######## calc_key_sequencer ########
`src/rtl/calc_key_sequencer.sv`:
```
// Pushbutton front end for the calculator. It debounces three active-low keys and turns
// each clean press into one op/A/B command, handed downstream with a valid/ready handshake.
//
// state | meaning
// IDLE  | waiting for a single clean key press
// PEND  | command presented on op/A/B, valid high until ready
// HOLD  | command transferred, waiting for all keys to be released
module calc_key_sequencer #(
    parameter int DEBOUNCE_CYCLES = 500000,
    parameter int CNT_W           = 19
) (
    input  logic       CLOCK_50,
    input  logic       Resetn,
    input  logic [2:0] KEY,
    input  logic [7:0] SW,
    input  logic       ready,
    output logic       valid,
    output logic [2:0] op,
    output logic [3:0] A,
    output logic [3:0] B,
    output logic       busy,
    output logic       err
);

    typedef enum logic [1:0] {
        IDLE = 2'd0,
        PEND = 2'd1,
        HOLD = 2'd2
    } state_t;

    localparam logic [CNT_W-1:0] CNT_LAST = CNT_W'(DEBOUNCE_CYCLES - 1);

    state_t           state, state_nxt;
    logic [2:0]       sync1, sync2;
    logic [2:0]       db_lvl, db_prev;
    logic [CNT_W-1:0] cnt [3];
    logic [2:0]       press, held;
    logic             press_multi, other_held;
    logic             capture, err_nxt;

    always_ff @(posedge CLOCK_50 or negedge Resetn) begin
        if (!Resetn) begin
            sync1 <= 3'b111;
            sync2 <= 3'b111;
        end else begin
            sync1 <= KEY;
            sync2 <= sync1;
        end
    end

    // The level flips on the edge where the disagreement count reaches its limit.
    always_ff @(posedge CLOCK_50 or negedge Resetn) begin
        if (!Resetn) begin
            db_lvl  <= 3'b111;
            db_prev <= 3'b111;
            for (int i = 0; i < 3; i++) cnt[i] <= '0;
        end else begin
            db_prev <= db_lvl;
            for (int i = 0; i < 3; i++) begin
                if (sync2[i] == db_lvl[i]) begin
                    cnt[i] <= '0;
                end else if (cnt[i] == CNT_LAST) begin
                    cnt[i]    <= '0;
                    db_lvl[i] <= sync2[i];
                end else begin
                    cnt[i] <= cnt[i] + CNT_W'(1);
                end
            end
        end
    end

    assign press       = db_prev & ~db_lvl;
    assign held        = ~db_lvl;
    assign press_multi = (press & (press - 3'd1)) != 3'b000;
    assign other_held  = (held & ~press) != 3'b000;

    always_ff @(posedge CLOCK_50 or negedge Resetn) begin
        if (!Resetn) state <= IDLE;
        else         state <= state_nxt;
    end

    always_comb begin
        state_nxt = state;
        capture   = 1'b0;
        err_nxt   = 1'b0;
        case (state)
            IDLE: begin
                if (press != 3'b000) begin
                    if (!press_multi && !other_held) begin
                        capture   = 1'b1;
                        state_nxt = PEND;
                    end else begin
                        err_nxt = 1'b1;
                    end
                end
            end
            PEND: begin
                err_nxt = |press;
                if (ready) state_nxt = HOLD;
            end
            HOLD: begin
                err_nxt = |press;
                if (&db_lvl) state_nxt = IDLE;
            end
            default: state_nxt = IDLE;
        endcase
    end

    always_ff @(posedge CLOCK_50 or negedge Resetn) begin
        if (!Resetn) begin
            op  <= 3'b000;
            A   <= 4'h0;
            B   <= 4'h0;
            err <= 1'b0;
        end else begin
            err <= err_nxt;
            if (capture) begin
                op <= press;
                A  <= SW[7:4];
                B  <= SW[3:0];
            end
        end
    end

    assign valid = (state == PEND);
    assign busy  = (state != IDLE);

endmodule
```
`config.mk`:
```
export PLATFORM = sky130hd
export DESIGN_NAME = calc_key_sequencer
export DESIGN_NICKNAME = d
export VERILOG_FILES = /design/src/rtl/calc_key_sequencer.sv
export SDC_FILE = /design/constraint.sdc
export NUM_CORES = 1
export LEC_CHECK = 0
export CORE_MARGIN = 8
export CORE_UTILIZATION = 30
export DETAILED_ROUTE_END_ITERATION = 8
export GPL_ROUTABILITY_DRIVEN = 1
export PLACE_DENSITY = 0.45
export SLEW_MARGIN = 30
export SYNTH_ARGS = -nofsm -noshare
export SYNTH_HDL_FRONTEND = slang
export SYNTH_SLANG_ARGS = --single-unit
```
`constraint.sdc`:
```
create_clock -name CLOCK_50 -period 2.92 [get_ports CLOCK_50]
set_input_delay 0.438 -clock CLOCK_50 [delete_from_list [all_inputs] [get_ports CLOCK_50]]
set_output_delay 0.438 -clock CLOCK_50 [all_outputs]
set_load 0.1 [all_outputs]
```
######## axi4_lite_cmd_arbiter ########
==> config.mk <==
export PLATFORM = sky130hd
export DESIGN_NAME = axi4_lite_cmd_arbiter
export DESIGN_NICKNAME = d
export VERILOG_FILES = /design/src/rtl/axi4_lite_cmd_arbiter.sv
export SDC_FILE = /design/constraint.sdc
export NUM_CORES = 1
export LEC_CHECK = 0
export ABC_CLOCK_PERIOD_IN_PS = 2000
export CAP_MARGIN = 20
export CORE_MARGIN = 4
export CORE_UTILIZATION = 35
export DETAILED_ROUTE_END_ITERATION = 8
export GPL_ROUTABILITY_DRIVEN = 0
export MAX_ROUTING_LAYER = met4
export PLACE_DENSITY = 0.77
export SLEW_MARGIN = 20
export SYNTH_ARGS = -nofsm -noshare
export SYNTH_HDL_FRONTEND = slang
export SYNTH_SLANG_ARGS = --single-unit
==> constraint.sdc <==
create_clock -name ACLK -period 2 [get_ports ACLK]
set_input_delay 0.3 -clock ACLK [delete_from_list [all_inputs] [get_ports ACLK]]
set_output_delay 0.3 -clock ACLK [all_outputs]
set_load 0.005 [all_outputs]
==> src/rtl/axi4_lite_cmd_arbiter.sv <==
// Two-requester round-robin command arbiter in front of an AXI4-Lite master.
// Define AXIL_ARB_TIMEOUT_EN to force an SLVERR completion after TIMEOUT_CYCLES wait cycles.
module axi4_lite_cmd_arbiter #(
   parameter int DATA_WIDTH     = 32,
   parameter int ADDRESS        = 32,
   parameter int TIMEOUT_CYCLES = 256
) (
   input  logic                    ACLK,
   input  logic                    ARESET,
   input  logic [1:0]              req_valid,
   output logic [1:0]              req_ready,
   input  logic [1:0]              req_rnw,
   input  logic [2*ADDRESS-1:0]    req_addr,
   input  logic [2*DATA_WIDTH-1:0] req_wdata,
   output logic [1:0]              rsp_valid,
   input  logic [1:0]              rsp_ready,
   output logic [DATA_WIDTH-1:0]   rsp_rdata,
   output logic [1:0]              rsp_resp,
   output logic                    start_read,
   output logic                    start_write,
   output logic [ADDRESS-1:0]      address,
   output logic [DATA_WIDTH-1:0]   W_data,
   input  logic                    m_rvalid,
   input  logic [DATA_WIDTH-1:0]   m_rdata,
   input  logic [1:0]              m_rresp,
   input  logic                    m_bvalid,
   input  logic [1:0]              m_bresp,
   output logic                    busy,
   output logic                    grant_id
);

   typedef enum logic [2:0] {
      S_IDLE,
      S_ISSUE,
      S_WAIT_RD,
      S_WAIT_WR,
      S_RESP
   } state_t;

   state_t                state_q, state_d;
   logic                  last_q, last_d;
   logic                  grant_q, grant_d;
   logic                  rnw_q, rnw_d;
   logic [ADDRESS-1:0]    addr_q, addr_d;
   logic [DATA_WIDTH-1:0] wdata_q, wdata_d;
   logic [DATA_WIDTH-1:0] rdata_q, rdata_d;
   logic [1:0]            resp_q, resp_d;
   logic                  win;
   logic                  timeout;

   // On a tie the requester that was not served last wins.
   always_comb begin
      win = 1'b0;
      case (req_valid)
         2'b01:   win = 1'b0;
         2'b10:   win = 1'b1;
         2'b11:   win = ~last_q;
         default: win = 1'b0;
      endcase
   end

   always_comb begin
      req_ready = 2'b00;
      if (state_q == S_IDLE) begin
         req_ready = req_valid & (win ? 2'b10 : 2'b01);
      end
   end

`ifdef AXIL_ARB_TIMEOUT_EN
   localparam int CW = $clog2(TIMEOUT_CYCLES) + 1;

   logic [CW-1:0] cnt_q, cnt_d;

   always_comb begin
      cnt_d = '0;
      if (state_q == S_WAIT_RD || state_q == S_WAIT_WR) begin
         cnt_d = cnt_q + CW'(1);
      end
   end

   always_ff @(posedge ACLK) begin
      if (ARESET) begin
         cnt_q <= '0;
      end else begin
         cnt_q <= cnt_d;
      end
   end

   assign timeout = (cnt_q == CW'(TIMEOUT_CYCLES - 1));
`else
   // Wait states never expire in this build.
   assign timeout = 1'b0 & (TIMEOUT_CYCLES > 0);
`endif

   always_comb begin
      state_d     = state_q;
      last_d      = last_q;
      grant_d     = grant_q;
      rnw_d       = rnw_q;
      addr_d      = addr_q;
      wdata_d     = wdata_q;
      rdata_d     = rdata_q;
      resp_d      = resp_q;
      start_read  = 1'b0;
      start_write = 1'b0;
      rsp_valid   = 2'b00;
      case (state_q)
         S_IDLE: begin
            if (|req_ready) begin
               grant_d = win;
               rnw_d   = req_rnw[win];
               addr_d  = win ? req_addr[ADDRESS +: ADDRESS]
                             : req_addr[0 +: ADDRESS];
               wdata_d = win ? req_wdata[DATA_WIDTH +: DATA_WIDTH]
                             : req_wdata[0 +: DATA_WIDTH];
               state_d = S_ISSUE;
            end
         end
         S_ISSUE: begin
            start_read  = rnw_q;
            start_write = ~rnw_q;
            state_d     = rnw_q ? S_WAIT_RD : S_WAIT_WR;
         end
         S_WAIT_RD: begin
            if (m_rvalid) begin
               rdata_d = m_rdata;
               resp_d  = m_rresp;
               state_d = S_RESP;
            end else if (timeout) begin
               rdata_d = '0;
               resp_d  = 2'b10;
               state_d = S_RESP;
            end
         end
         S_WAIT_WR: begin
            if (m_bvalid) begin
               rdata_d = '0;
               resp_d  = m_bresp;
               state_d = S_RESP;
            end else if (timeout) begin
               rdata_d = '0;
               resp_d  = 2'b10;
               state_d = S_RESP;
            end
         end
         S_RESP: begin
            rsp_valid = grant_q ? 2'b10 : 2'b01;
            if (rsp_ready[grant_q]) begin
               last_d  = grant_q;
               state_d = S_IDLE;
            end
         end
         default: begin
            state_d = S_IDLE;
         end
      endcase
   end

   always_ff @(posedge ACLK) begin
      if (ARESET) begin
         state_q <= S_IDLE;
         last_q  <= 1'b1;
         grant_q <= 1'b0;
         rnw_q   <= 1'b0;
         addr_q  <= '0;
         wdata_q <= '0;
         rdata_q <= '0;
         resp_q  <= 2'b00;
      end else begin
         state_q <= state_d;
         last_q  <= last_d;
         grant_q <= grant_d;
         rnw_q   <= rnw_d;
         addr_q  <= addr_d;
         wdata_q <= wdata_d;
         rdata_q <= rdata_d;
         resp_q  <= resp_d;
      end
   end

   assign address   = addr_q;
   assign W_data    = wdata_q;
   assign rsp_rdata = rdata_q;
   assign rsp_resp  = resp_q;
   assign busy      = (state_q != S_IDLE);
   assign grant_id  = grant_q;

endmodule

######## sio_niu_resp_tx_flat ########
### src/rtl/sio_niu_resp_tx_pkg.sv
// Shared definitions for the SIO->NIU outbound response transmitter.
// Holds the bus geometry, header field positions, response-type codes,
// the FSM state type, the buffered request record and the lane-parity
// helpers used by the transmitter.
package sio_niu_resp_tx_pkg;

    localparam int SIO_NIU_DW = 128;
    localparam int PARW       = 8;
    localparam int BEATS      = 4;
    localparam int PAY_W      = SIO_NIU_DW * BEATS;

    // Header field placement; every other header bit, including the
    // address field [39:0], is driven as 0.
    localparam int HDR_TYPE_LSB = 122;
    localparam int HDR_TYPE_W   = 6;
    localparam int HDR_TAG_LSB  = 64;
    localparam int HDR_TAG_W    = 16;

    localparam logic [5:0] RTYPE_RD_RESP = 6'h2A;
    localparam logic [5:0] RTYPE_WR_ACK  = 6'h2B;

    typedef enum logic [1:0] {
        ST_IDLE = 2'd0,
        ST_HDR  = 2'd1,
        ST_PAY  = 2'd2
    } tx_state_e;

    typedef struct packed {
        logic [HDR_TYPE_W-1:0] rtype;
        logic [HDR_TAG_W-1:0]  tag;
        logic                  has_data;
        logic                  inj_err;
        logic [PAY_W-1:0]      data;
    } resp_req_t;

    function automatic logic parity16(input logic [15:0] w, input logic odd);
        return (^w) ^ odd;
    endfunction

    function automatic logic [PARW-1:0] lane_parity(input logic [SIO_NIU_DW-1:0] d,
                                                    input logic                  odd);
        logic [PARW-1:0] p;
        p = '0;
        for (int i = 0; i < PARW; i++) begin
            p[i] = parity16(d[16*i +: 16], odd);
        end
        return p;
    endfunction

    function automatic logic [SIO_NIU_DW-1:0] build_hdr(input logic [HDR_TYPE_W-1:0] rtype,
                                                        input logic [HDR_TAG_W-1:0]  tag);
        logic [SIO_NIU_DW-1:0] h;
        h = '0;
        h[HDR_TYPE_LSB +: HDR_TYPE_W] = rtype;
        h[HDR_TAG_LSB  +: HDR_TAG_W]  = tag;
        return h;
    endfunction

endpackage

### src/rtl/sio_niu_resp_tx_if.sv
// Request-side handshake and NIU-side outbound bus of the response
// transmitter, bundled so the design and its environment share one view.
//   req_vld/req_rdy       request handshake (transfer when both high)
//   req_type/tag/...      request fields, sampled on transfer
//   inj_par_err           corrupt payload parity of the transferred packet
//   sio_niu_*             registered header/payload bus toward the NIU
//   tx_busy, pkt_done     status
// slave  : the transmitter's view
// master : the request source / NIU-side observer's view
interface sio_niu_resp_tx_if;
    import sio_niu_resp_tx_pkg::*;

    logic                  req_vld;
    logic                  req_rdy;
    logic [HDR_TYPE_W-1:0] req_type;
    logic [HDR_TAG_W-1:0]  req_tag;
    logic                  req_has_data;
    logic [PAY_W-1:0]      req_data;
    logic                  inj_par_err;

    logic                  sio_niu_hdr_vld;
    logic                  sio_niu_datareq;
    logic [SIO_NIU_DW-1:0] sio_niu_data;
    logic [PARW-1:0]       sio_niu_parity;
    logic                  tx_busy;
    logic                  pkt_done;

    modport slave (
        input  req_vld, req_type, req_tag, req_has_data, req_data, inj_par_err,
        output req_rdy, sio_niu_hdr_vld, sio_niu_datareq, sio_niu_data,
               sio_niu_parity, tx_busy, pkt_done
    );

    modport master (
        output req_vld, req_type, req_tag, req_has_data, req_data, inj_par_err,
        input  req_rdy, sio_niu_hdr_vld, sio_niu_datareq, sio_niu_data,
               sio_niu_parity, tx_busy, pkt_done
    );

endinterface

### src/rtl/sio_niu_resp_tx_req_fifo.sv
// Synchronous request FIFO for the response transmitter.
//   iol2clk, reset   clock, synchronous active-high reset (flushes entries)
//   i_push, i_wdata  write request; ignored while full
//   i_pop            drop the head entry; ignored while empty
//   o_rdata          head entry (valid when !o_empty)
//   o_full, o_empty  occupancy flags
module sio_niu_req_fifo
    import sio_niu_resp_tx_pkg::*;
#(
    parameter int DEPTH = 2
) (
    input  logic      iol2clk,
    input  logic      reset,
    input  logic      i_push,
    input  resp_req_t i_wdata,
    input  logic      i_pop,
    output resp_req_t o_rdata,
    output logic      o_full,
    output logic      o_empty
);

    localparam int AW = (DEPTH > 1) ? $clog2(DEPTH) : 1;

    resp_req_t     r_mem [DEPTH];
    logic [AW:0]   r_wr_ptr;
    logic [AW:0]   r_rd_ptr;
    logic          w_wr_en;
    logic          w_rd_en;

    // Extra pointer MSB distinguishes full from empty when the indices match.
    assign o_empty = (r_wr_ptr == r_rd_ptr);
    assign o_full  = (r_wr_ptr[AW] != r_rd_ptr[AW]) &&
                     (r_wr_ptr[AW-1:0] == r_rd_ptr[AW-1:0]);
    assign w_wr_en = i_push && !o_full;
    assign w_rd_en = i_pop && !o_empty;
    assign o_rdata = r_mem[r_rd_ptr[AW-1:0]];

    always_ff @(posedge iol2clk) begin
        if (reset) begin
            r_wr_ptr <= '0;
            r_rd_ptr <= '0;
        end else begin
            if (w_wr_en) r_wr_ptr <= r_wr_ptr + (AW+1)'(1);
            if (w_rd_en) r_rd_ptr <= r_rd_ptr + (AW+1)'(1);
        end
    end

    always_ff @(posedge iol2clk) begin
        if (!reset && w_wr_en) begin
            r_mem[r_wr_ptr[AW-1:0]] <= i_wdata;
        end
    end

endmodule

### src/rtl/sio_niu_resp_tx.sv
// SIO->NIU outbound response transmitter. Buffers response requests and
// sends each as one header cycle, followed by four payload beats when the
// response carries data. All NIU-side outputs are registered.
//   iol2clk   clock, all logic on its rising edge
//   reset     synchronous active-high reset; truncates any packet in flight
//   bus       request handshake in, sio_niu_* bus and status out
// Parameters: DEPTH request entries (power of 2, >=2); PAR_ODD selects odd
// lane parity.
//
// state   | meaning
// IDLE    | nothing on the bus, waiting for a buffered request
// HDR     | header cycle on the bus (request was popped on entry)
// PAY     | payload beat r_beat (0..3) on the bus
module sio_niu_resp_tx
    import sio_niu_resp_tx_pkg::*;
#(
    parameter int DEPTH   = 2,
    parameter bit PAR_ODD = 1'b0
) (
    input  logic               iol2clk,
    input  logic               reset,
    sio_niu_resp_tx_if.slave   bus
);

    localparam logic [1:0] LAST_BEAT = 2'(BEATS - 1);

    tx_state_e             r_state;
    tx_state_e             w_nxt_state;
    logic [1:0]            r_beat;
    logic [1:0]            w_nxt_beat;
    resp_req_t             r_cur;
    resp_req_t             w_cur_nxt;
    resp_req_t             w_head;
    resp_req_t             w_wdata;
    logic                  w_push;
    logic                  w_pop;
    logic                  w_full;
    logic                  w_empty;

    logic                  r_hdr_vld;
    logic                  r_datareq;
    logic [SIO_NIU_DW-1:0] r_data;
    logic [PARW-1:0]       r_parity;
    logic                  r_pkt_done;

    logic                  w_hdr_vld_d;
    logic                  w_datareq_d;
    logic [SIO_NIU_DW-1:0] w_data_d;
    logic [PARW-1:0]       w_parity_d;
    logic                  w_pkt_done_d;
    logic                  w_flip_d;
    logic [SIO_NIU_DW-1:0] w_beat_data;

    assign w_wdata = '{rtype:    bus.req_type,
                       tag:      bus.req_tag,
                       has_data: bus.req_has_data,
                       inj_err:  bus.inj_par_err,
                       data:     bus.req_data};
    assign w_push  = bus.req_vld && !w_full;

    sio_niu_req_fifo #(.DEPTH(DEPTH)) u_req_fifo (
        .iol2clk (iol2clk),
        .reset   (reset),
        .i_push  (w_push),
        .i_wdata (w_wdata),
        .i_pop   (w_pop),
        .o_rdata (w_head),
        .o_full  (w_full),
        .o_empty (w_empty)
    );

    assign bus.req_rdy = !w_full;
    assign bus.tx_busy = !w_empty || (r_state != ST_IDLE);

    always_comb begin
        w_nxt_state = r_state;
        w_nxt_beat  = r_beat;
        w_pop       = 1'b0;
        case (r_state)
            ST_IDLE: begin
                if (!w_empty) begin
                    w_nxt_state = ST_HDR;
                    w_pop       = 1'b1;
                end
            end
            ST_HDR: begin
                if (r_cur.has_data) begin
                    w_nxt_state = ST_PAY;
                    w_nxt_beat  = '0;
                end else if (!w_empty) begin
                    w_nxt_state = ST_HDR;
                    w_pop       = 1'b1;
                end else begin
                    w_nxt_state = ST_IDLE;
                end
            end
            ST_PAY: begin
                if (r_beat == LAST_BEAT) begin
                    if (!w_empty) begin
                        w_nxt_state = ST_HDR;
                        w_pop       = 1'b1;
                    end else begin
                        w_nxt_state = ST_IDLE;
                    end
                end else begin
                    w_nxt_beat = r_beat + 2'd1;
                end
            end
            default: w_nxt_state = ST_IDLE;
        endcase
    end

    // The packet owning the next bus cycle: freshly popped head on a
    // header launch, otherwise the packet already in flight.
    assign w_cur_nxt = w_pop ? w_head : r_cur;

    always_comb begin
        w_beat_data = '0;
        case (w_nxt_beat)
            2'd0: w_beat_data = w_cur_nxt.data[0*SIO_NIU_DW +: SIO_NIU_DW];
            2'd1: w_beat_data = w_cur_nxt.data[1*SIO_NIU_DW +: SIO_NIU_DW];
            2'd2: w_beat_data = w_cur_nxt.data[2*SIO_NIU_DW +: SIO_NIU_DW];
            2'd3: w_beat_data = w_cur_nxt.data[3*SIO_NIU_DW +: SIO_NIU_DW];
            default: w_beat_data = '0;
        endcase
    end

    // Output register inputs are derived from the next state so the bus
    // shows exactly what the FSM will be in after the edge.
    always_comb begin
        w_hdr_vld_d  = 1'b0;
        w_datareq_d  = 1'b0;
        w_data_d     = '0;
        w_parity_d   = '0;
        w_pkt_done_d = 1'b0;
        w_flip_d     = 1'b0;
        case (w_nxt_state)
            ST_HDR: begin
                w_hdr_vld_d  = 1'b1;
                w_datareq_d  = w_cur_nxt.has_data;
                w_data_d     = build_hdr(w_cur_nxt.rtype, w_cur_nxt.tag);
                w_pkt_done_d = !w_cur_nxt.has_data;
            end
            ST_PAY: begin
                w_data_d     = w_beat_data;
                w_flip_d     = w_cur_nxt.inj_err;
                w_pkt_done_d = (w_nxt_beat == LAST_BEAT);
            end
            default: ;
        endcase
        if (w_nxt_state != ST_IDLE) begin
            w_parity_d = lane_parity(w_data_d, PAR_ODD) ^ {{(PARW-1){1'b0}}, w_flip_d};
        end
    end

    always_ff @(posedge iol2clk) begin
        if (reset) begin
            r_state    <= ST_IDLE;
            r_beat     <= '0;
            r_cur      <= '0;
            r_hdr_vld  <= 1'b0;
            r_datareq  <= 1'b0;
            r_data     <= '0;
            r_parity   <= '0;
            r_pkt_done <= 1'b0;
        end else begin
            r_state    <= w_nxt_state;
            r_beat     <= w_nxt_beat;
            r_cur      <= w_cur_nxt;
            r_hdr_vld  <= w_hdr_vld_d;
            r_datareq  <= w_datareq_d;
            r_data     <= w_data_d;
            r_parity   <= w_parity_d;
            r_pkt_done <= w_pkt_done_d;
        end
    end

    assign bus.sio_niu_hdr_vld = r_hdr_vld;
    assign bus.sio_niu_datareq = r_datareq;
    assign bus.sio_niu_data    = r_data;
    assign bus.sio_niu_parity  = r_parity;
    assign bus.pkt_done        = r_pkt_done;

endmodule

### src/flat_wrapper.sv
// flat-port wrapper written by rule: the top's interface ports become plain ports
module sio_niu_resp_tx_flat import sio_niu_resp_tx_pkg::*;
#(
    parameter int DEPTH   = 2,
    parameter bit PAR_ODD = 1'b0
)
  (iol2clk, reset, bus_req_vld, bus_req_type, bus_req_tag, bus_req_has_data, bus_req_data, bus_inj_par_err, bus_req_rdy, bus_sio_niu_hdr_vld, bus_sio_niu_datareq, bus_sio_niu_data, bus_sio_niu_parity, bus_tx_busy, bus_pkt_done);
  sio_niu_resp_tx_if bus_i ();
  input  logic iol2clk;
  input  logic reset;
  input wire logic [$bits(bus_i.req_vld)-1:0] bus_req_vld;
  input wire logic [$bits(bus_i.req_type)-1:0] bus_req_type;
  input wire logic [$bits(bus_i.req_tag)-1:0] bus_req_tag;
  input wire logic [$bits(bus_i.req_has_data)-1:0] bus_req_has_data;
  input wire logic [$bits(bus_i.req_data)-1:0] bus_req_data;
  input wire logic [$bits(bus_i.inj_par_err)-1:0] bus_inj_par_err;
  output wire logic [$bits(bus_i.req_rdy)-1:0] bus_req_rdy;
  output wire logic [$bits(bus_i.sio_niu_hdr_vld)-1:0] bus_sio_niu_hdr_vld;
  output wire logic [$bits(bus_i.sio_niu_datareq)-1:0] bus_sio_niu_datareq;
  output wire logic [$bits(bus_i.sio_niu_data)-1:0] bus_sio_niu_data;
  output wire logic [$bits(bus_i.sio_niu_parity)-1:0] bus_sio_niu_parity;
  output wire logic [$bits(bus_i.tx_busy)-1:0] bus_tx_busy;
  output wire logic [$bits(bus_i.pkt_done)-1:0] bus_pkt_done;
  assign bus_i.req_vld = bus_req_vld;
  assign bus_i.req_type = bus_req_type;
  assign bus_i.req_tag = bus_req_tag;
  assign bus_i.req_has_data = bus_req_has_data;
  assign bus_i.req_data = bus_req_data;
  assign bus_i.inj_par_err = bus_inj_par_err;
  assign bus_req_rdy = bus_i.req_rdy;
  assign bus_sio_niu_hdr_vld = bus_i.sio_niu_hdr_vld;
  assign bus_sio_niu_datareq = bus_i.sio_niu_datareq;
  assign bus_sio_niu_data = bus_i.sio_niu_data;
  assign bus_sio_niu_parity = bus_i.sio_niu_parity;
  assign bus_tx_busy = bus_i.tx_busy;
  assign bus_pkt_done = bus_i.pkt_done;
  sio_niu_resp_tx #(.DEPTH(DEPTH), .PAR_ODD(PAR_ODD)) u_core (.iol2clk(iol2clk), .reset(reset), .bus(bus_i));
endmodule
### config.mk
export PLATFORM = sky130hd
export DESIGN_NAME = sio_niu_resp_tx_flat
export DESIGN_NICKNAME = d
export VERILOG_FILES = /design/src/rtl/sio_niu_resp_tx_pkg.sv /design/src/rtl/sio_niu_resp_tx_if.sv /design/src/rtl/sio_niu_resp_tx_req_fifo.sv /design/src/rtl/sio_niu_resp_tx.sv /design/src/flat_wrapper.sv
export SDC_FILE = /design/constraint.sdc
export NUM_CORES = 2
export LEC_CHECK = 0
export ABC_AREA = 0
export CORE_AREA = 2 2 367 369
export CTS_BUF_LIST = sky130_fd_sc_hd__clkbuf_8
export DETAILED_ROUTE_END_ITERATION = 8
export DIE_AREA = 0 0 369 371
export GPL_TIMING_DRIVEN = 1
export PLACE_DENSITY = 0.73
export SLEW_MARGIN = 10
export SYNTH_ARGS = -nofsm -noshare
export SYNTH_HDL_FRONTEND = slang
export SYNTH_SLANG_ARGS = --single-unit
### constraint.sdc
create_clock -name iol2clk -period 78.9 [get_ports iol2clk]
set_clock_uncertainty 0.2 [all_clocks]
set_input_delay 7.89 -clock iol2clk [delete_from_list [all_inputs] [get_ports iol2clk]]
set_output_delay 7.89 -clock iol2clk [all_outputs]
set_load 0.02 [all_outputs]
calc_key_sequencer/layers.png
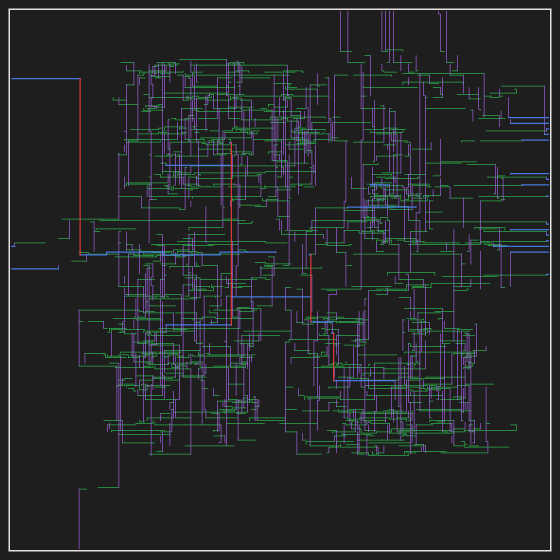
layer	color	wire length
M4	red	115 um
M3	blue	248 um
M1	green	4030 um
M2	purple	3580 um

==> run summary, calc_key_sequencer <==
Notes on the physical design

The post-layout instance count excluding filler cells is 593. The most common cell in the synthesized netlist is sky130_fd_sc_hd__dfrtp_1. The highest-count logic cell in the final layout is sky130_fd_sc_hd__dfrtp_1. The area overhead of the layout relative to synthesis is 20.1%. The post-route antenna net violation count is 0. The worst hold slack is approximately 0.14 ns. The flow ran to the end, and the final reports show no timing, DRC or antenna violations.

The number of violations of the max-capacitance limit is 0. The floorplan step defined a core boundary enclosing between 10000 and 15000 um^2. The gate family responsible for the most delay along the worst path is AND-OR/OR-AND gates. The launch point of the worst path is cnt[0]. The first TritonRoute pass finished after 4 iterations. The die is about 130 um tall.

For the worst reg-to-reg path, the startpoint reported by OpenROAD is cnt[0]. The global-route wire length before repair is 14.3 mm. The die covers 17200 um^2. The overall via count from detail_route is 2814.
calc_key_sequencer: cells by family after synthesis:
group	Yosys count	synth area share (%)
compound gates	33	5.65
xor+xnor	44	9.67
simple gates	181	24.2
buf+inv	18	1.98
flops	83	52.5
mux	13	3.74
fa+ha+maj	7	2.20
calc_key_sequencer: cell type report:
class	count	area (um^2)	share of cell area (%)
multi-input combinational	278	1810	37.9
clock inverter	7	140	2.93
timing repair buffer	29	251	5.26
inverter	11	41.3	0.863
clock buffer	9	225	4.71
tap	176	220	4.60
sequential	83	2090	43.7
calc_key_sequencer: flip-flops by register name (all words and copies together), names as in the netlist:
register and cells:
A 4, db_prev 3, sync2 3, op 3, state 2, B 4, err 1, sync1 3
db_lvl 3, cnt 57
calc_key_sequencer: layer usage:
layer  global-route usage [%]  vias to the layer above  part of all wire (%)
met5                        0                        -                     0
met4                     3.94                        0                   1.4
met3                     2.90                       11                   3.1
met2                     15.3                       31                    45
met1                     13.0                     1365                    50
li1                         -                     1407                     -
calc_key_sequencer: report_power, final:
part | switching [uW] | internal [uW] | total (uW)
logic | 46.8 | 30.0 | 76.7
clock network | 464 | 920 | 1380
registers | 15.1 | 1170 | 1180
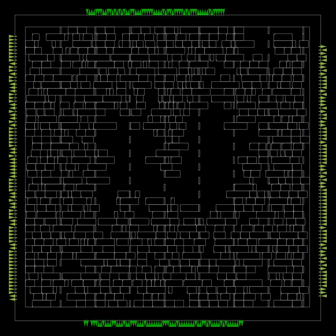
axi4_lite_cmd_arbiter/placed.png
CORE AREA: 12600 um^2
register fraction of the total cell area: 26.4%

==> run summary, axi4_lite_cmd_arbiter <==
Notes on the physical design

The reg-to-reg critical path startpoint is state_q[1]. The largest stage delay on the critical path is 0.54 ns. Global routing used 35.9% of the available met2 tracks. The clock tree buffer count of the final layout is 9.

For the worst-skew pair, the clock arrives at the later sink with an insertion delay of around 0.34 ns. The upper clock frequency limit is 525 MHz. The and-or/or-and share of the synthesized area is 22.3%. The amount of wire on met2 after detailed routing is 7.79 mm.

The TritonCTS buffer count is 9. For reference, the top cells by area after synthesis are sky130_fd_sc_hd__dfxtp_1 (46%), sky130_fd_sc_hd__mux2i_1 (15%), sky130_fd_sc_hd__a211oi_2 (11%). After detailed placement, the total cell area comes to 7530 um^2. The cell taking the most area after synthesis is sky130_fd_sc_hd__dfxtp_1.

The overall power after layout is 7410 uW. The maximum root-to-sink buffer count is 2. In this run, the synthesized area fraction spent on adder and majority cells is recorded as 0%. The logic gate fraction of the total cell area is between 20% and 30%. STA lists the maximum fanout along the critical path as 5. The flow ran to the end, and the final reports show no timing, DRC or antenna violations. The pin slew with the least headroom to its limit is 0.569 ns. The global-route wire length before repair is approximately 23 mm.
[axi4_lite_cmd_arbiter: stage by stage]
| stage | hold WS [ns] | setup TNS (ns) |
|---|---|---|
| floorplan | 0.462 | 0 |
| global placement | 0.477 | -0.00993 |
| detailed placement | 0.484 | -0.00636 |
| CTS | 0.502 | 0 |
| global route | 0.524 | 0 |
| finish | 0.498 | 0 |
[axi4_lite_cmd_arbiter: state kept, by name (all words and copies together) (netlist names)]
name and cells:
last_q 1, address 32, state_q 3, rnw_q 1, grant_id 1, W_data 32
rsp_rdata 32, rsp_resp 2
[axi4_lite_cmd_arbiter: repair_timing]
item,in CTS,in global routing
gates cloned,0,0
pin swaps,1,0
setup endpoints to repair,4,4
resized,8,4
hold buffers,0,0
setup buffers,5,1
[axi4_lite_cmd_arbiter: path summary, 6_finish.rpt]
kind	endpoint	slack, ns	cells past startpoint
hold / removal	rsp_rdata[15]	0.50	2
setup / recovery	start_write	0.1	4
setup reg to reg	address[2]	0.34	7
hold reg to reg	rsp_rdata[15]	0.50	2
[axi4_lite_cmd_arbiter: report_power, final]
group / total, uW / switching [uW] / internal [uW]
logic: 2820 / 1220 / 1610
registers: 2700 / 233 / 2470
clock network: 1890 / 792 / 1100
sio_niu_resp_tx_flat/m1.png
Supply wires on this layer in gray.
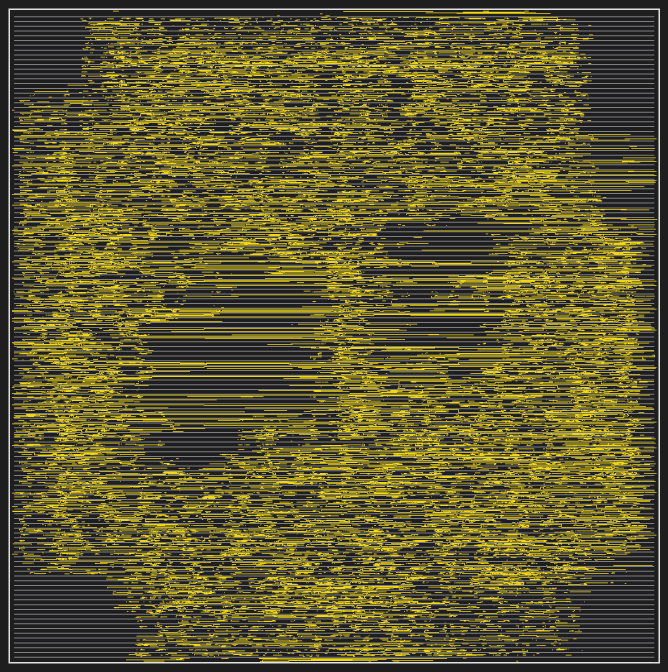
longest straight run	221 um
nets with wire on the layer	5910
wire length on this layer	79.5 mm
main direction	horizontal
share of all routed wire	41%

==> run summary, sio_niu_resp_tx_flat <==
Notes on the physical design

The flow ran to the end, and the final reports show no timing, DRC or antenna violations. The post-detailed-placement cell area is between 70000 and 80000 um^2. The number of nets at floorplan is between 5000 and 6000.

In the log, the iteration count for the first detailed-route pass is 6. For reference, simple AND, OR, NAND and NOR cells occupy 8.01% of the area reported after synthesis. In this run, the synthesized area fraction spent on xor and xnor cells is recorded as under 10%.

The placement summary gives the final routability congestion estimate as 0.847. The critical path in the final layout is reported with a setup slack of 67.23 ns. The top cell types in the final layout, fill and taps aside, are sky130_fd_sc_hd__edfxtp_1 (1072), sky130_fd_sc_hd__dfxtp_1 (683), sky130_fd_sc_hd__clkdlybuf4s50_1 (678).

Per the detailed-route log, wirelength across all metal layers totals 193 mm. The portion of synthesized cell area occupied by the leading cell type is 48.8%. Looking at the gate-level netlist, the highest instance count belongs to sky130_fd_sc_hd__edfxtp_1. Dividing the final minimum period by the clock period gives 14.8%. The start point of the worst hold path is u_core.r_cur[329]. The share of total power dissipated in sequential elements is 42.7%.
-- sio_niu_resp_tx_flat: power by group through the flow --
stage | registers [uW] | clock network (uW) | logic (uW)
CTS | 1210 | 760 | 873
finish | 1210 | 748 | 878
detailed placement | 1230 | 0 | 868
global placement | 1220 | 0 | 851
floorplan | 1300 | 0 | 643
global route | 1220 | 803 | 961
-- sio_niu_resp_tx_flat: state kept, by name, indices dropped and copies added, names as in the netlist, 2 cells and up, named ones only --
register and flops:
u_core.u_req_fifo.r_mem 1072, u_core.r_cur 536, u_core.bus.sio_niu_data 128, u_core.bus.sio_niu_parity 8, u_core.r_beat 2, u_core.r_state 2, u_core.u_req_fifo.r_rd_ptr 2, u_core.u_req_fifo.r_wr_ptr 2
-- sio_niu_resp_tx_flat: cell type report --
type	count	area (um^2)
inverter	10	37.5
sequential	1756	45900
clock inverter	186	786
tap	1768	2210
timing repair buffer	740	7350
fill	10400	53300
clock buffer	337	4640
antenna	42	105
multi-input combinational	2907	18500
-- sio_niu_resp_tx_flat: worst min-delay path, delay by kind of cell (launching register included) --
kind             cells  cell delay, ns
flip-flops           1            0.30
AND-OR/OR-AND        1            0.05
AND/OR/NAND/NOR      1            0.06

######## display_mux_scheduler ########
`config.mk`:
```
export PLATFORM = sky130hd
export DESIGN_NAME = display_mux_scheduler
export DESIGN_NICKNAME = d
export VERILOG_FILES = /design/src/rtl/display_mux_scheduler.sv
export SDC_FILE = /design/constraint.sdc
export NUM_CORES = 1
export LEC_CHECK = 0
export CAP_MARGIN = 5
export CORE_MARGIN = 2
export CORE_UTILIZATION = 47
export DETAILED_ROUTE_END_ITERATION = 16
export PLACE_DENSITY = 0.66
export SETUP_SLACK_MARGIN = 0.3
export SLEW_MARGIN = 20
export SYNTH_ARGS = -nofsm -noshare
export SYNTH_HDL_FRONTEND = slang
export SYNTH_SLANG_ARGS = --single-unit
export TNS_END_PERCENT = 1
```
`constraint.sdc`:
```
create_clock -name clk -period 2.34 [get_ports clk]
set_input_delay 0.468 -clock clk [delete_from_list [all_inputs] [get_ports clk]]
set_output_delay 0.468 -clock clk [all_outputs]
set_load 0.01 [all_outputs]
```
`src/rtl/display_mux_scheduler.sv`:
```
// Two-digit seven-segment scan scheduler with dead-time blanking.
// Both digit values are latched together once per frame, so the two digits never tear.
module display_mux_scheduler #(
    parameter int SHOW_CYCLES  = 5000,
    parameter int BLANK_CYCLES = 100,
    parameter int CNT_W        = 13
) (
    input  logic       clk,
    input  logic       reset,
    input  logic       en,
    input  logic [3:0] s0,
    input  logic [3:0] s1,
    output logic [3:0] hex_out,
    output logic       blank,
    output logic       select0,
    output logic       select1,
    output logic       frame_tick
);

    typedef enum logic [1:0] {
        BLANK0 = 2'd0,
        SHOW0  = 2'd1,
        BLANK1 = 2'd2,
        SHOW1  = 2'd3
    } state_t;

    localparam logic [CNT_W-1:0] SHOW_LAST  = CNT_W'(SHOW_CYCLES - 1);
    localparam logic [CNT_W-1:0] BLANK_LAST = CNT_W'(BLANK_CYCLES - 1);

    state_t           r_state, w_state_n;
    logic [CNT_W-1:0] r_cnt, w_cnt_n;
    logic [3:0]       r_d0, r_d1, w_d0_n, w_d1_n;
    logic [3:0]       r_hex, w_hex_n;
    logic             r_blank, w_blank_n;
    logic             r_sel0, w_sel0_n;
    logic             r_sel1, w_sel1_n;
    logic             r_tick, w_tick_n;
    logic             w_last;

    always_ff @(posedge clk) begin
        if (reset) begin
            r_state <= BLANK0;
            r_cnt   <= '0;
            r_d0    <= 4'h0;
            r_d1    <= 4'h0;
            r_hex   <= 4'h0;
            r_blank <= 1'b1;
            r_sel0  <= 1'b1;
            r_sel1  <= 1'b1;
            r_tick  <= 1'b0;
        end else begin
            r_state <= w_state_n;
            r_cnt   <= w_cnt_n;
            r_d0    <= w_d0_n;
            r_d1    <= w_d1_n;
            r_hex   <= w_hex_n;
            r_blank <= w_blank_n;
            r_sel0  <= w_sel0_n;
            r_sel1  <= w_sel1_n;
            r_tick  <= w_tick_n;
        end
    end

    always_comb begin
        w_last = 1'b0;
        unique case (r_state)
            BLANK0, BLANK1: w_last = (r_cnt == BLANK_LAST);
            SHOW0, SHOW1:   w_last = (r_cnt == SHOW_LAST);
            default:        w_last = 1'b0;
        endcase
    end

    always_comb begin
        w_state_n = r_state;
        w_cnt_n   = r_cnt + CNT_W'(1);
        w_d0_n    = r_d0;
        w_d1_n    = r_d1;
        w_tick_n  = 1'b0;
        if (!en) begin
            // Disabled: park dark at the top of a frame, tracking live inputs
            w_state_n = BLANK0;
            w_cnt_n   = '0;
            w_d0_n    = s0;
            w_d1_n    = s1;
        end else if (w_last) begin
            w_cnt_n = '0;
            unique case (r_state)
                BLANK0: w_state_n = SHOW0;
                SHOW0:  w_state_n = BLANK1;
                BLANK1: w_state_n = SHOW1;
                SHOW1: begin
                    w_state_n = BLANK0;
                    w_d0_n    = s0;
                    w_d1_n    = s1;
                    w_tick_n  = 1'b1;
                end
                default: w_state_n = BLANK0;
            endcase
        end
    end

    // Outputs decoded from the next state so they are registered alongside it
    always_comb begin
        w_hex_n   = w_d0_n;
        w_blank_n = 1'b1;
        w_sel0_n  = 1'b1;
        w_sel1_n  = 1'b1;
        unique case (w_state_n)
            BLANK0: w_hex_n = w_d0_n;
            SHOW0: begin
                w_hex_n   = w_d0_n;
                w_blank_n = 1'b0;
                w_sel0_n  = 1'b0;
            end
            BLANK1: w_hex_n = w_d1_n;
            SHOW1: begin
                w_hex_n   = w_d1_n;
                w_blank_n = 1'b0;
                w_sel1_n  = 1'b0;
            end
            default: w_hex_n = w_d0_n;
        endcase
    end

    assign hex_out    = r_hex;
    assign blank      = r_blank;
    assign select0    = r_sel0;
    assign select1    = r_sel1;
    assign frame_tick = r_tick;

endmodule

```
######## des_block_packer ########
==> src/rtl/des_pkg.sv <==
// Shared DES definitions: block/byte widths, packer state encoding and the
// byte-to-lane bit reversal used by the ingress packer and egress unpacker.
package des_pkg;

  localparam int DES_BLOCK_W = 64;
  localparam int DES_BYTE_W  = 8;

  typedef enum logic [1:0] {
    FILL = 2'd0,
    HOLD = 2'd1,
    PAD  = 2'd2
  } pack_state_e;

  // DES numbers bits MSB-first, so a byte's MSB lands on the lowest bit of its lane.
  function automatic logic [DES_BYTE_W-1:0] des_byte_lane(input logic [DES_BYTE_W-1:0] b);
    logic [DES_BYTE_W-1:0] r;
    for (int i = 0; i < DES_BYTE_W; i++) begin
      r[i] = b[DES_BYTE_W-1-i];
    end
    return r;
  endfunction

endpackage

==> src/rtl/des_block_packer.sv <==
// Byte-serial ingress packer: assembles bytes into 64-bit DES-ordered blocks,
// applies PKCS#5 padding (or zero fill) on the final block of a message, and
// buffers one completed block while the output register is occupied.
module des_block_packer
  import des_pkg::*;
#(
  parameter bit PAD_EN = 1'b1
) (
  input  logic                   clk,
  input  logic                   rst_n,
  input  logic                   s_valid,
  output logic                   s_ready,
  input  logic [DES_BYTE_W-1:0]  s_data,
  input  logic                   s_last,
  output logic                   m_valid,
  input  logic                   m_ready,
  output logic [DES_BLOCK_W-1:0] m_block,
  output logic                   m_last
);

  localparam logic [DES_BYTE_W-1:0]  PAD_BYTE  = 8'h08;
  localparam logic [DES_BLOCK_W-1:0] PAD_BLOCK = {8{des_byte_lane(PAD_BYTE)}};

  pack_state_e              state_q, state_d;
  logic [2:0]               cnt_q, cnt_d;
  logic [DES_BLOCK_W-1:0]   asm_q, asm_d;
  logic                     hold_last_q, hold_last_d;
  logic                     hold_pad_q, hold_pad_d;
  logic                     en_q, en_d;
  logic                     m_valid_q, m_valid_d;
  logic                     m_last_q, m_last_d;
  logic [DES_BLOCK_W-1:0]   m_block_q, m_block_d;

  logic                     s_fire;
  logic                     out_free;
  logic                     aligned;
  logic                     complete;
  logic                     comp_last;
  logic                     comp_pad;
  logic [DES_BYTE_W-1:0]    fill_byte;
  logic [DES_BLOCK_W-1:0]   comp_block;

  // Ready is registered state only, never a function of s_valid/s_last.
  assign s_ready  = en_q && (state_q == FILL);
  assign s_fire   = s_valid && s_ready;
  assign out_free = !m_valid_q || m_ready;
  assign en_d     = 1'b1;

  assign m_valid  = m_valid_q;
  assign m_block  = m_block_q;
  assign m_last   = m_last_q;

  // Merge the incoming byte into the assembly image and fill the lanes above it.
  always_comb begin
    // NOTE: every combinational output gets a default first so no path infers a latch.
    fill_byte  = PAD_EN ? (8'd7 - {5'd0, cnt_q}) : 8'h00;
    aligned    = (cnt_q == 3'd7);
    complete   = aligned || s_last;
    comp_pad   = PAD_EN && aligned && s_last;
    comp_last  = s_last && !comp_pad;
    comp_block = asm_q;
    for (int i = 0; i < 8; i++) begin
      if (i == int'(cnt_q)) begin
        comp_block[8*i +: 8] = des_byte_lane(s_data);
      end else if (i > int'(cnt_q)) begin
        comp_block[8*i +: 8] = des_byte_lane(fill_byte);
      end
    end
  end

  // Next-state and output-register load decisions for FILL/HOLD/PAD.
  always_comb begin
    state_d     = state_q;
    cnt_d       = cnt_q;
    asm_d       = asm_q;
    hold_last_d = hold_last_q;
    hold_pad_d  = hold_pad_q;
    m_valid_d   = m_valid_q && !m_ready;
    m_block_d   = m_block_q;
    m_last_d    = m_last_q;
    unique case (state_q)
      FILL: begin
        if (s_fire) begin
          asm_d = comp_block;
          cnt_d = cnt_q + 3'd1;
          if (complete) begin
            cnt_d = 3'd0;
            if (out_free) begin
              m_valid_d = 1'b1;
              m_block_d = comp_block;
              m_last_d  = comp_last;
              state_d   = comp_pad ? PAD : FILL;
            end else begin
              hold_last_d = comp_last;
              hold_pad_d  = comp_pad;
              state_d     = HOLD;
            end
          end
        end
      end
      HOLD: begin
        if (out_free) begin
          m_valid_d = 1'b1;
          m_block_d = asm_q;
          m_last_d  = hold_last_q;
          state_d   = hold_pad_q ? PAD : FILL;
        end
      end
      PAD: begin
        if (out_free) begin
          m_valid_d = 1'b1;
          m_block_d = PAD_BLOCK;
          m_last_d  = 1'b1;
          state_d   = FILL;
        end
      end
      default: state_d = FILL;
    endcase
  end

  // State, assembly and output registers; reset drops all partial and held data.
  always_ff @(posedge clk or negedge rst_n) begin
    // NOTE: the assembly register is reset too, so a block built after reset can never
    // carry bytes left over from an abandoned message.
    if (!rst_n) begin
      state_q     <= FILL;
      cnt_q       <= 3'd0;
      asm_q       <= '0;
      hold_last_q <= 1'b0;
      hold_pad_q  <= 1'b0;
      en_q        <= 1'b0;
      m_valid_q   <= 1'b0;
      m_block_q   <= '0;
      m_last_q    <= 1'b0;
    end else begin
      // NOTE: non-blocking assignments so every flop samples pre-edge values.
      state_q     <= state_d;
      cnt_q       <= cnt_d;
      asm_q       <= asm_d;
      hold_last_q <= hold_last_d;
      hold_pad_q  <= hold_pad_d;
      en_q        <= en_d;
      m_valid_q   <= m_valid_d;
      m_block_q   <= m_block_d;
      m_last_q    <= m_last_d;
    end
  end

endmodule
==> config.mk <==
export PLATFORM = sky130hd
export DESIGN_NAME = des_block_packer
export DESIGN_NICKNAME = d
export VERILOG_FILES = /design/src/rtl/des_pkg.sv /design/src/rtl/des_block_packer.sv
export SDC_FILE = /design/constraint.sdc
export NUM_CORES = 1
export LEC_CHECK = 0
export CORE_MARGIN = 4
export CORE_UTILIZATION = 25
export DETAILED_ROUTE_END_ITERATION = 8
export GPL_TIMING_DRIVEN = 0
export SYNTH_ARGS = -nofsm -noshare
export SYNTH_HDL_FRONTEND = slang
export SYNTH_SLANG_ARGS = --single-unit
export TNS_END_PERCENT = 1
==> constraint.sdc <==
create_clock -name clk -period 5.5 [get_ports clk]
set_input_delay 0.825 -clock clk [delete_from_list [all_inputs] [get_ports clk]]
set_output_delay 0.825 -clock clk [all_outputs]
set_load 0.05 [all_outputs]
######## ctu_idcode_ctl_flat ########
`src/rtl/ctu_id_pkg.sv`:
```
// rtl/ctu_id_pkg.sv - shared constants, FSM encoding and VERSION image builder for ctu_idcode_ctl
package ctu_id_pkg;

    // CSR read sequencer states
    typedef enum logic [1:0] {
        ST_IDLE = 2'd0,
        ST_SNAP = 2'd1,
        ST_ACK  = 2'd2
    } csr_state_e;

    // IDCODE bit 0 is fixed to 1 by IEEE 1149.1
    localparam logic IDCODE_LSB = 1'b1;

    // VERSION register field positions
    localparam int VER_MANUF_LSB  = 48;
    localparam int VER_IMPL_LSB   = 32;
    localparam int VER_MAJOR_LSB  = 28;
    localparam int VER_MINOR_LSB  = 24;
    localparam int VER_MAXTL_LSB  = 8;
    localparam int VER_MAXWIN_LSB = 0;

    function automatic logic [63:0] version_image(
        input logic [15:0] manuf,
        input logic [15:0] impl,
        input logic [3:0]  major,
        input logic [3:0]  minor,
        input logic [7:0]  maxtl,
        input logic [4:0]  maxwin
    );
        logic [63:0] img;
        img = 64'h0;
        img = img | (64'(manuf)  << VER_MANUF_LSB);
        img = img | (64'(impl)   << VER_IMPL_LSB);
        img = img | (64'(major)  << VER_MAJOR_LSB);
        img = img | (64'(minor)  << VER_MINOR_LSB);
        img = img | (64'(maxtl)  << VER_MAXTL_LSB);
        img = img | (64'(maxwin) << VER_MAXWIN_LSB);
        return img;
    endfunction

endpackage

```
`src/rtl/ctu_idcode_ctl_if.sv`:
```
// rtl/ctu_idcode_ctl_if.sv - TAP, revision-ID and CSR read signals of ctu_idcode_ctl
interface ctu_idcode_ctl_if;

    logic [3:0]  jtag_id;
    logic [3:0]  mask_major_id;
    logic [3:0]  mask_minor_id;
    logic        tap_sel_idcode;
    logic        tap_capture_dr;
    logic        tap_shift_dr;
    logic        tap_tdi;
    logic        idcode_tdo;
    logic        idcode_shift_done;
    logic        csr_rd_req;
    logic        csr_rd_ack;
    logic [63:0] csr_rd_data;
    logic        csr_rd_drop;

    modport master (
        output jtag_id, mask_major_id, mask_minor_id,
        output tap_sel_idcode, tap_capture_dr, tap_shift_dr, tap_tdi,
        output csr_rd_req,
        input  idcode_tdo, idcode_shift_done,
        input  csr_rd_ack, csr_rd_data, csr_rd_drop
    );

    modport slave (
        input  jtag_id, mask_major_id, mask_minor_id,
        input  tap_sel_idcode, tap_capture_dr, tap_shift_dr, tap_tdi,
        input  csr_rd_req,
        output idcode_tdo, idcode_shift_done,
        output csr_rd_ack, csr_rd_data, csr_rd_drop
    );

endinterface

```
`src/rtl/ctu_idcode_dr.sv`:
```
// rtl/ctu_idcode_dr.sv - 32-bit IDCODE data register with shift counter and done pulse
module ctu_idcode_dr
    import ctu_id_pkg::*;
#(
    parameter logic [10:0] MANUF_ID = 11'h03e,
    parameter logic [15:0] PART_NUM = 16'h0001
) (
    input  logic       tck,
    input  logic       tap_rst,
    input  logic [3:0] jtag_id,
    input  logic       sel,
    input  logic       capture,
    input  logic       shift,
    input  logic       tdi,
    output logic       tdo,
    output logic       shift_done
);

    logic [31:0] sr;
    logic [5:0]  cnt;

    // Capture has priority over shift; the counter saturates at 32 so the done pulse fires once per capture
    always_ff @(posedge tck or posedge tap_rst) begin
        if (tap_rst) begin
            sr         <= 32'h0;
            cnt        <= 6'd0;
            shift_done <= 1'b0;
        end else begin
            shift_done <= 1'b0;
            if (sel) begin
                if (capture) begin
                    sr  <= {jtag_id, PART_NUM, MANUF_ID, IDCODE_LSB};
                    cnt <= 6'd0;
                end else if (shift) begin
                    sr <= {tdi, sr[31:1]};
                    if (cnt != 6'd32) begin
                        cnt <= cnt + 6'd1;
                    end
                    if (cnt == 6'd31) begin
                        shift_done <= 1'b1;
                    end
                end
            end
        end
    end

    assign tdo = sr[0];

endmodule

```
`src/rtl/ctu_idcode_ctl.sv`:
```
// rtl/ctu_idcode_ctl.sv - revision-ID sequencer serving the TAP IDCODE register and the VERSION CSR read
module ctu_idcode_ctl
    import ctu_id_pkg::*;
#(
    parameter logic [10:0] MANUF_ID   = 11'h03e,
    parameter logic [15:0] PART_NUM   = 16'h0001,
    parameter logic [15:0] VER_MANUF  = 16'h003e,
    parameter logic [15:0] VER_IMPL   = 16'h0023,
    parameter logic [7:0]  VER_MAXTL  = 8'h06,
    parameter logic [4:0]  VER_MAXWIN = 5'h07
) (
    input  logic             tck,
    input  logic             tap_rst,
    ctu_idcode_ctl_if.slave  bus
);

    csr_state_e  state_q, state_d;
    logic        pending_q, pending_d;
    logic        ack_q, ack_d;
    logic        drop_q, drop_d;
    logic [63:0] data_q;

    ctu_idcode_dr #(
        .MANUF_ID (MANUF_ID),
        .PART_NUM (PART_NUM)
    ) u_dr (
        .tck        (tck),
        .tap_rst    (tap_rst),
        .jtag_id    (bus.jtag_id),
        .sel        (bus.tap_sel_idcode),
        .capture    (bus.tap_capture_dr),
        .shift      (bus.tap_shift_dr),
        .tdi        (bus.tap_tdi),
        .tdo        (bus.idcode_tdo),
        .shift_done (bus.idcode_shift_done)
    );

    // Next state: one request may queue behind the active one, any further request is dropped
    always_comb begin
        state_d   = state_q;
        pending_d = pending_q;
        drop_d    = 1'b0;
        ack_d     = (state_q == ST_ACK);
        case (state_q)
            ST_IDLE: begin
                if (bus.csr_rd_req) begin
                    state_d = ST_SNAP;
                end
            end
            ST_SNAP: begin
                state_d = ST_ACK;
                if (bus.csr_rd_req) begin
                    if (pending_q) begin
                        drop_d = 1'b1;
                    end else begin
                        pending_d = 1'b1;
                    end
                end
            end
            ST_ACK: begin
                if (bus.csr_rd_req && pending_q) begin
                    drop_d = 1'b1;
                end
                if (pending_q || bus.csr_rd_req) begin
                    state_d   = ST_SNAP;
                    pending_d = 1'b0;
                end else begin
                    state_d = ST_IDLE;
                end
            end
            default: begin
                state_d = ST_IDLE;
            end
        endcase
    end

    // State, registered pulses and the VERSION snapshot taken while in SNAP
    always_ff @(posedge tck or posedge tap_rst) begin
        if (tap_rst) begin
            state_q   <= ST_IDLE;
            pending_q <= 1'b0;
            ack_q     <= 1'b0;
            drop_q    <= 1'b0;
            data_q    <= 64'h0;
        end else begin
            state_q   <= state_d;
            pending_q <= pending_d;
            ack_q     <= ack_d;
            drop_q    <= drop_d;
            if (state_q == ST_SNAP) begin
                data_q <= version_image(VER_MANUF, VER_IMPL, bus.mask_major_id,
                                        bus.mask_minor_id, VER_MAXTL, VER_MAXWIN);
            end
        end
    end

    assign bus.csr_rd_ack  = ack_q;
    assign bus.csr_rd_drop = drop_q;
    assign bus.csr_rd_data = data_q;

endmodule
```
`src/flat_wrapper.sv`:
```
// flat-port wrapper written by rule: the top's interface ports become plain ports
module ctu_idcode_ctl_flat import ctu_id_pkg::*;
#(
    parameter logic [10:0] MANUF_ID   = 11'h03e,
    parameter logic [15:0] PART_NUM   = 16'h0001,
    parameter logic [15:0] VER_MANUF  = 16'h003e,
    parameter logic [15:0] VER_IMPL   = 16'h0023,
    parameter logic [7:0]  VER_MAXTL  = 8'h06,
    parameter logic [4:0]  VER_MAXWIN = 5'h07
)
  (tck, tap_rst, bus_jtag_id, bus_mask_major_id, bus_mask_minor_id, bus_tap_sel_idcode, bus_tap_capture_dr, bus_tap_shift_dr, bus_tap_tdi, bus_csr_rd_req, bus_idcode_tdo, bus_idcode_shift_done, bus_csr_rd_ack, bus_csr_rd_data, bus_csr_rd_drop);
  ctu_idcode_ctl_if bus_i ();
  input  logic tck;
  input  logic tap_rst;
  input wire logic [$bits(bus_i.jtag_id)-1:0] bus_jtag_id;
  input wire logic [$bits(bus_i.mask_major_id)-1:0] bus_mask_major_id;
  input wire logic [$bits(bus_i.mask_minor_id)-1:0] bus_mask_minor_id;
  input wire logic [$bits(bus_i.tap_sel_idcode)-1:0] bus_tap_sel_idcode;
  input wire logic [$bits(bus_i.tap_capture_dr)-1:0] bus_tap_capture_dr;
  input wire logic [$bits(bus_i.tap_shift_dr)-1:0] bus_tap_shift_dr;
  input wire logic [$bits(bus_i.tap_tdi)-1:0] bus_tap_tdi;
  input wire logic [$bits(bus_i.csr_rd_req)-1:0] bus_csr_rd_req;
  output wire logic [$bits(bus_i.idcode_tdo)-1:0] bus_idcode_tdo;
  output wire logic [$bits(bus_i.idcode_shift_done)-1:0] bus_idcode_shift_done;
  output wire logic [$bits(bus_i.csr_rd_ack)-1:0] bus_csr_rd_ack;
  output wire logic [$bits(bus_i.csr_rd_data)-1:0] bus_csr_rd_data;
  output wire logic [$bits(bus_i.csr_rd_drop)-1:0] bus_csr_rd_drop;
  assign bus_i.jtag_id = bus_jtag_id;
  assign bus_i.mask_major_id = bus_mask_major_id;
  assign bus_i.mask_minor_id = bus_mask_minor_id;
  assign bus_i.tap_sel_idcode = bus_tap_sel_idcode;
  assign bus_i.tap_capture_dr = bus_tap_capture_dr;
  assign bus_i.tap_shift_dr = bus_tap_shift_dr;
  assign bus_i.tap_tdi = bus_tap_tdi;
  assign bus_i.csr_rd_req = bus_csr_rd_req;
  assign bus_idcode_tdo = bus_i.idcode_tdo;
  assign bus_idcode_shift_done = bus_i.idcode_shift_done;
  assign bus_csr_rd_ack = bus_i.csr_rd_ack;
  assign bus_csr_rd_data = bus_i.csr_rd_data;
  assign bus_csr_rd_drop = bus_i.csr_rd_drop;
  ctu_idcode_ctl #(.MANUF_ID(MANUF_ID), .PART_NUM(PART_NUM), .VER_MANUF(VER_MANUF), .VER_IMPL(VER_IMPL), .VER_MAXTL(VER_MAXTL), .VER_MAXWIN(VER_MAXWIN)) u_core (.tck(tck), .tap_rst(tap_rst), .bus(bus_i));
endmodule
```
`config.mk`:
```
export PLATFORM = sky130hd
export DESIGN_NAME = ctu_idcode_ctl_flat
export DESIGN_NICKNAME = d
export VERILOG_FILES = /design/src/rtl/ctu_id_pkg.sv /design/src/rtl/ctu_idcode_ctl_if.sv /design/src/rtl/ctu_idcode_dr.sv /design/src/rtl/ctu_idcode_ctl.sv /design/src/flat_wrapper.sv
export SDC_FILE = /design/constraint.sdc
export NUM_CORES = 1
export LEC_CHECK = 0
export CAP_MARGIN = 20
export CORE_ASPECT_RATIO = 1.1
export CORE_MARGIN = 8
export CORE_UTILIZATION = 47
export CTS_BUF_LIST = sky130_fd_sc_hd__clkbuf_8
export CTS_CLUSTER_DIAMETER = 60
export DETAILED_ROUTE_END_ITERATION = 8
export PLACE_DENSITY = 0.87
export SLEW_MARGIN = 20
export SYNTH_ARGS = -nofsm -noshare
export SYNTH_HDL_FRONTEND = slang
export SYNTH_SLANG_ARGS = --single-unit
```
`constraint.sdc`:
```
create_clock -name tck -period 1.95 [get_ports tck]
set_input_delay 0.39 -clock tck [delete_from_list [all_inputs] [get_ports tck]]
set_output_delay 0.39 -clock tck [all_outputs]
set_load 0.01 [all_outputs]
```
ctu_idcode_ctl_flat/m1.png
Supply wires on this layer in gray.
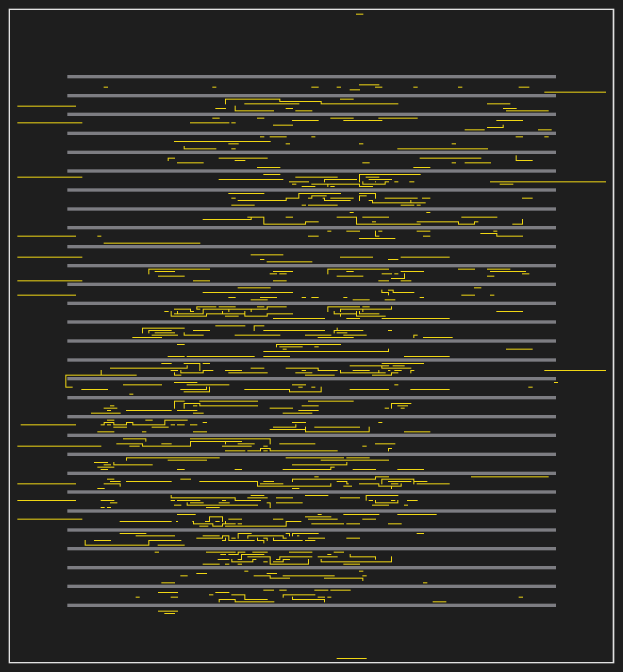
share of all routed wire	38%
main direction	horizontal

==> run summary, ctu_idcode_ctl_flat <==
Notes on the physical design

The total overflow left after global routing is 0. The part of the total power dissipated in the clock network is 24.4%. The number of global-route vias before repair is 1763. The clock-pin slew on the worst setup and hold paths is about 0.08 ns.

Of the total power, combinational logic draws 27.6%. After routing the design area is 3000 um^2. The post-detailed-placement cell area is 2900 um^2. The worst-skew pair later-pin latency is 0.29 ns. The count of cell types in the netlist is 37. The run finished with clean final reports.

The instance count of the mapped netlist is around 220. The largest stage delay on the critical path is roughly 0.62 ns. The buffer type at the clock tree root is sky130_fd_sc_hd__clkbuf_8. The worst setup path is captured at an output pin.

The DRC marker count from the first detailed-route iteration is 51. The post-synthesis cell count from yosys is 218. The minimum clock period after layout is 1.84 ns.

The post-synthesis chip area from yosys is 2590 um^2.
[ctu_idcode_ctl_flat: power groups by stage]
| stage | Clock (uW) | Combinational (uW) | Sequential [uW] |
|---|---|---|---|
| floorplan | 0 | 470 | 1430 |
| global placement | 0 | 768 | 1390 |
| detailed placement | 0 | 802 | 1400 |
| CTS | 728 | 804 | 1380 |
| global route | 760 | 883 | 1400 |
| finish | 700 | 791 | 1380 |
[ctu_idcode_ctl_flat: worst paths after layout]
path,startpoint,end,slack (ns),cells after the start
worst max-delay path,u_core.bus.csr_rd_data[52],bus_csr_rd_data[53],0.11,1
worst min-delay path,tap_rst,u_core.bus.csr_rd_data[26],0.37,2
worst min register to register,u_core.bus.csr_rd_data[28],u_core.bus.csr_rd_data[28],0.49,1
worst max register to register,u_core.state_q[1],u_core.bus.csr_rd_data[25],0.45,3
max in group asynchronous,tap_rst,u_core.u_dr.sr[8],1.08,3
min in group tck,u_core.bus.csr_rd_data[28],u_core.bus.csr_rd_data[28],0.49,1
[ctu_idcode_ctl_flat: routing by layer]
metal  track usage, %  wire length, um  vias up
met5                0                0        -
met4             4.02               38        0
met3             3.59              371        4
met2             22.2             2450       56
met1             13.4             1750      781
li1                 -                -      738
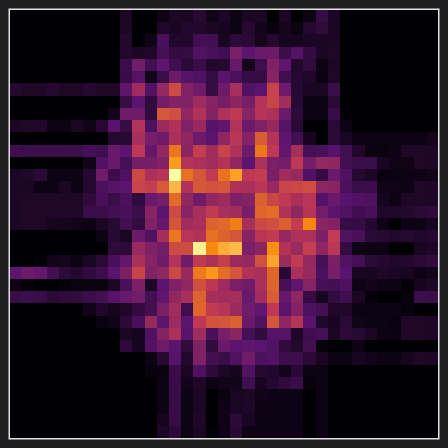
des_block_packer/route_heat.png
35 x 35 tiles, from black (low) to pale yellow (high), scaled to the fullest tile. Values are wire area over tile area, all layers added.
tiles over half the peak	7.0%
mean over tiles	0.11
nearly empty tiles	32%
fullest tile	0.71

==> run summary, des_block_packer <==
Notes on the physical design

In this run, the synthesized area fraction spent on and/or/nand/nor cells is recorded as 8.83%. The run finished with clean final reports. The number of buffers added on ports is 74. The mean instance size in the synthesized netlist is 10.9 um^2. After routing, the total negative slack on setup checks comes to 0 ns. Power attributed to the clock group is between 1000 and 1500 uW. The first routing iteration left 510 violations. According to the floorplan report, the die height is approximately 180 um.

Summed over all layers, the global routing overflow is 0. Non-clock inverters in the final layout number 17. The number of violations of the max-capacitance limit is 0. Per the Yosys statistics, synthesis produced 656 cells. The fraction of the core area occupied by cells at floorplan is ~26%.

Per the timing report, the achievable frequency comes out to 293 MHz. In the synthesized netlist, the cells that appear most often are sky130_fd_sc_hd__dfrtp_1 (138), sky130_fd_sc_hd__nand2_1 (68), sky130_fd_sc_hd__o21ai_0 (65). For the worst-skew pair, the clock arrives at the later sink with an insertion delay of ~0.42 ns.

For this design the ratio of total power to cell area is about 590 nW/um^2. The tool warning count is 34. Entering global routing, the biggest net connects 87 pins. 0 antenna diodes ended up in the layout. The met3 layer wire length in the routed design is 1.30 mm.
==> des_block_packer: critical path, delay by kind of cell, from the launching register on <==
kind / cells / cell delay, ns
compound gates: 1 / 0.41
fa+ha+maj: 1 / 0.35
buf+inv: 5 / 1.80
flops: 1 / 0.47
mux: 1 / 0.22
simple gates: 1 / 0.11
==> des_block_packer: registers in the layout, summed over array words and instances (netlist names) <==
| signal | cells |
|---|---|
| m_last | 1 |
| hold_last_q | 1 |
| m_block | 64 |
| en_q | 1 |
| m_valid | 1 |
| cnt_q | 3 |
| asm_q | 64 |
| hold_pad_q | 1 |
| state_q | 2 |
==> des_block_packer: final timing paths <==
| check | end | slack [ns] |
|---|---|---|
| min in group clk | asm_q[63] | 0.48 |
| hold reg to reg | asm_q[63] | 0.48 |
| max in group asynchronous | asm_q[6] | 4.34 |
| setup / recovery | m_block[29] | 2.08 |
| setup reg to reg | m_block[29] | 2.08 |
| hold / removal | m_block[56] | 0.36 |
==> des_block_packer: kinds of logic (layout without fill, tap and decap cells) <==
family,after synthesis,in the layout
buffers and inverters,78,184
AOI/OAI and AO/OA,209,209
muxes,82,82
and+or+nand+nor,137,137
adders and majority gates,11,11
other,1,1
DFF,138,138
display_mux_scheduler/m1.png
Supply wires on this layer in gray.
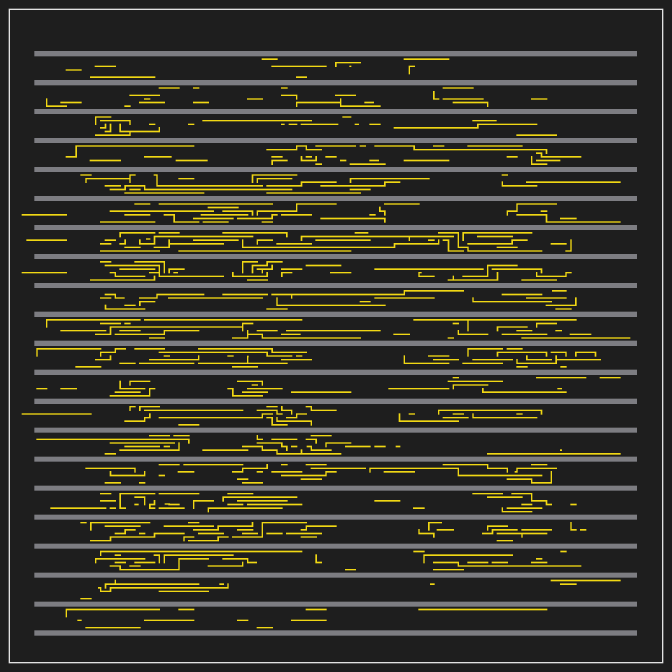
nets with wire on the layer	203
longest straight run	18.9 um

==> run summary, display_mux_scheduler <==
Notes on the physical design

Per the post-synthesis report, the nets total 195. Setup repair after global routing could not meet its margin everywhere. The timing report gives the worst reg2reg path a setup slack of 0.35 ns. Yosys shows that the main logic family after synthesis is simple AND/OR/NAND/NOR gates. The part of the total power dissipated in the clock network is 35.0%.

The overall fraction of global-route tracks in use is 20.7%. The flip-flop and latch power is roughly 560 uW. The maximum fanout along the worst path is 4.

The group drawing the most power is registers. The initial antenna violation count came to 0. The xor/xnor cell area share of the yosys netlist is around 6.3%.

Summing the areas of all fa, ha and maj instances in the mapped netlist gives 3.25% of the synthesized area. The and-or/or-and share of the synthesized area is 16.9%. The clock reaches the later pin of the worst-skew pair after 0.34 ns. Wire segments on met2 add up to 1.74 mm in the final route. The flow ran to the end, and the final reports show no timing, DRC or antenna violations. Looking at the reg2reg group, the worst path starts from r_cnt[0].

The net switching power in the latest report is between 200 and 300 uW.
display_mux_scheduler: worst max-delay path, delay by kind of cell, from the launching register on:
kind                       cells  cell delay, ns
AOI/OAI and AO/OA              1            0.18
adders and majority gates      1            0.23
and+or+nand+nor                4            0.94
DFF                            1            0.39
buffers and inverters          1            0.18
display_mux_scheduler: registers in the layout, indices dropped and copies added, names as in the netlist:
name        flops
r_d1            4
select1         1
r_state         2
select0         1
hex_out         4
r_cnt          13
frame_tick      1
r_d0            4
blank           1
display_mux_scheduler: synth_stat cells, drive strengths merged (4+ instances only):
cell	count	area [um^2]
a22oi	7	52.6
o22ai	4	25.0
ha	4	50.1
dfxtp	31	621
nand2	16	60.1
o21ai	9	45.0
clkbuf	7	26.3
inv	6	22.5
nor3	18	90.1
xor2	6	52.6
xnor2	5	43.8
nor2	28	105
o2111a	9	101
display_mux_scheduler: layout make-up:
type	count	area, um^2
Clock buffer	8	68.8
Sequential cell	31	621
Multi-Input combinational cell	133	886
Tap cell	44	55.1
Timing Repair Buffer	27	248
Inverter	6	22.5
Fill cell	300	1180

######## sterownik_wtrysku_zaplonu ########
**config.mk**
```make
export PLATFORM = sky130hd
export DESIGN_NAME = sterownik_wtrysku_zaplonu
export DESIGN_NICKNAME = d
export VERILOG_FILES = /design/src/rtl/sterownik_wtrysku_zaplonu_pkg.sv /design/src/rtl/sterownik_wtrysku_zaplonu_kanal_cylindra.sv /design/src/rtl/sterownik_wtrysku_zaplonu.sv
export SDC_FILE = /design/constraint.sdc
export NUM_CORES = 2
export LEC_CHECK = 0
export ABC_AREA = 1
export CAP_MARGIN = 20
export CORE_MARGIN = 4
export CORE_UTILIZATION = 28
export DETAILED_ROUTE_END_ITERATION = 10
export GPL_ROUTABILITY_DRIVEN = 0
export GPL_TIMING_DRIVEN = 0
export PLACE_DENSITY_LB_ADDON = 0.12
export SLEW_MARGIN = 20
export SYNTH_ARGS = -nofsm -noshare
export SYNTH_HDL_FRONTEND = slang
export SYNTH_SLANG_ARGS = --single-unit
export TNS_END_PERCENT = 20
```
**constraint.sdc**
```tcl
create_clock -name clk -period 6.4 [get_ports clk]
set_input_delay 1.28 -clock clk [delete_from_list [all_inputs] [get_ports clk]]
set_output_delay 1.28 -clock clk [all_outputs]
set_load 0.005 [all_outputs]
```
**src/rtl/sterownik_wtrysku_zaplonu_pkg.sv**
```systemverilog
// Shared types and constants for the two-cylinder injection/ignition sequencer.
// Angles are in degrees; thresholds are in position-counter ticks.
package sterownik_wtrysku_zaplonu_pkg;

  localparam int KATY_CYKLU = 720;
  localparam int SZER_POZ   = 29;
  localparam int SZER_KATA  = 10;

  typedef enum logic [2:0] {
    BEZCZYNNY = 3'd0,
    GOTOWY    = 3'd1,
    WTRYSK    = 3'd2,
    PRZERWA   = 3'd3,
    LADOWANIE = 3'd4,
    KONIEC    = 3'd5
  } stan_t;

  typedef struct packed {
    logic [SZER_POZ-1:0] tws;
    logic [SZER_POZ-1:0] twk;
    logic [SZER_POZ-1:0] tls;
    logic [SZER_POZ-1:0] tz;
    logic                bez_wtrysku;
  } progi_t;

  // 11-bit angle times 9-bit ticks-per-degree, widened to the position width.
  function automatic logic [SZER_POZ-1:0] na_takty(input logic [SZER_KATA:0] kat,
                                                   input logic [8:0]          tns);
    logic [19:0] iloczyn;
    iloczyn = 20'(kat) * 20'(tns);
    return SZER_POZ'(iloczyn);
  endfunction

endpackage

```
**src/rtl/sterownik_wtrysku_zaplonu_kanal_cylindra.sv**
```systemverilog
// One cylinder sequencing channel: injection pulse, coil dwell and spark strobe
// driven from the cylinder's own tick position, with thresholds latched per cycle.
module kanal_cylindra
  import sterownik_wtrysku_zaplonu_pkg::*;
(
  input  logic                clk,
  input  logic                reset,
  input  logic                zmiana_rpm,
  input  logic [SZER_POZ-1:0] poz,
  input  logic [3:0]          licznik_cykli,
  input  progi_t              progi,
  input  logic                konfiguracja_ok,
  output logic                wtrysk,
  output logic                cewka,
  output logic                iskra,
  output logic                blad_sync,
  output stan_t               stan
);

  stan_t               stan_n;
  progi_t              progi_q;
  logic [SZER_POZ-1:0] poz_poprz;
  logic                zawiniecie;
  logic                zatrzask;
  logic                wtrysk_n, cewka_n, iskra_n, blad_n;

  assign zawiniecie = (poz == '0) && (poz_poprz != '0);

  always_comb begin
    stan_n   = stan;
    zatrzask = 1'b0;
    wtrysk_n = 1'b0;
    cewka_n  = 1'b0;
    iskra_n  = 1'b0;
    blad_n   = 1'b0;
    if (zmiana_rpm) begin
      stan_n = BEZCZYNNY;
    end else if (stan == BEZCZYNNY) begin
      // The cycle counter leaves zero only after a full sync cycle has elapsed.
      if ((licznik_cykli != '0) && (poz == '0) && konfiguracja_ok) begin
        stan_n   = GOTOWY;
        zatrzask = 1'b1;
      end
    end else if (zawiniecie) begin
      // A wrap before the spark aborts the sequence; no late spark is issued.
      blad_n = (stan inside {WTRYSK, PRZERWA, LADOWANIE});
      if (konfiguracja_ok) begin
        stan_n   = GOTOWY;
        zatrzask = 1'b1;
      end else begin
        stan_n = KONIEC;
      end
    end else begin
      case (stan)
        GOTOWY: begin
          if (poz >= progi_q.tws) begin
            if (progi_q.bez_wtrysku) begin
              stan_n = PRZERWA;
            end else begin
              stan_n   = WTRYSK;
              wtrysk_n = 1'b1;
            end
          end
        end
        WTRYSK: begin
          if (poz >= progi_q.twk) stan_n = PRZERWA;
          else                    wtrysk_n = 1'b1;
        end
        PRZERWA: begin
          if (poz >= progi_q.tls) begin
            stan_n  = LADOWANIE;
            cewka_n = 1'b1;
          end
        end
        LADOWANIE: begin
          if (poz >= progi_q.tz) begin
            stan_n  = KONIEC;
            iskra_n = 1'b1;
          end else begin
            cewka_n = 1'b1;
          end
        end
        default: ;
      endcase
    end
  end

  always_ff @(posedge clk) begin
    if (reset) begin
      stan      <= BEZCZYNNY;
      progi_q   <= '0;
      poz_poprz <= '0;
      wtrysk    <= 1'b0;
      cewka     <= 1'b0;
      iskra     <= 1'b0;
      blad_sync <= 1'b0;
    end else begin
      stan      <= stan_n;
      poz_poprz <= poz;
      if (zatrzask) progi_q <= progi;
      wtrysk    <= wtrysk_n;
      cewka     <= cewka_n;
      iskra     <= iskra_n;
      blad_sync <= blad_n;
    end
  end

endmodule

```
**src/rtl/sterownik_wtrysku_zaplonu.sv**
```systemverilog
// Two-cylinder injection/ignition controller: registers shared tick thresholds
// and the configuration check, then runs one sequencing channel per cylinder.
module sterownik_wtrysku_zaplonu
  import sterownik_wtrysku_zaplonu_pkg::*;
(
  input  logic                 clk,
  input  logic                 reset,
  input  logic                 sygnal_zmiany_rpm,
  input  logic [8:0]           taktowanie_na_stopien,
  input  logic [SZER_POZ-1:0]  licznik_co_tysiac_taktow,
  input  logic [SZER_POZ-1:0]  licznik_co_tysiac_taktow_cylinder_2,
  input  logic [3:0]           zliczanie_obrotow,
  input  logic [3:0]           zliczanie_obrotow_cylinder_2,
  input  logic [SZER_KATA-1:0] kat_wtrysku,
  input  logic [SZER_KATA-1:0] dlugosc_wtrysku,
  input  logic [SZER_KATA-1:0] kat_zaplonu,
  input  logic [SZER_KATA-1:0] dlugosc_ladowania,
  output logic                 wtrysk_1,
  output logic                 wtrysk_2,
  output logic                 cewka_1,
  output logic                 cewka_2,
  output logic                 iskra_1,
  output logic                 iskra_2,
  output logic                 blad_konfiguracji,
  output logic                 blad_synchronizacji,
  output stan_t                stan_kanalu_1,
  output stan_t                stan_kanalu_2
);

  logic [SZER_KATA:0] koniec_wtrysku;
  logic [SZER_KATA:0] poczatek_ladowania;
  logic               konf_zla;
  logic               konf_zaladowana;
  logic               konf_ok;
  logic               blad_sync_1, blad_sync_2;
  progi_t             progi_n, progi_q;

  always_comb begin
    koniec_wtrysku     = {1'b0, kat_wtrysku} + {1'b0, dlugosc_wtrysku};
    poczatek_ladowania = {1'b0, kat_zaplonu} - {1'b0, dlugosc_ladowania};
    // Dwell longer than the spark angle underflows the start; it is rejected here anyway.
    konf_zla = (kat_zaplonu >= SZER_KATA'(KATY_CYKLU)) ||
               (dlugosc_ladowania == '0) ||
               (dlugosc_ladowania > kat_zaplonu) ||
               (koniec_wtrysku > poczatek_ladowania);
    progi_n.tws         = na_takty({1'b0, kat_wtrysku}, taktowanie_na_stopien);
    progi_n.twk         = na_takty(koniec_wtrysku, taktowanie_na_stopien);
    progi_n.tls         = na_takty(poczatek_ladowania, taktowanie_na_stopien);
    progi_n.tz          = na_takty({1'b0, kat_zaplonu}, taktowanie_na_stopien);
    progi_n.bez_wtrysku = (dlugosc_wtrysku == '0);
  end

  always_ff @(posedge clk) begin
    if (reset) begin
      progi_q           <= '0;
      blad_konfiguracji <= 1'b0;
      konf_zaladowana   <= 1'b0;
    end else begin
      progi_q           <= progi_n;
      blad_konfiguracji <= konf_zla;
      konf_zaladowana   <= 1'b1;
    end
  end

  // Channels must not latch the reset-zero thresholds before the first real ones exist.
  assign konf_ok = konf_zaladowana && !blad_konfiguracji;

  kanal_cylindra u_kanal_1 (
    .clk             (clk),
    .reset           (reset),
    .zmiana_rpm      (sygnal_zmiany_rpm),
    .poz             (licznik_co_tysiac_taktow),
    .licznik_cykli   (zliczanie_obrotow),
    .progi           (progi_q),
    .konfiguracja_ok (konf_ok),
    .wtrysk          (wtrysk_1),
    .cewka           (cewka_1),
    .iskra           (iskra_1),
    .blad_sync       (blad_sync_1),
    .stan            (stan_kanalu_1)
  );

  kanal_cylindra u_kanal_2 (
    .clk             (clk),
    .reset           (reset),
    .zmiana_rpm      (sygnal_zmiany_rpm),
    .poz             (licznik_co_tysiac_taktow_cylinder_2),
    .licznik_cykli   (zliczanie_obrotow_cylinder_2),
    .progi           (progi_q),
    .konfiguracja_ok (konf_ok),
    .wtrysk          (wtrysk_2),
    .cewka           (cewka_2),
    .iskra           (iskra_2),
    .blad_sync       (blad_sync_2),
    .stan            (stan_kanalu_2)
  );

  assign blad_synchronizacji = blad_sync_1 | blad_sync_2;

endmodule

```
######## cpu_step_tracer ########
`config.mk`:
```
export PLATFORM = sky130hd
export DESIGN_NAME = cpu_step_tracer
export DESIGN_NICKNAME = d
export VERILOG_FILES = /design/src/rtl/cpu_trace_pkg.sv /design/src/rtl/trace_fifo.sv /design/src/rtl/cpu_step_tracer.sv
export SDC_FILE = /design/constraint.sdc
export NUM_CORES = 1
export LEC_CHECK = 0
export ABC_AREA = 0
export CAP_MARGIN = 10
export CORE_MARGIN = 3
export CORE_UTILIZATION = 40
export DETAILED_ROUTE_END_ITERATION = 7
export GPL_ROUTABILITY_DRIVEN = 0
export GPL_TIMING_DRIVEN = 0
export PLACE_DENSITY_LB_ADDON = 0.1
export REMOVE_ABC_BUFFERS = 1
export SYNTH_ARGS = -nofsm -noshare
export SYNTH_HDL_FRONTEND = slang
export SYNTH_SLANG_ARGS = --single-unit
```
`constraint.sdc`:
```
create_clock -name Clock -period 5.6 [get_ports Clock]
set_clock_uncertainty 0.15 [all_clocks]
set_input_delay 1.4 -clock Clock [delete_from_list [all_inputs] [get_ports Clock]]
set_output_delay 1.4 -clock Clock [all_outputs]
set_load 0.01 [all_outputs]
```
`src/rtl/cpu_trace_pkg.sv`:
```
// Shared types for the CPU run-control / trace-capture block.
package cpu_trace_pkg;

    // Encoding of the 2-bit mode input.
    localparam logic [1:0] ModeEncHalt  = 2'b00;
    localparam logic [1:0] ModeEncRun   = 2'b01;
    localparam logic [1:0] ModeEncStep  = 2'b10;
    localparam logic [1:0] ModeEncRunBp = 2'b11;

    typedef enum logic [1:0] {
        ModeHalt  = ModeEncHalt,
        ModeRun   = ModeEncRun,
        ModeStep  = ModeEncStep,
        ModeRunBp = ModeEncRunBp
    } mode_t;

    typedef enum logic [2:0] {
        StIdle,
        StRun,
        StStep,
        StBpRun,
        StDrain
    } state_t;

endpackage

```
`src/rtl/trace_fifo.sv`:
```
// Circular trace buffer; when full, a lone write overwrites the oldest entry.
module trace_fifo
    import cpu_trace_pkg::*;
#(
    parameter int unsigned WIDTH = 64,
    parameter int unsigned DEPTH = 16
) (
    input  logic                     Clock,
    input  logic                     Reset,
    input  logic                     wr_en,
    input  logic [WIDTH-1:0]         wr_data,
    input  logic                     rd_en,
    input  logic                     clr_ovf,
    output logic [WIDTH-1:0]         rd_data,
    output logic                     rd_valid,
    output logic [$clog2(DEPTH):0]   count,
    output logic                     overflow
);

    localparam int unsigned PtrW = $clog2(DEPTH);
    localparam int unsigned CntW = PtrW + 1;
    localparam logic [PtrW:0] FullCount = DEPTH[PtrW:0];

    logic [WIDTH-1:0] mem_q [DEPTH];
    logic [PtrW-1:0]  wptr_q, rptr_q;
    logic [PtrW:0]    count_q;
    logic [WIDTH-1:0] rd_data_q;
    logic             rd_valid_q;
    logic             overflow_q;

    logic full, empty, do_rd, do_ovw;

    assign full   = (count_q == FullCount);
    assign empty  = (count_q == '0);
    assign do_rd  = rd_en && !empty;
    // Coincident read frees the oldest slot, so only a lone write overwrites.
    assign do_ovw = wr_en && full && !do_rd;

    // Storage array; no reset needed, occupancy comes from the pointers.
    always_ff @(posedge Clock) begin
        if (wr_en) begin
            mem_q[wptr_q] <= wr_data;
        end
    end

    // Pointers, occupancy, sticky overflow and registered read port.
    always_ff @(posedge Clock or negedge Reset) begin
        if (!Reset) begin
            wptr_q     <= '0;
            rptr_q     <= '0;
            count_q    <= '0;
            overflow_q <= 1'b0;
            rd_data_q  <= '0;
            rd_valid_q <= 1'b0;
        end else begin
            if (wr_en) begin
                wptr_q <= wptr_q + PtrW'(1);
            end
            if (do_rd || do_ovw) begin
                rptr_q <= rptr_q + PtrW'(1);
            end
            if (wr_en && !do_rd && !full) begin
                count_q <= count_q + CntW'(1);
            end else if (do_rd && !wr_en) begin
                count_q <= count_q - CntW'(1);
            end
            // Overwrite wins over a clear in the same cycle.
            if (do_ovw) begin
                overflow_q <= 1'b1;
            end else if (clr_ovf) begin
                overflow_q <= 1'b0;
            end
            rd_valid_q <= do_rd;
            if (do_rd) begin
                rd_data_q <= mem_q[rptr_q];
            end
        end
    end

    assign rd_data  = rd_data_q;
    assign rd_valid = rd_valid_q;
    assign count    = count_q;
    assign overflow = overflow_q;

endmodule

```
`src/rtl/cpu_step_tracer.sv`:
```
// Run-control (halt / run / N-step / run-to-breakpoint) and trace capture for a single-cycle CPU.
module cpu_step_tracer
    import cpu_trace_pkg::*;
#(
    parameter int unsigned ADDR_W = 32,
    parameter int unsigned DATA_W = 32,
    parameter int unsigned DEPTH  = 16,
    parameter int unsigned CNT_W  = 16
) (
    input  logic                     Clock,
    input  logic                     Reset,
    input  logic [1:0]               mode,
    input  logic                     start,
    input  logic                     stop,
    input  logic [CNT_W-1:0]         step_count,
    input  logic [ADDR_W-1:0]        bp_addr,
    input  logic [ADDR_W-1:0]        cpu_addr,
    input  logic [DATA_W-1:0]        cpu_result,
    output logic                     cpu_en,
    input  logic                     rd_en,
    output logic [ADDR_W-1:0]        rd_addr,
    output logic [DATA_W-1:0]        rd_result,
    output logic                     rd_valid,
    output logic [$clog2(DEPTH):0]   count,
    output logic                     overflow,
    output logic                     busy,
    output logic                     done,
    output logic [CNT_W-1:0]         cycles
);

    localparam int unsigned EntryW = ADDR_W + DATA_W;

    state_t             state_q;
    logic [CNT_W-1:0]   step_cnt_q;
    logic               busy_q;
    logic               done_q;
    logic [CNT_W-1:0]   cycles_q;
    logic               cap_pend_q;
    logic               cpu_en_c;
    logic               start_ok;
    logic               bp_hit;
    logic [EntryW-1:0]  rd_data;

    assign bp_hit   = (cpu_addr == bp_addr);
    assign start_ok = (state_q == StIdle) && start && !stop;

    // Clock-enable is combinational so a breakpoint match or stop gates it in the same cycle.
    always_comb begin
        cpu_en_c = 1'b0;
        if (!stop) begin
            case (state_q)
                StRun:   cpu_en_c = 1'b1;
                StStep:  cpu_en_c = (step_cnt_q != '0);
                StBpRun: cpu_en_c = !bp_hit;
                default: cpu_en_c = 1'b0;
            endcase
        end
    end

    assign cpu_en = cpu_en_c;

    // Run-control FSM with registered busy/done.
    always_ff @(posedge Clock or negedge Reset) begin
        if (!Reset) begin
            state_q    <= StIdle;
            step_cnt_q <= '0;
            busy_q     <= 1'b0;
            done_q     <= 1'b0;
        end else begin
            done_q <= 1'b0;
            if (stop) begin
                state_q <= StIdle;
                busy_q  <= 1'b0;
            end else begin
                unique case (state_q)
                    StIdle: begin
                        if (start) begin
                            case (mode_t'(mode))
                                ModeRun: begin
                                    state_q <= StRun;
                                    busy_q  <= 1'b1;
                                end
                                ModeStep: begin
                                    // Zero steps skips straight to the drain cycle.
                                    state_q    <= (step_count == '0) ? StDrain : StStep;
                                    step_cnt_q <= step_count;
                                    busy_q     <= 1'b1;
                                end
                                ModeRunBp: begin
                                    state_q <= StBpRun;
                                    busy_q  <= 1'b1;
                                end
                                default: ;
                            endcase
                        end
                    end
                    StRun: ;
                    StStep: begin
                        if (step_cnt_q != '0) begin
                            step_cnt_q <= step_cnt_q - CNT_W'(1);
                        end
                        if (step_cnt_q <= CNT_W'(1)) begin
                            state_q <= StDrain;
                        end
                    end
                    StBpRun: begin
                        if (bp_hit) begin
                            state_q <= StDrain;
                        end
                    end
                    StDrain: begin
                        state_q <= StIdle;
                        busy_q  <= 1'b0;
                        done_q  <= 1'b1;
                    end
                    default: begin
                        state_q <= StIdle;
                        busy_q  <= 1'b0;
                    end
                endcase
            end
        end
    end

    // Saturating enable-pulse counter and capture-pending flag.
    always_ff @(posedge Clock or negedge Reset) begin
        if (!Reset) begin
            cycles_q   <= '0;
            cap_pend_q <= 1'b0;
        end else begin
            cap_pend_q <= cpu_en_c;
            if (start_ok) begin
                cycles_q <= '0;
            end else if (cpu_en_c && (cycles_q != '1)) begin
                cycles_q <= cycles_q + CNT_W'(1);
            end
        end
    end

    // Capture the CPU's post-advance state one cycle after each enable pulse.
    trace_fifo #(
        .WIDTH (EntryW),
        .DEPTH (DEPTH)
    ) u_trace_fifo (
        .Clock    (Clock),
        .Reset    (Reset),
        .wr_en    (cap_pend_q),
        .wr_data  ({cpu_addr, cpu_result}),
        .rd_en    (rd_en),
        .clr_ovf  (start_ok),
        .rd_data  (rd_data),
        .rd_valid (rd_valid),
        .count    (count),
        .overflow (overflow)
    );

    assign rd_addr   = rd_data[EntryW-1:DATA_W];
    assign rd_result = rd_data[DATA_W-1:0];
    assign busy      = busy_q;
    assign done      = done_q;
    assign cycles    = cycles_q;

endmodule

```
######## uart_rx_ctrl ########
==> src/rtl/uart_pkg.sv <==
`default_nettype none
// ============================================================================
// Module : uart_pkg
// Brief  : Shared UART receive encodings, parity modes and width helper.
// Rev    : 1.0
// ============================================================================
package uart_pkg;

    typedef enum logic [2:0] {
        RX_IDLE   = 3'd0,
        RX_START  = 3'd1,
        RX_DATA   = 3'd2,
        RX_PARITY = 3'd3,
        RX_STOP   = 3'd4,
        RX_BREAK  = 3'd5
    } rx_state_e;

    localparam int PARITY_NONE = 0;
    localparam int PARITY_EVEN = 1;
    localparam int PARITY_ODD  = 2;

    // Bits needed to hold the values 0 .. value-1.
    function automatic int clog2(input int value);
        int r;
        r = 0;
        for (int i = 0; i < 31; i++) begin
            if ((1 << i) < value) begin
                r = i + 1;
            end
        end
        return r;
    endfunction

endpackage
`default_nettype wire

==> src/rtl/uart_rx_sync.sv <==
`default_nettype none
// ============================================================================
// Module : uart_rx_sync
// Brief  : Two-flop synchroniser for the serial line; resets to idle-high.
// Rev    : 1.0
// ============================================================================
module uart_rx_sync (
    input  logic clk,
    input  logic reset,
    input  logic i_rx,
    output logic o_rx_s
);

    logic r_meta;
    logic r_sync;

    always_ff @(posedge clk or negedge reset) begin
        if (!reset) begin
            r_meta <= 1'b1;
            r_sync <= 1'b1;
        end else begin
            r_meta <= i_rx;
            r_sync <= r_meta;
        end
    end

    assign o_rx_s = r_sync;

endmodule
`default_nettype wire

==> src/rtl/uart_rx_ctrl.sv <==
`default_nettype none
// ============================================================================
// Module : uart_rx_ctrl
// Brief  : Parametrised UART receiver with parity/stop/break checks and a
//          one-frame valid/ready output buffer with overrun reporting.
// Rev    : 1.0
// ============================================================================
module uart_rx_ctrl
    import uart_pkg::*;
#(
    parameter int DATA_BITS   = 8,
    parameter int OVERSAMPLE  = 16,
    parameter int PARITY_MODE = 0,
    parameter int STOP_BITS   = 1
) (
    input  logic                 clk,
    input  logic                 reset,
    input  logic                 tick,
    input  logic                 rx,
    input  logic                 rx_ready,
    output logic [DATA_BITS-1:0] rx_data,
    output logic                 rx_valid,
    output logic                 parity_err,
    output logic                 frame_err,
    output logic                 overrun,
    output logic                 break_det,
    output logic                 busy
);

    localparam int TW = clog2(OVERSAMPLE);
    localparam int BW = clog2(DATA_BITS + 1);

    localparam logic [TW-1:0] C_HALF_LAST = TW'(OVERSAMPLE / 2 - 1);
    localparam logic [TW-1:0] C_FULL_LAST = TW'(OVERSAMPLE - 1);
    localparam logic [BW-1:0] C_DATA_LAST = BW'(DATA_BITS - 1);
    localparam logic [BW-1:0] C_STOP_LAST = BW'(STOP_BITS - 1);
    localparam logic          C_ODD       = (PARITY_MODE == PARITY_ODD);

    logic                 w_rx_s;
    logic                 w_ferr_next;

    rx_state_e            r_state;
    logic [TW-1:0]        r_tick_cnt;
    logic [BW-1:0]        r_bit_cnt;
    logic [DATA_BITS-1:0] r_shift;
    logic                 r_perr;
    logic                 r_ferr;
    logic                 r_done;

    logic [DATA_BITS-1:0] r_rx_data;
    logic                 r_rx_valid;
    logic                 r_parity_err;
    logic                 r_frame_err;
    logic                 r_overrun;
    logic                 r_break_det;

    uart_rx_sync u_sync (
        .clk    (clk),
        .reset  (reset),
        .i_rx   (rx),
        .o_rx_s (w_rx_s)
    );

    // Stop-bit error including the sample being taken this tick.
    assign w_ferr_next = r_ferr | ~w_rx_s;

    always_ff @(posedge clk or negedge reset) begin
        if (!reset) begin
            r_state      <= RX_IDLE;
            r_tick_cnt   <= '0;
            r_bit_cnt    <= '0;
            r_shift      <= '0;
            r_perr       <= 1'b0;
            r_ferr       <= 1'b0;
            r_done       <= 1'b0;
            r_rx_data    <= '0;
            r_rx_valid   <= 1'b0;
            r_parity_err <= 1'b0;
            r_frame_err  <= 1'b0;
            r_overrun    <= 1'b0;
            r_break_det  <= 1'b0;
        end else begin
            r_done      <= 1'b0;
            r_overrun   <= 1'b0;
            r_break_det <= 1'b0;

            if (r_rx_valid && rx_ready) begin
                r_rx_valid <= 1'b0;
            end

            // A frame finished last cycle: load it unless an unread frame blocks it.
            if (r_done) begin
                if (!r_rx_valid || rx_ready) begin
                    r_rx_data    <= r_shift;
                    r_parity_err <= r_perr;
                    r_frame_err  <= r_ferr;
                    r_rx_valid   <= 1'b1;
                end else begin
                    r_overrun <= 1'b1;
                end
            end

            if (tick) begin
                case (r_state)
                    RX_IDLE: begin
                        if (!w_rx_s) begin
                            r_state    <= RX_START;
                            r_tick_cnt <= '0;
                            r_bit_cnt  <= '0;
                        end
                    end
                    RX_START: begin
                        if (r_tick_cnt == C_HALF_LAST) begin
                            r_tick_cnt <= '0;
                            r_bit_cnt  <= '0;
                            r_perr     <= 1'b0;
                            r_ferr     <= 1'b0;
                            r_state    <= w_rx_s ? RX_IDLE : RX_DATA;
                        end else begin
                            r_tick_cnt <= r_tick_cnt + 1'b1;
                        end
                    end
                    RX_DATA: begin
                        if (r_tick_cnt == C_FULL_LAST) begin
                            r_tick_cnt <= '0;
                            r_shift    <= {w_rx_s, r_shift[DATA_BITS-1:1]};
                            if (r_bit_cnt == C_DATA_LAST) begin
                                r_bit_cnt <= '0;
                                r_state   <= (PARITY_MODE != PARITY_NONE) ? RX_PARITY : RX_STOP;
                            end else begin
                                r_bit_cnt <= r_bit_cnt + 1'b1;
                            end
                        end else begin
                            r_tick_cnt <= r_tick_cnt + 1'b1;
                        end
                    end
                    RX_PARITY: begin
                        if (r_tick_cnt == C_FULL_LAST) begin
                            r_tick_cnt <= '0;
                            r_bit_cnt  <= '0;
                            r_perr     <= (^r_shift) ^ w_rx_s ^ C_ODD;
                            r_state    <= RX_STOP;
                        end else begin
                            r_tick_cnt <= r_tick_cnt + 1'b1;
                        end
                    end
                    RX_STOP: begin
                        if (r_tick_cnt == C_FULL_LAST) begin
                            r_tick_cnt <= '0;
                            r_ferr     <= w_ferr_next;
                            if (r_bit_cnt == C_STOP_LAST) begin
                                r_bit_cnt <= '0;
                                r_done    <= 1'b1;
                                // All-zero payload with the line still held low is a break.
                                if (w_ferr_next && (r_shift == '0) && !w_rx_s) begin
                                    r_state     <= RX_BREAK;
                                    r_break_det <= 1'b1;
                                end else begin
                                    r_state <= RX_IDLE;
                                end
                            end else begin
                                r_bit_cnt <= r_bit_cnt + 1'b1;
                            end
                        end else begin
                            r_tick_cnt <= r_tick_cnt + 1'b1;
                        end
                    end
                    RX_BREAK: begin
                        if (w_rx_s) begin
                            r_state    <= RX_IDLE;
                            r_tick_cnt <= '0;
                            r_bit_cnt  <= '0;
                        end
                    end
                    default: begin
                        r_state    <= RX_IDLE;
                        r_tick_cnt <= '0;
                        r_bit_cnt  <= '0;
                    end
                endcase
            end
        end
    end

    assign rx_data    = r_rx_data;
    assign rx_valid   = r_rx_valid;
    assign parity_err = r_parity_err;
    assign frame_err  = r_frame_err;
    assign overrun    = r_overrun;
    assign break_det  = r_break_det;
    assign busy       = (r_state != RX_IDLE);

endmodule
`default_nettype wire

==> config.mk <==
export PLATFORM = sky130hd
export DESIGN_NAME = uart_rx_ctrl
export DESIGN_NICKNAME = d
export VERILOG_FILES = /design/src/rtl/uart_pkg.sv /design/src/rtl/uart_rx_sync.sv /design/src/rtl/uart_rx_ctrl.sv
export SDC_FILE = /design/constraint.sdc
export NUM_CORES = 1
export LEC_CHECK = 0
export ABC_AREA = 1
export CORE_ASPECT_RATIO = 0.5
export CORE_MARGIN = 1.5
export CORE_UTILIZATION = 35
export DETAILED_ROUTE_END_ITERATION = 10
export GPL_ROUTABILITY_DRIVEN = 0
export PLACE_DENSITY_LB_ADDON = 0.15
export REMOVE_ABC_BUFFERS = 1
export SLEW_MARGIN = 5
export SYNTH_ARGS = -nofsm -noshare
export SYNTH_HDL_FRONTEND = slang
export SYNTH_SLANG_ARGS = --single-unit
==> constraint.sdc <==
create_clock -name clk -period 1.9 [get_ports clk]
set_input_delay 0.475 -clock clk [delete_from_list [all_inputs] [get_ports clk]]
set_output_delay 0.475 -clock clk [all_outputs]
set_load 0.01 [all_outputs]
######## epw22_req_arbiter ########
### config.mk
export PLATFORM = sky130hd
export DESIGN_NAME = epw22_req_arbiter
export DESIGN_NICKNAME = d
export VERILOG_FILES = /design/src/rtl/epw22_req_arbiter.sv
export SDC_FILE = /design/constraint.sdc
export NUM_CORES = 1
export LEC_CHECK = 0
export CORE_AREA = 2 2 42 44
export CTS_BUF_LIST = sky130_fd_sc_hd__clkbuf_4
export CTS_CLUSTER_SIZE = 10
export DETAILED_ROUTE_END_ITERATION = 8
export DIE_AREA = 0 0 44 46
export GPL_TIMING_DRIVEN = 0
export PLACE_DENSITY = 0.69
export SYNTH_ARGS = -nofsm -noshare
export SYNTH_HDL_FRONTEND = slang
export SYNTH_SLANG_ARGS = --single-unit
### constraint.sdc
create_clock -name clk -period 1.7 [get_ports clk]
set_input_delay 0.255 -clock clk [delete_from_list [all_inputs] [get_ports clk]]
set_output_delay 0.255 -clock clk [all_outputs]
set_load 0.02 [all_outputs]
### src/rtl/epw22_req_arbiter.sv
// epw22_req_arbiter: round-robin owner arbiter for the shared EPW22 bus.
// Define EPW22_ARB_TIMEOUT_EN to build in the grant-hold watchdog.
module epw22_req_arbiter #(
  parameter int NREQ     = 4,
  parameter int MAX_HOLD = 64
) (
  input  logic                    clk,
  input  logic                    reset,
  input  logic [NREQ-1:0]         req,
  input  logic [NREQ-1:0]         done,
  output logic [NREQ-1:0]         grant,
  output logic                    grant_valid,
  output logic [$clog2(NREQ)-1:0] grant_id,
  output logic                    timeout
);

  localparam int IW = $clog2(NREQ);

  typedef enum logic [1:0] {
    IDLE,
    OWN,
    RELEASE
  } state_t;

  state_t          state_q, state_d;
  logic [NREQ-1:0] grant_q, grant_d;
  logic [IW-1:0]   id_q, id_d;
  logic [IW-1:0]   rr_q, rr_d;
  logic            timeout_q, timeout_d;

  logic [IW-1:0]   sel;
  logic            found;
  logic            own_done;
  logic            own_drop;
  logic            expire;

`ifdef EPW22_ARB_TIMEOUT_EN
  logic [9:0] hold_q, hold_d;

  // Hold counter: cleared on grant, counts cycles spent in OWN.
  always_comb begin
    hold_d = hold_q;
    if (state_q == IDLE && found) begin
      hold_d = '0;
    end else if (state_q == OWN) begin
      hold_d = hold_q + 10'd1;
    end
  end

  // Hold counter register.
  always_ff @(posedge clk) begin
    if (reset) begin
      hold_q <= '0;
    end else begin
      hold_q <= hold_d;
    end
  end

  assign expire = (state_q == OWN) &&
                  (hold_q == 10'(MAX_HOLD - 1));
`else
  // Watchdog compiled out: a grant never expires.
  assign expire = (MAX_HOLD < 0);
`endif

  // Find the first requester at or above rr_q, wrapping around.
  always_comb begin
    int idx;
    found = 1'b0;
    sel   = '0;
    idx   = 0;
    for (int i = 0; i < NREQ; i++) begin
      idx = (int'(rr_q) + i) % NREQ;
      if (!found && req[IW'(idx)]) begin
        found = 1'b1;
        sel   = IW'(idx);
      end
    end
  end

  assign own_done = done[id_q];
  assign own_drop = !req[id_q];

  // Next-state, grant and pointer logic.
  always_comb begin
    state_d   = state_q;
    grant_d   = grant_q;
    id_d      = id_q;
    rr_d      = rr_q;
    timeout_d = 1'b0;
    unique case (state_q)
      IDLE: begin
        if (found) begin
          state_d      = OWN;
          grant_d      = '0;
          grant_d[sel] = 1'b1;
          id_d         = sel;
        end
      end
      OWN: begin
        if (own_done || own_drop || expire) begin
          state_d   = RELEASE;
          grant_d   = '0;
          timeout_d = expire && !own_done && !own_drop;
          if (id_q == IW'(NREQ - 1)) begin
            rr_d = '0;
          end else begin
            rr_d = id_q + 1'b1;
          end
        end
      end
      RELEASE: begin
        state_d = IDLE;
      end
      default: begin
        state_d = IDLE;
        grant_d = '0;
      end
    endcase
  end

  // State and output registers.
  always_ff @(posedge clk) begin
    if (reset) begin
      state_q   <= IDLE;
      grant_q   <= '0;
      id_q      <= '0;
      rr_q      <= '0;
      timeout_q <= 1'b0;
    end else begin
      state_q   <= state_d;
      grant_q   <= grant_d;
      id_q      <= id_d;
      rr_q      <= rr_d;
      timeout_q <= timeout_d;
    end
  end

  assign grant       = grant_q;
  assign grant_valid = |grant_q;
  assign grant_id    = grant_valid ? id_q : '0;
  assign timeout     = timeout_q;

endmodule

uart_rx_ctrl/route_heat.png
22 x 11 tiles, from black (low) to pale yellow (high), scaled to the fullest tile. Values are wire area over tile area, all layers added.
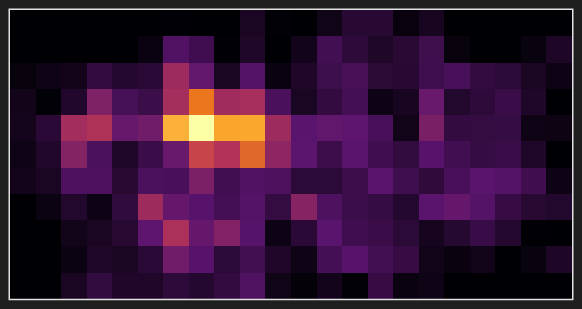
densest ninth of the die	middle
fullest tile	0.67
tiles over half the peak	2.9%
mean over tiles	0.099

==> run summary, uart_rx_ctrl <==
Notes on the physical design

Of the total synthesized cell area, the portion taken by full adders, half adders and majority gates is 4.55%. Per the final report, max-transition violations number 0. The number of tap instances is 70.

On the critical path the largest part of the delay comes from flip-flops. The minimum clock period after layout is around 1.7 ns. The number of warnings printed during yosys synthesis is 0. For reference, the top cells by count after synthesis are sky130_fd_sc_hd__nand2_1 (64), sky130_fd_sc_hd__dfrtp_1 (35), sky130_fd_sc_hd__inv_1 (28). The global-route wire length before repair is 6.66 mm. The antenna diode count is 0.

The portion of synthesized cell area occupied by the leading cell type is between 40% and 50%. The flow ran to the end, and the final reports show no timing, DRC or antenna violations. The post-route clock period utilization is 90.1%. Of all nets on the critical path, the largest fanout is 4. Summed over all cells, the static leakage comes to 0.00115 uW.

The area overhead of the layout relative to synthesis is 21.4%. The worst slack at placement is 0.127 ns. For this run, asynchronously set or reset flops after synthesis account for 100%. The HPWL after detailed placement is 2.80 mm.
==> uart_rx_ctrl: through the flow <==
stage	util [%]	cells	power (uW)	instance area (um^2)	hold slack, ns
after floorplan	-	219	1420	1910	0.179
after global placement	43.2	312	1640	2210	0.347
after global routing	45.7	321	2530	2340	0.138
after detailed placement	43.2	312	1640	2210	0.349
final	45.7	321	2380	2340	0.105
after CTS	45.7	321	2390	2340	0.114
==> uart_rx_ctrl: worst paths after layout <==
kind,from,endpoint,slack (ns),depth (start not counted)
max,r_state[1],busy,0.19,3
min,reset,r_shift[6],0.11,1
max reg2reg,r_bit_cnt[0],r_state[2],0.35,9
min reg2reg,u_sync.r_meta,u_sync.o_rx_s,0.36,0
min in group clk,u_sync.r_meta,u_sync.o_rx_s,0.36,0
max in group asynchronous,reset,rx_data[1],1.28,2
==> uart_rx_ctrl: metal layers <==
layer  up-vias  GRT usage [%]  wire [um]
li1        763              -          -
met1       712           18.9       1890
met2        30           22.5       1710
met3         4           4.60        163
met4         0           4.14         40
met5         -              0          0
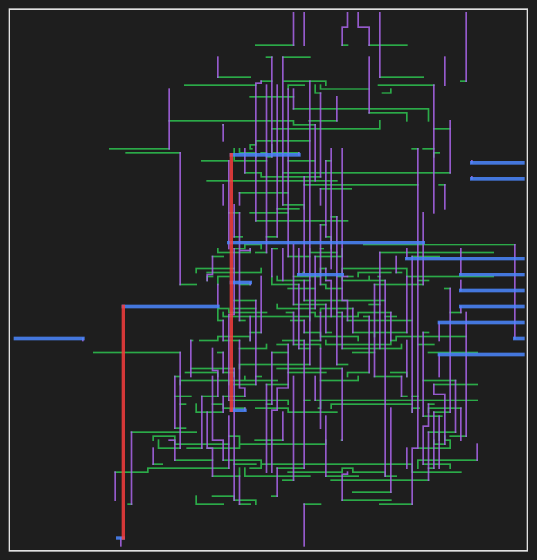
epw22_req_arbiter/layers.png
layer	color	wire length
M4	red	41.5 um
M2	purple	683 um
M3	blue	92.2 um
M1	green	655 um

==> run summary, epw22_req_arbiter <==
Notes on the physical design

In this run, synthesis inferred 0 flip-flops with an integrated enable. The non-clock buffer instance count of the final layout is 24. After clock tree synthesis, the clock-pin slew on the worst setup and hold paths is 0.07 ns. The critical path class is reg -> reg.

The layout has 3 inverters outside the clock class. After the first detailed-routing iteration, the DRC count stood at 11. Counting the warning lines in the Yosys log gives 0. The total setup violations reported at the end of the flow is 2. The final reports fail on negative setup slack. STA classifies the critical path endpoint as a register.

The mean number of vias per cell is 5.67. The die span in x is 44 um. Measured against the total synthesized area, the mux share comes to 1.73%.

Per the OpenROAD floorplan log, the area of the die is 2020 um^2. The flow reports an fmax of 552 MHz. The final worst setup slack is -0.112 ns. The number of buffers added on ports is 15. The power density over the cells is 780 nW/um^2. The run finished, with violations left. The synthesized flop and latch total is 10.
-- epw22_req_arbiter: placed cells by master (no fill, tap or decap), drive strengths merged, types with 2 or more instances in the layout --
cell type,synthesis,layout
dfxtp,10,10
dlygate4sd2,0,8
buf,2,7
clkdlybuf4s50,0,6
a21oi,6,6
nor2,5,5
clkbuf,2,5
nand2,4,4
nor4,4,4
inv,3,3
nand2b,3,3
or4,3,3
nor2b,2,2
nor3,2,2
a22o,2,2
or3,2,2
o21ai,2,2
a32o,2,2
-- epw22_req_arbiter: power breakdown --
part,switching (uW),internal (uW),leakage [uW]
registers,24.1,257,0.0000833
clock network,82.8,84.9,0.0000154
logic,111,113,0.000265
-- epw22_req_arbiter: critical path: cells and delay by family, from the launching register on --
family / cells / cell delay (ns)
AND-OR/OR-AND: 1 / 0.13
buffers and inverters: 1 / 0.13
flip-flops: 1 / 0.36
AND/OR/NAND/NOR: 3 / 1.12
-- epw22_req_arbiter: routing by layer --
layer  part of all wire [%]  up-vias  track usage [%]  wire length [um]
li1                       -      310                -                 -
met1                     44      289             18.6               654
met2                     46       20             25.3               682
met3                    6.3        5             2.78                92
met4                    2.8        0             10.9                41
met5                      0        -                0                 0
cpu_step_tracer/m1.png
Supply wires on this layer in gray.
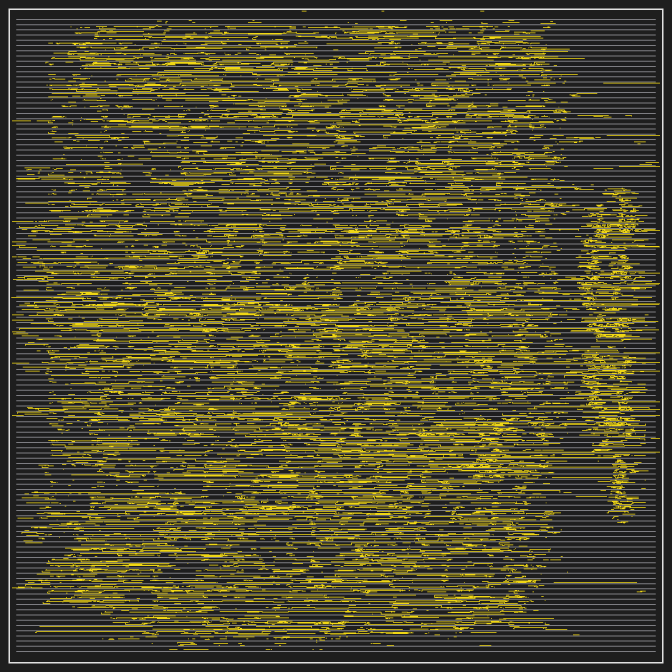
longest straight run	156 um
main direction	horizontal

==> run summary, cpu_step_tracer <==
Notes on the physical design

Global routing put the most usage on met2. Summing all non-filler instances in the final layout gives an area of 54100 um^2. The pre-antenna-repair detailed-routing pass consisted of 7 iterations. The core area is 110000 um^2. The mean number of vias per cell is roughly 5.5.

Dividing the synthesized area by the synthesized cell count gives 19.6 um^2. For reference, the critical path is launched at cpu_addr[13]. The number of failing hold endpoints at the final stage is 0. The number of violations of the max-capacitance limit is 0. The post-detailed-placement cell area is 49900 um^2.

The run finished with clean final reports. The required time at the worst-slack endpoint is 4.05 ns. The chip footprint is approximately 120000 um^2. STA classifies the critical path endpoint as an output pin.

The met3 routing resource usage after global routing is 3.35%. The uppermost metal layer occupied by signal nets is met5. STA reports a reg2reg setup slack of 1.65 ns.
## cpu_step_tracer: power breakdown
part / total (uW) / switching [uW] / internal [uW] / leakage (uW)
Clock: 8080 / 3240 / 4840 / 0.00202
Sequential: 10100 / 501 / 9630 / 0.0106
Combinational: 6260 / 3050 / 3220 / 0.00527
Total: 24500 / 6790 / 17700 / 0.0179
## cpu_step_tracer: layout make-up
type                    instances  area [um^2]
well taps                    1476         1850
multi-input cells             998        10500
flip-flops and latches       1141        33700
inverters                       9         33.8
clock buffers                 175         3590
repair buffers                312         3920
fillers                      9030        55500
clock inverters                53          518
diodes                          6         15.0
## cpu_step_tracer: flip-flops by register name, summed over array words and instances, names as in the netlist
| name | count |
|---|---|
| done | 1 |
| busy | 1 |
| u_trace_fifo.rd_data | 64 |
| u_trace_fifo.mem_q | 1024 |
| u_trace_fifo.count | 5 |
| u_trace_fifo.rptr_q | 4 |
| step_cnt_q | 16 |
| cycles | 16 |
| u_trace_fifo.overflow | 1 |
| u_trace_fifo.wptr_q | 4 |
| u_trace_fifo.rd_valid | 1 |
| cap_pend_q | 1 |
| state_q | 3 |
sterownik_wtrysku_zaplonu/class_map.png
Scale bar: 100 um. Fill, decap, tap and diode cells in gray.
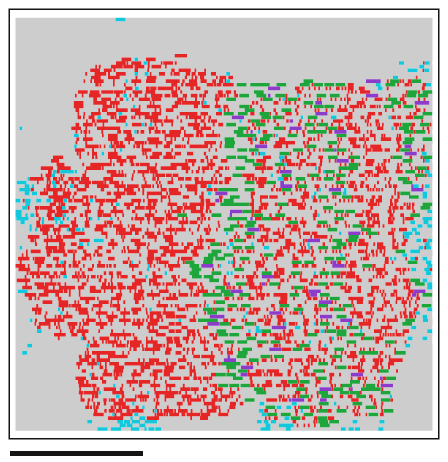
class	color	cells	share of their area
clock drivers and dummy loads	purple	63	3.8%
registers	green	311	20%
remaining logic cells	red	3333	69%
remaining buffers and delay cells	cyan	278	6.8%

==> run summary, sterownik_wtrysku_zaplonu <==
Notes on the physical design

The clock tree cell share of total cell area is 3.65%. The power dissipated by switching net loads is 5810 uW. The final antenna diode tally reported by the flow is 2. The initial antenna violation count is 3. The layout has around 46 clock buffers. The required time at the worst endpoint is listed as between 6 and 7 ns. In the synthesized netlist the async set-or-reset flop fraction comes to 0%. The run finished with clean final reports. The worst reg2reg path endpoint is u_kanal_2.progi_q[46]. Entering global routing, the biggest net connects 14 pins. The worst setup path is captured at a register. The cell type that accounts for the most area after synthesis is sky130_fd_sc_hd__dfxtp_1. The number of pins exceeding their max-slew limit in the final report is 0. The clock-pin slew on the worst setup and hold paths is approximately 0.06 ns. The multi-input combinational cell area is 18400 um^2. The part of the total power dissipated in the clock network is 16.8%.

The number of search-and-repair iterations in the first detailed-routing pass is 5. In this run, post-CTS repair resized a total of 70 instances. After layout, the setup clock skew is reported as 0.0103 ns. IR analysis of the VDD net gives a maximum drop of 0.339 mV. The summed negative setup slack over all endpoints is 0 ns.

Of the total power, registers draw between 20% and 30%. In this run the most critical hold path is launched from u_kanal_1.progi_q[95]. Among the stages of the critical path, the cell type that occurs most often is sky130_fd_sc_hd__fa_1.
## sterownik_wtrysku_zaplonu: metal layers
metal	up-vias	share of wire, %	GRT usage, %
met3	77	3.3	1.57
met1	10800	49	25.9
met2	395	46	31.1
met5	-	0	0
met4	0	1.6	3.03
li1	12000	-	-
## sterownik_wtrysku_zaplonu: kinds of logic (layout without fill, tap and decap cells)
| kind of cell | count (synthesis) | in the layout | synth area share [%] |
|---|---|---|---|
| buffers and inverters | 930 | 1146 | 13.0 |
| and+or+nand+nor | 1373 | 1373 | 20.0 |
| AOI/OAI and AO/OA | 558 | 558 | 10.7 |
| xor gates and xnor gates | 8 | 8 | 0.255 |
| other | 0 | 2 | 0 |
| DFF | 311 | 311 | 22.7 |
| adders and majority gates | 589 | 589 | 33.5 |
## sterownik_wtrysku_zaplonu: registers in the layout, summed over array words and instances, names as in the netlist, 3 cells and up
register             cells
u_kanal_1.progi_q       79
u_kanal_1.stan           3
u_kanal_1.poz_poprz     29
u_kanal_2.poz_poprz     29
u_kanal_2.stan           3
progi_q                 79
u_kanal_2.progi_q       79


==> notes/layouts.md <==
Pictures saved along the way, in no particular order.

Cell placement.
shot_01.png
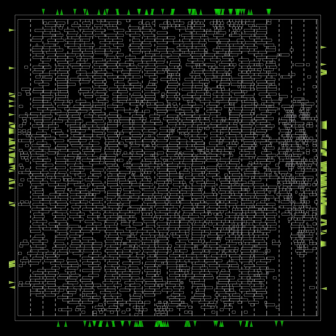
shot_02.png
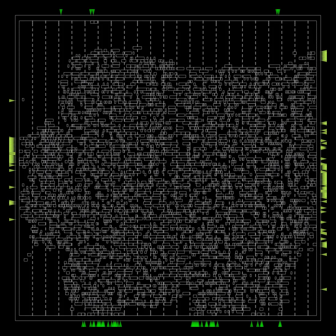
shot_03.png
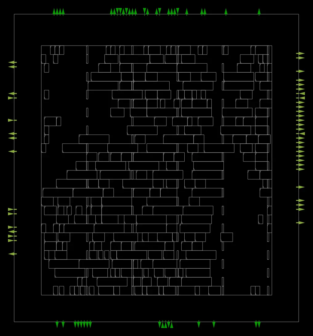
shot_04.png
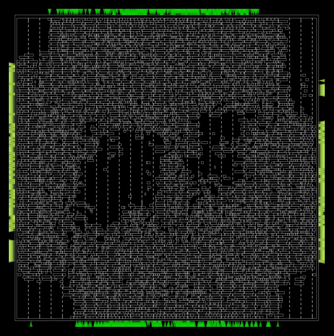
shot_05.png
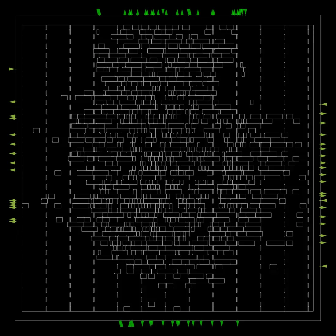
shot_06.png
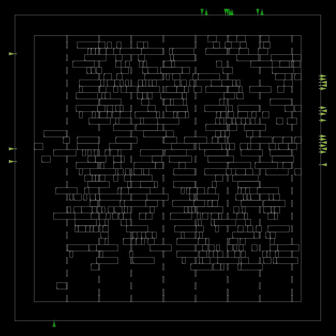
- shot_06.png = calc_key_sequencer
- shot_03.png = ctu_idcode_ctl_flat
- shot_05.png = des_block_packer
- shot_02.png = sterownik_wtrysku_zaplonu
- shot_04.png = sio_niu_resp_tx_flat
- shot_01.png = cpu_step_tracer
- most sequential cells: shot_04.png


==> notes/layouts.md <==
Pictures saved along the way, in no particular order.

Signal wires by layer.
(a)
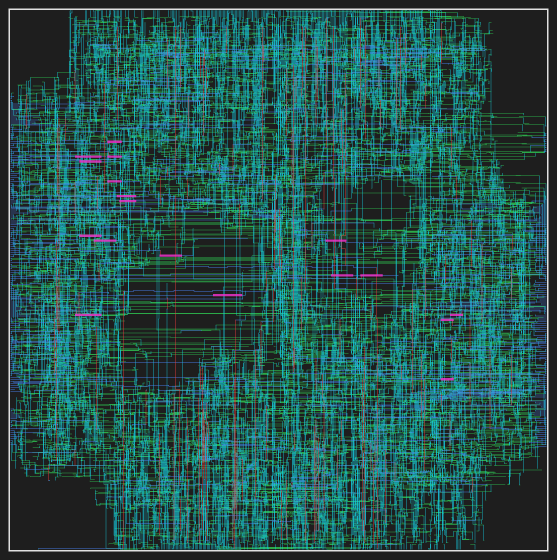
(b)
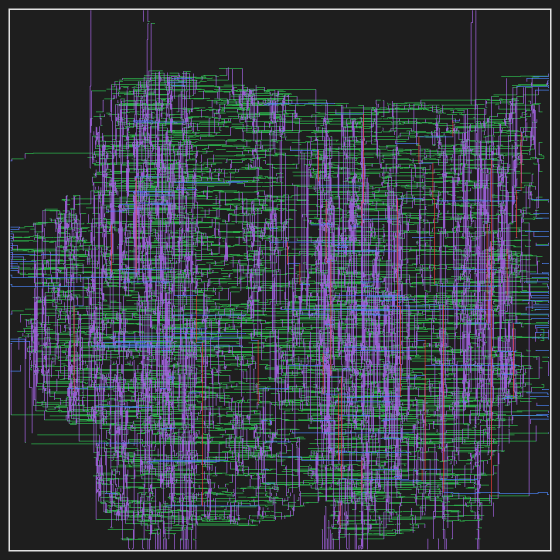
(c)
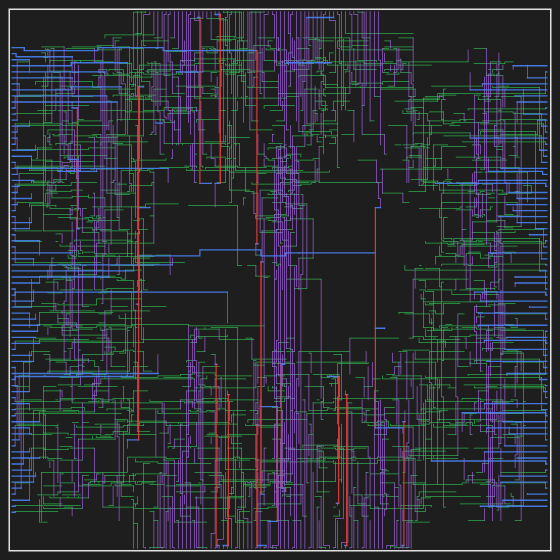
(d)
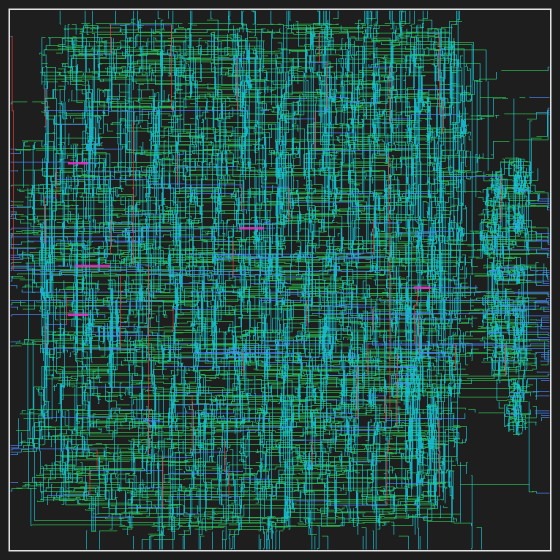
(e)
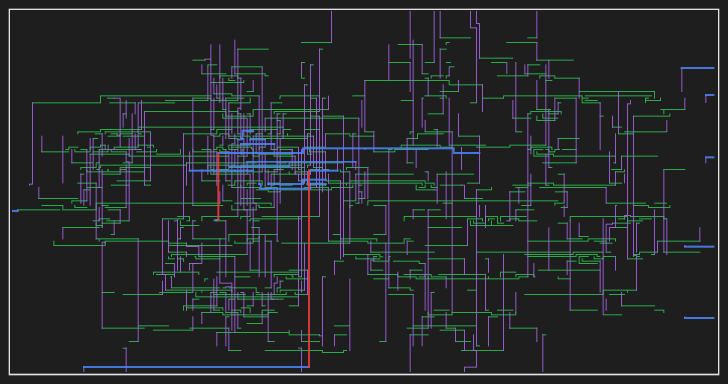
(f)
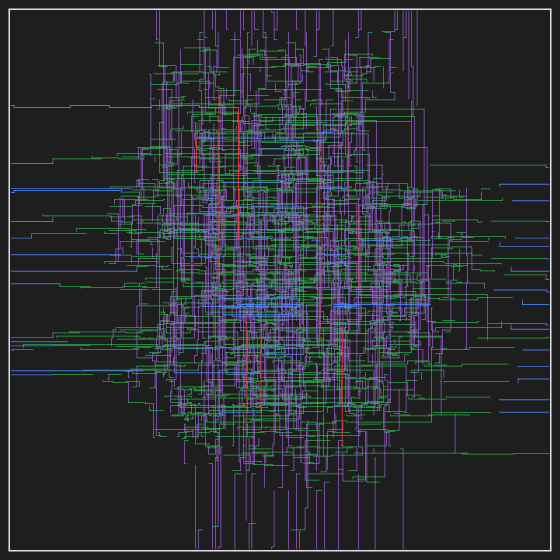
(e) comes from uart_rx_ctrl.
(d) comes from cpu_step_tracer.
(c) comes from axi4_lite_cmd_arbiter.
(a) comes from sio_niu_resp_tx_flat.
(f) comes from des_block_packer.
(b) comes from sterownik_wtrysku_zaplonu.
The one with the most wire is (a).
The one with the least wire is (e).

Power figures rest on the tool's default switching activity, not on a simulated workload.
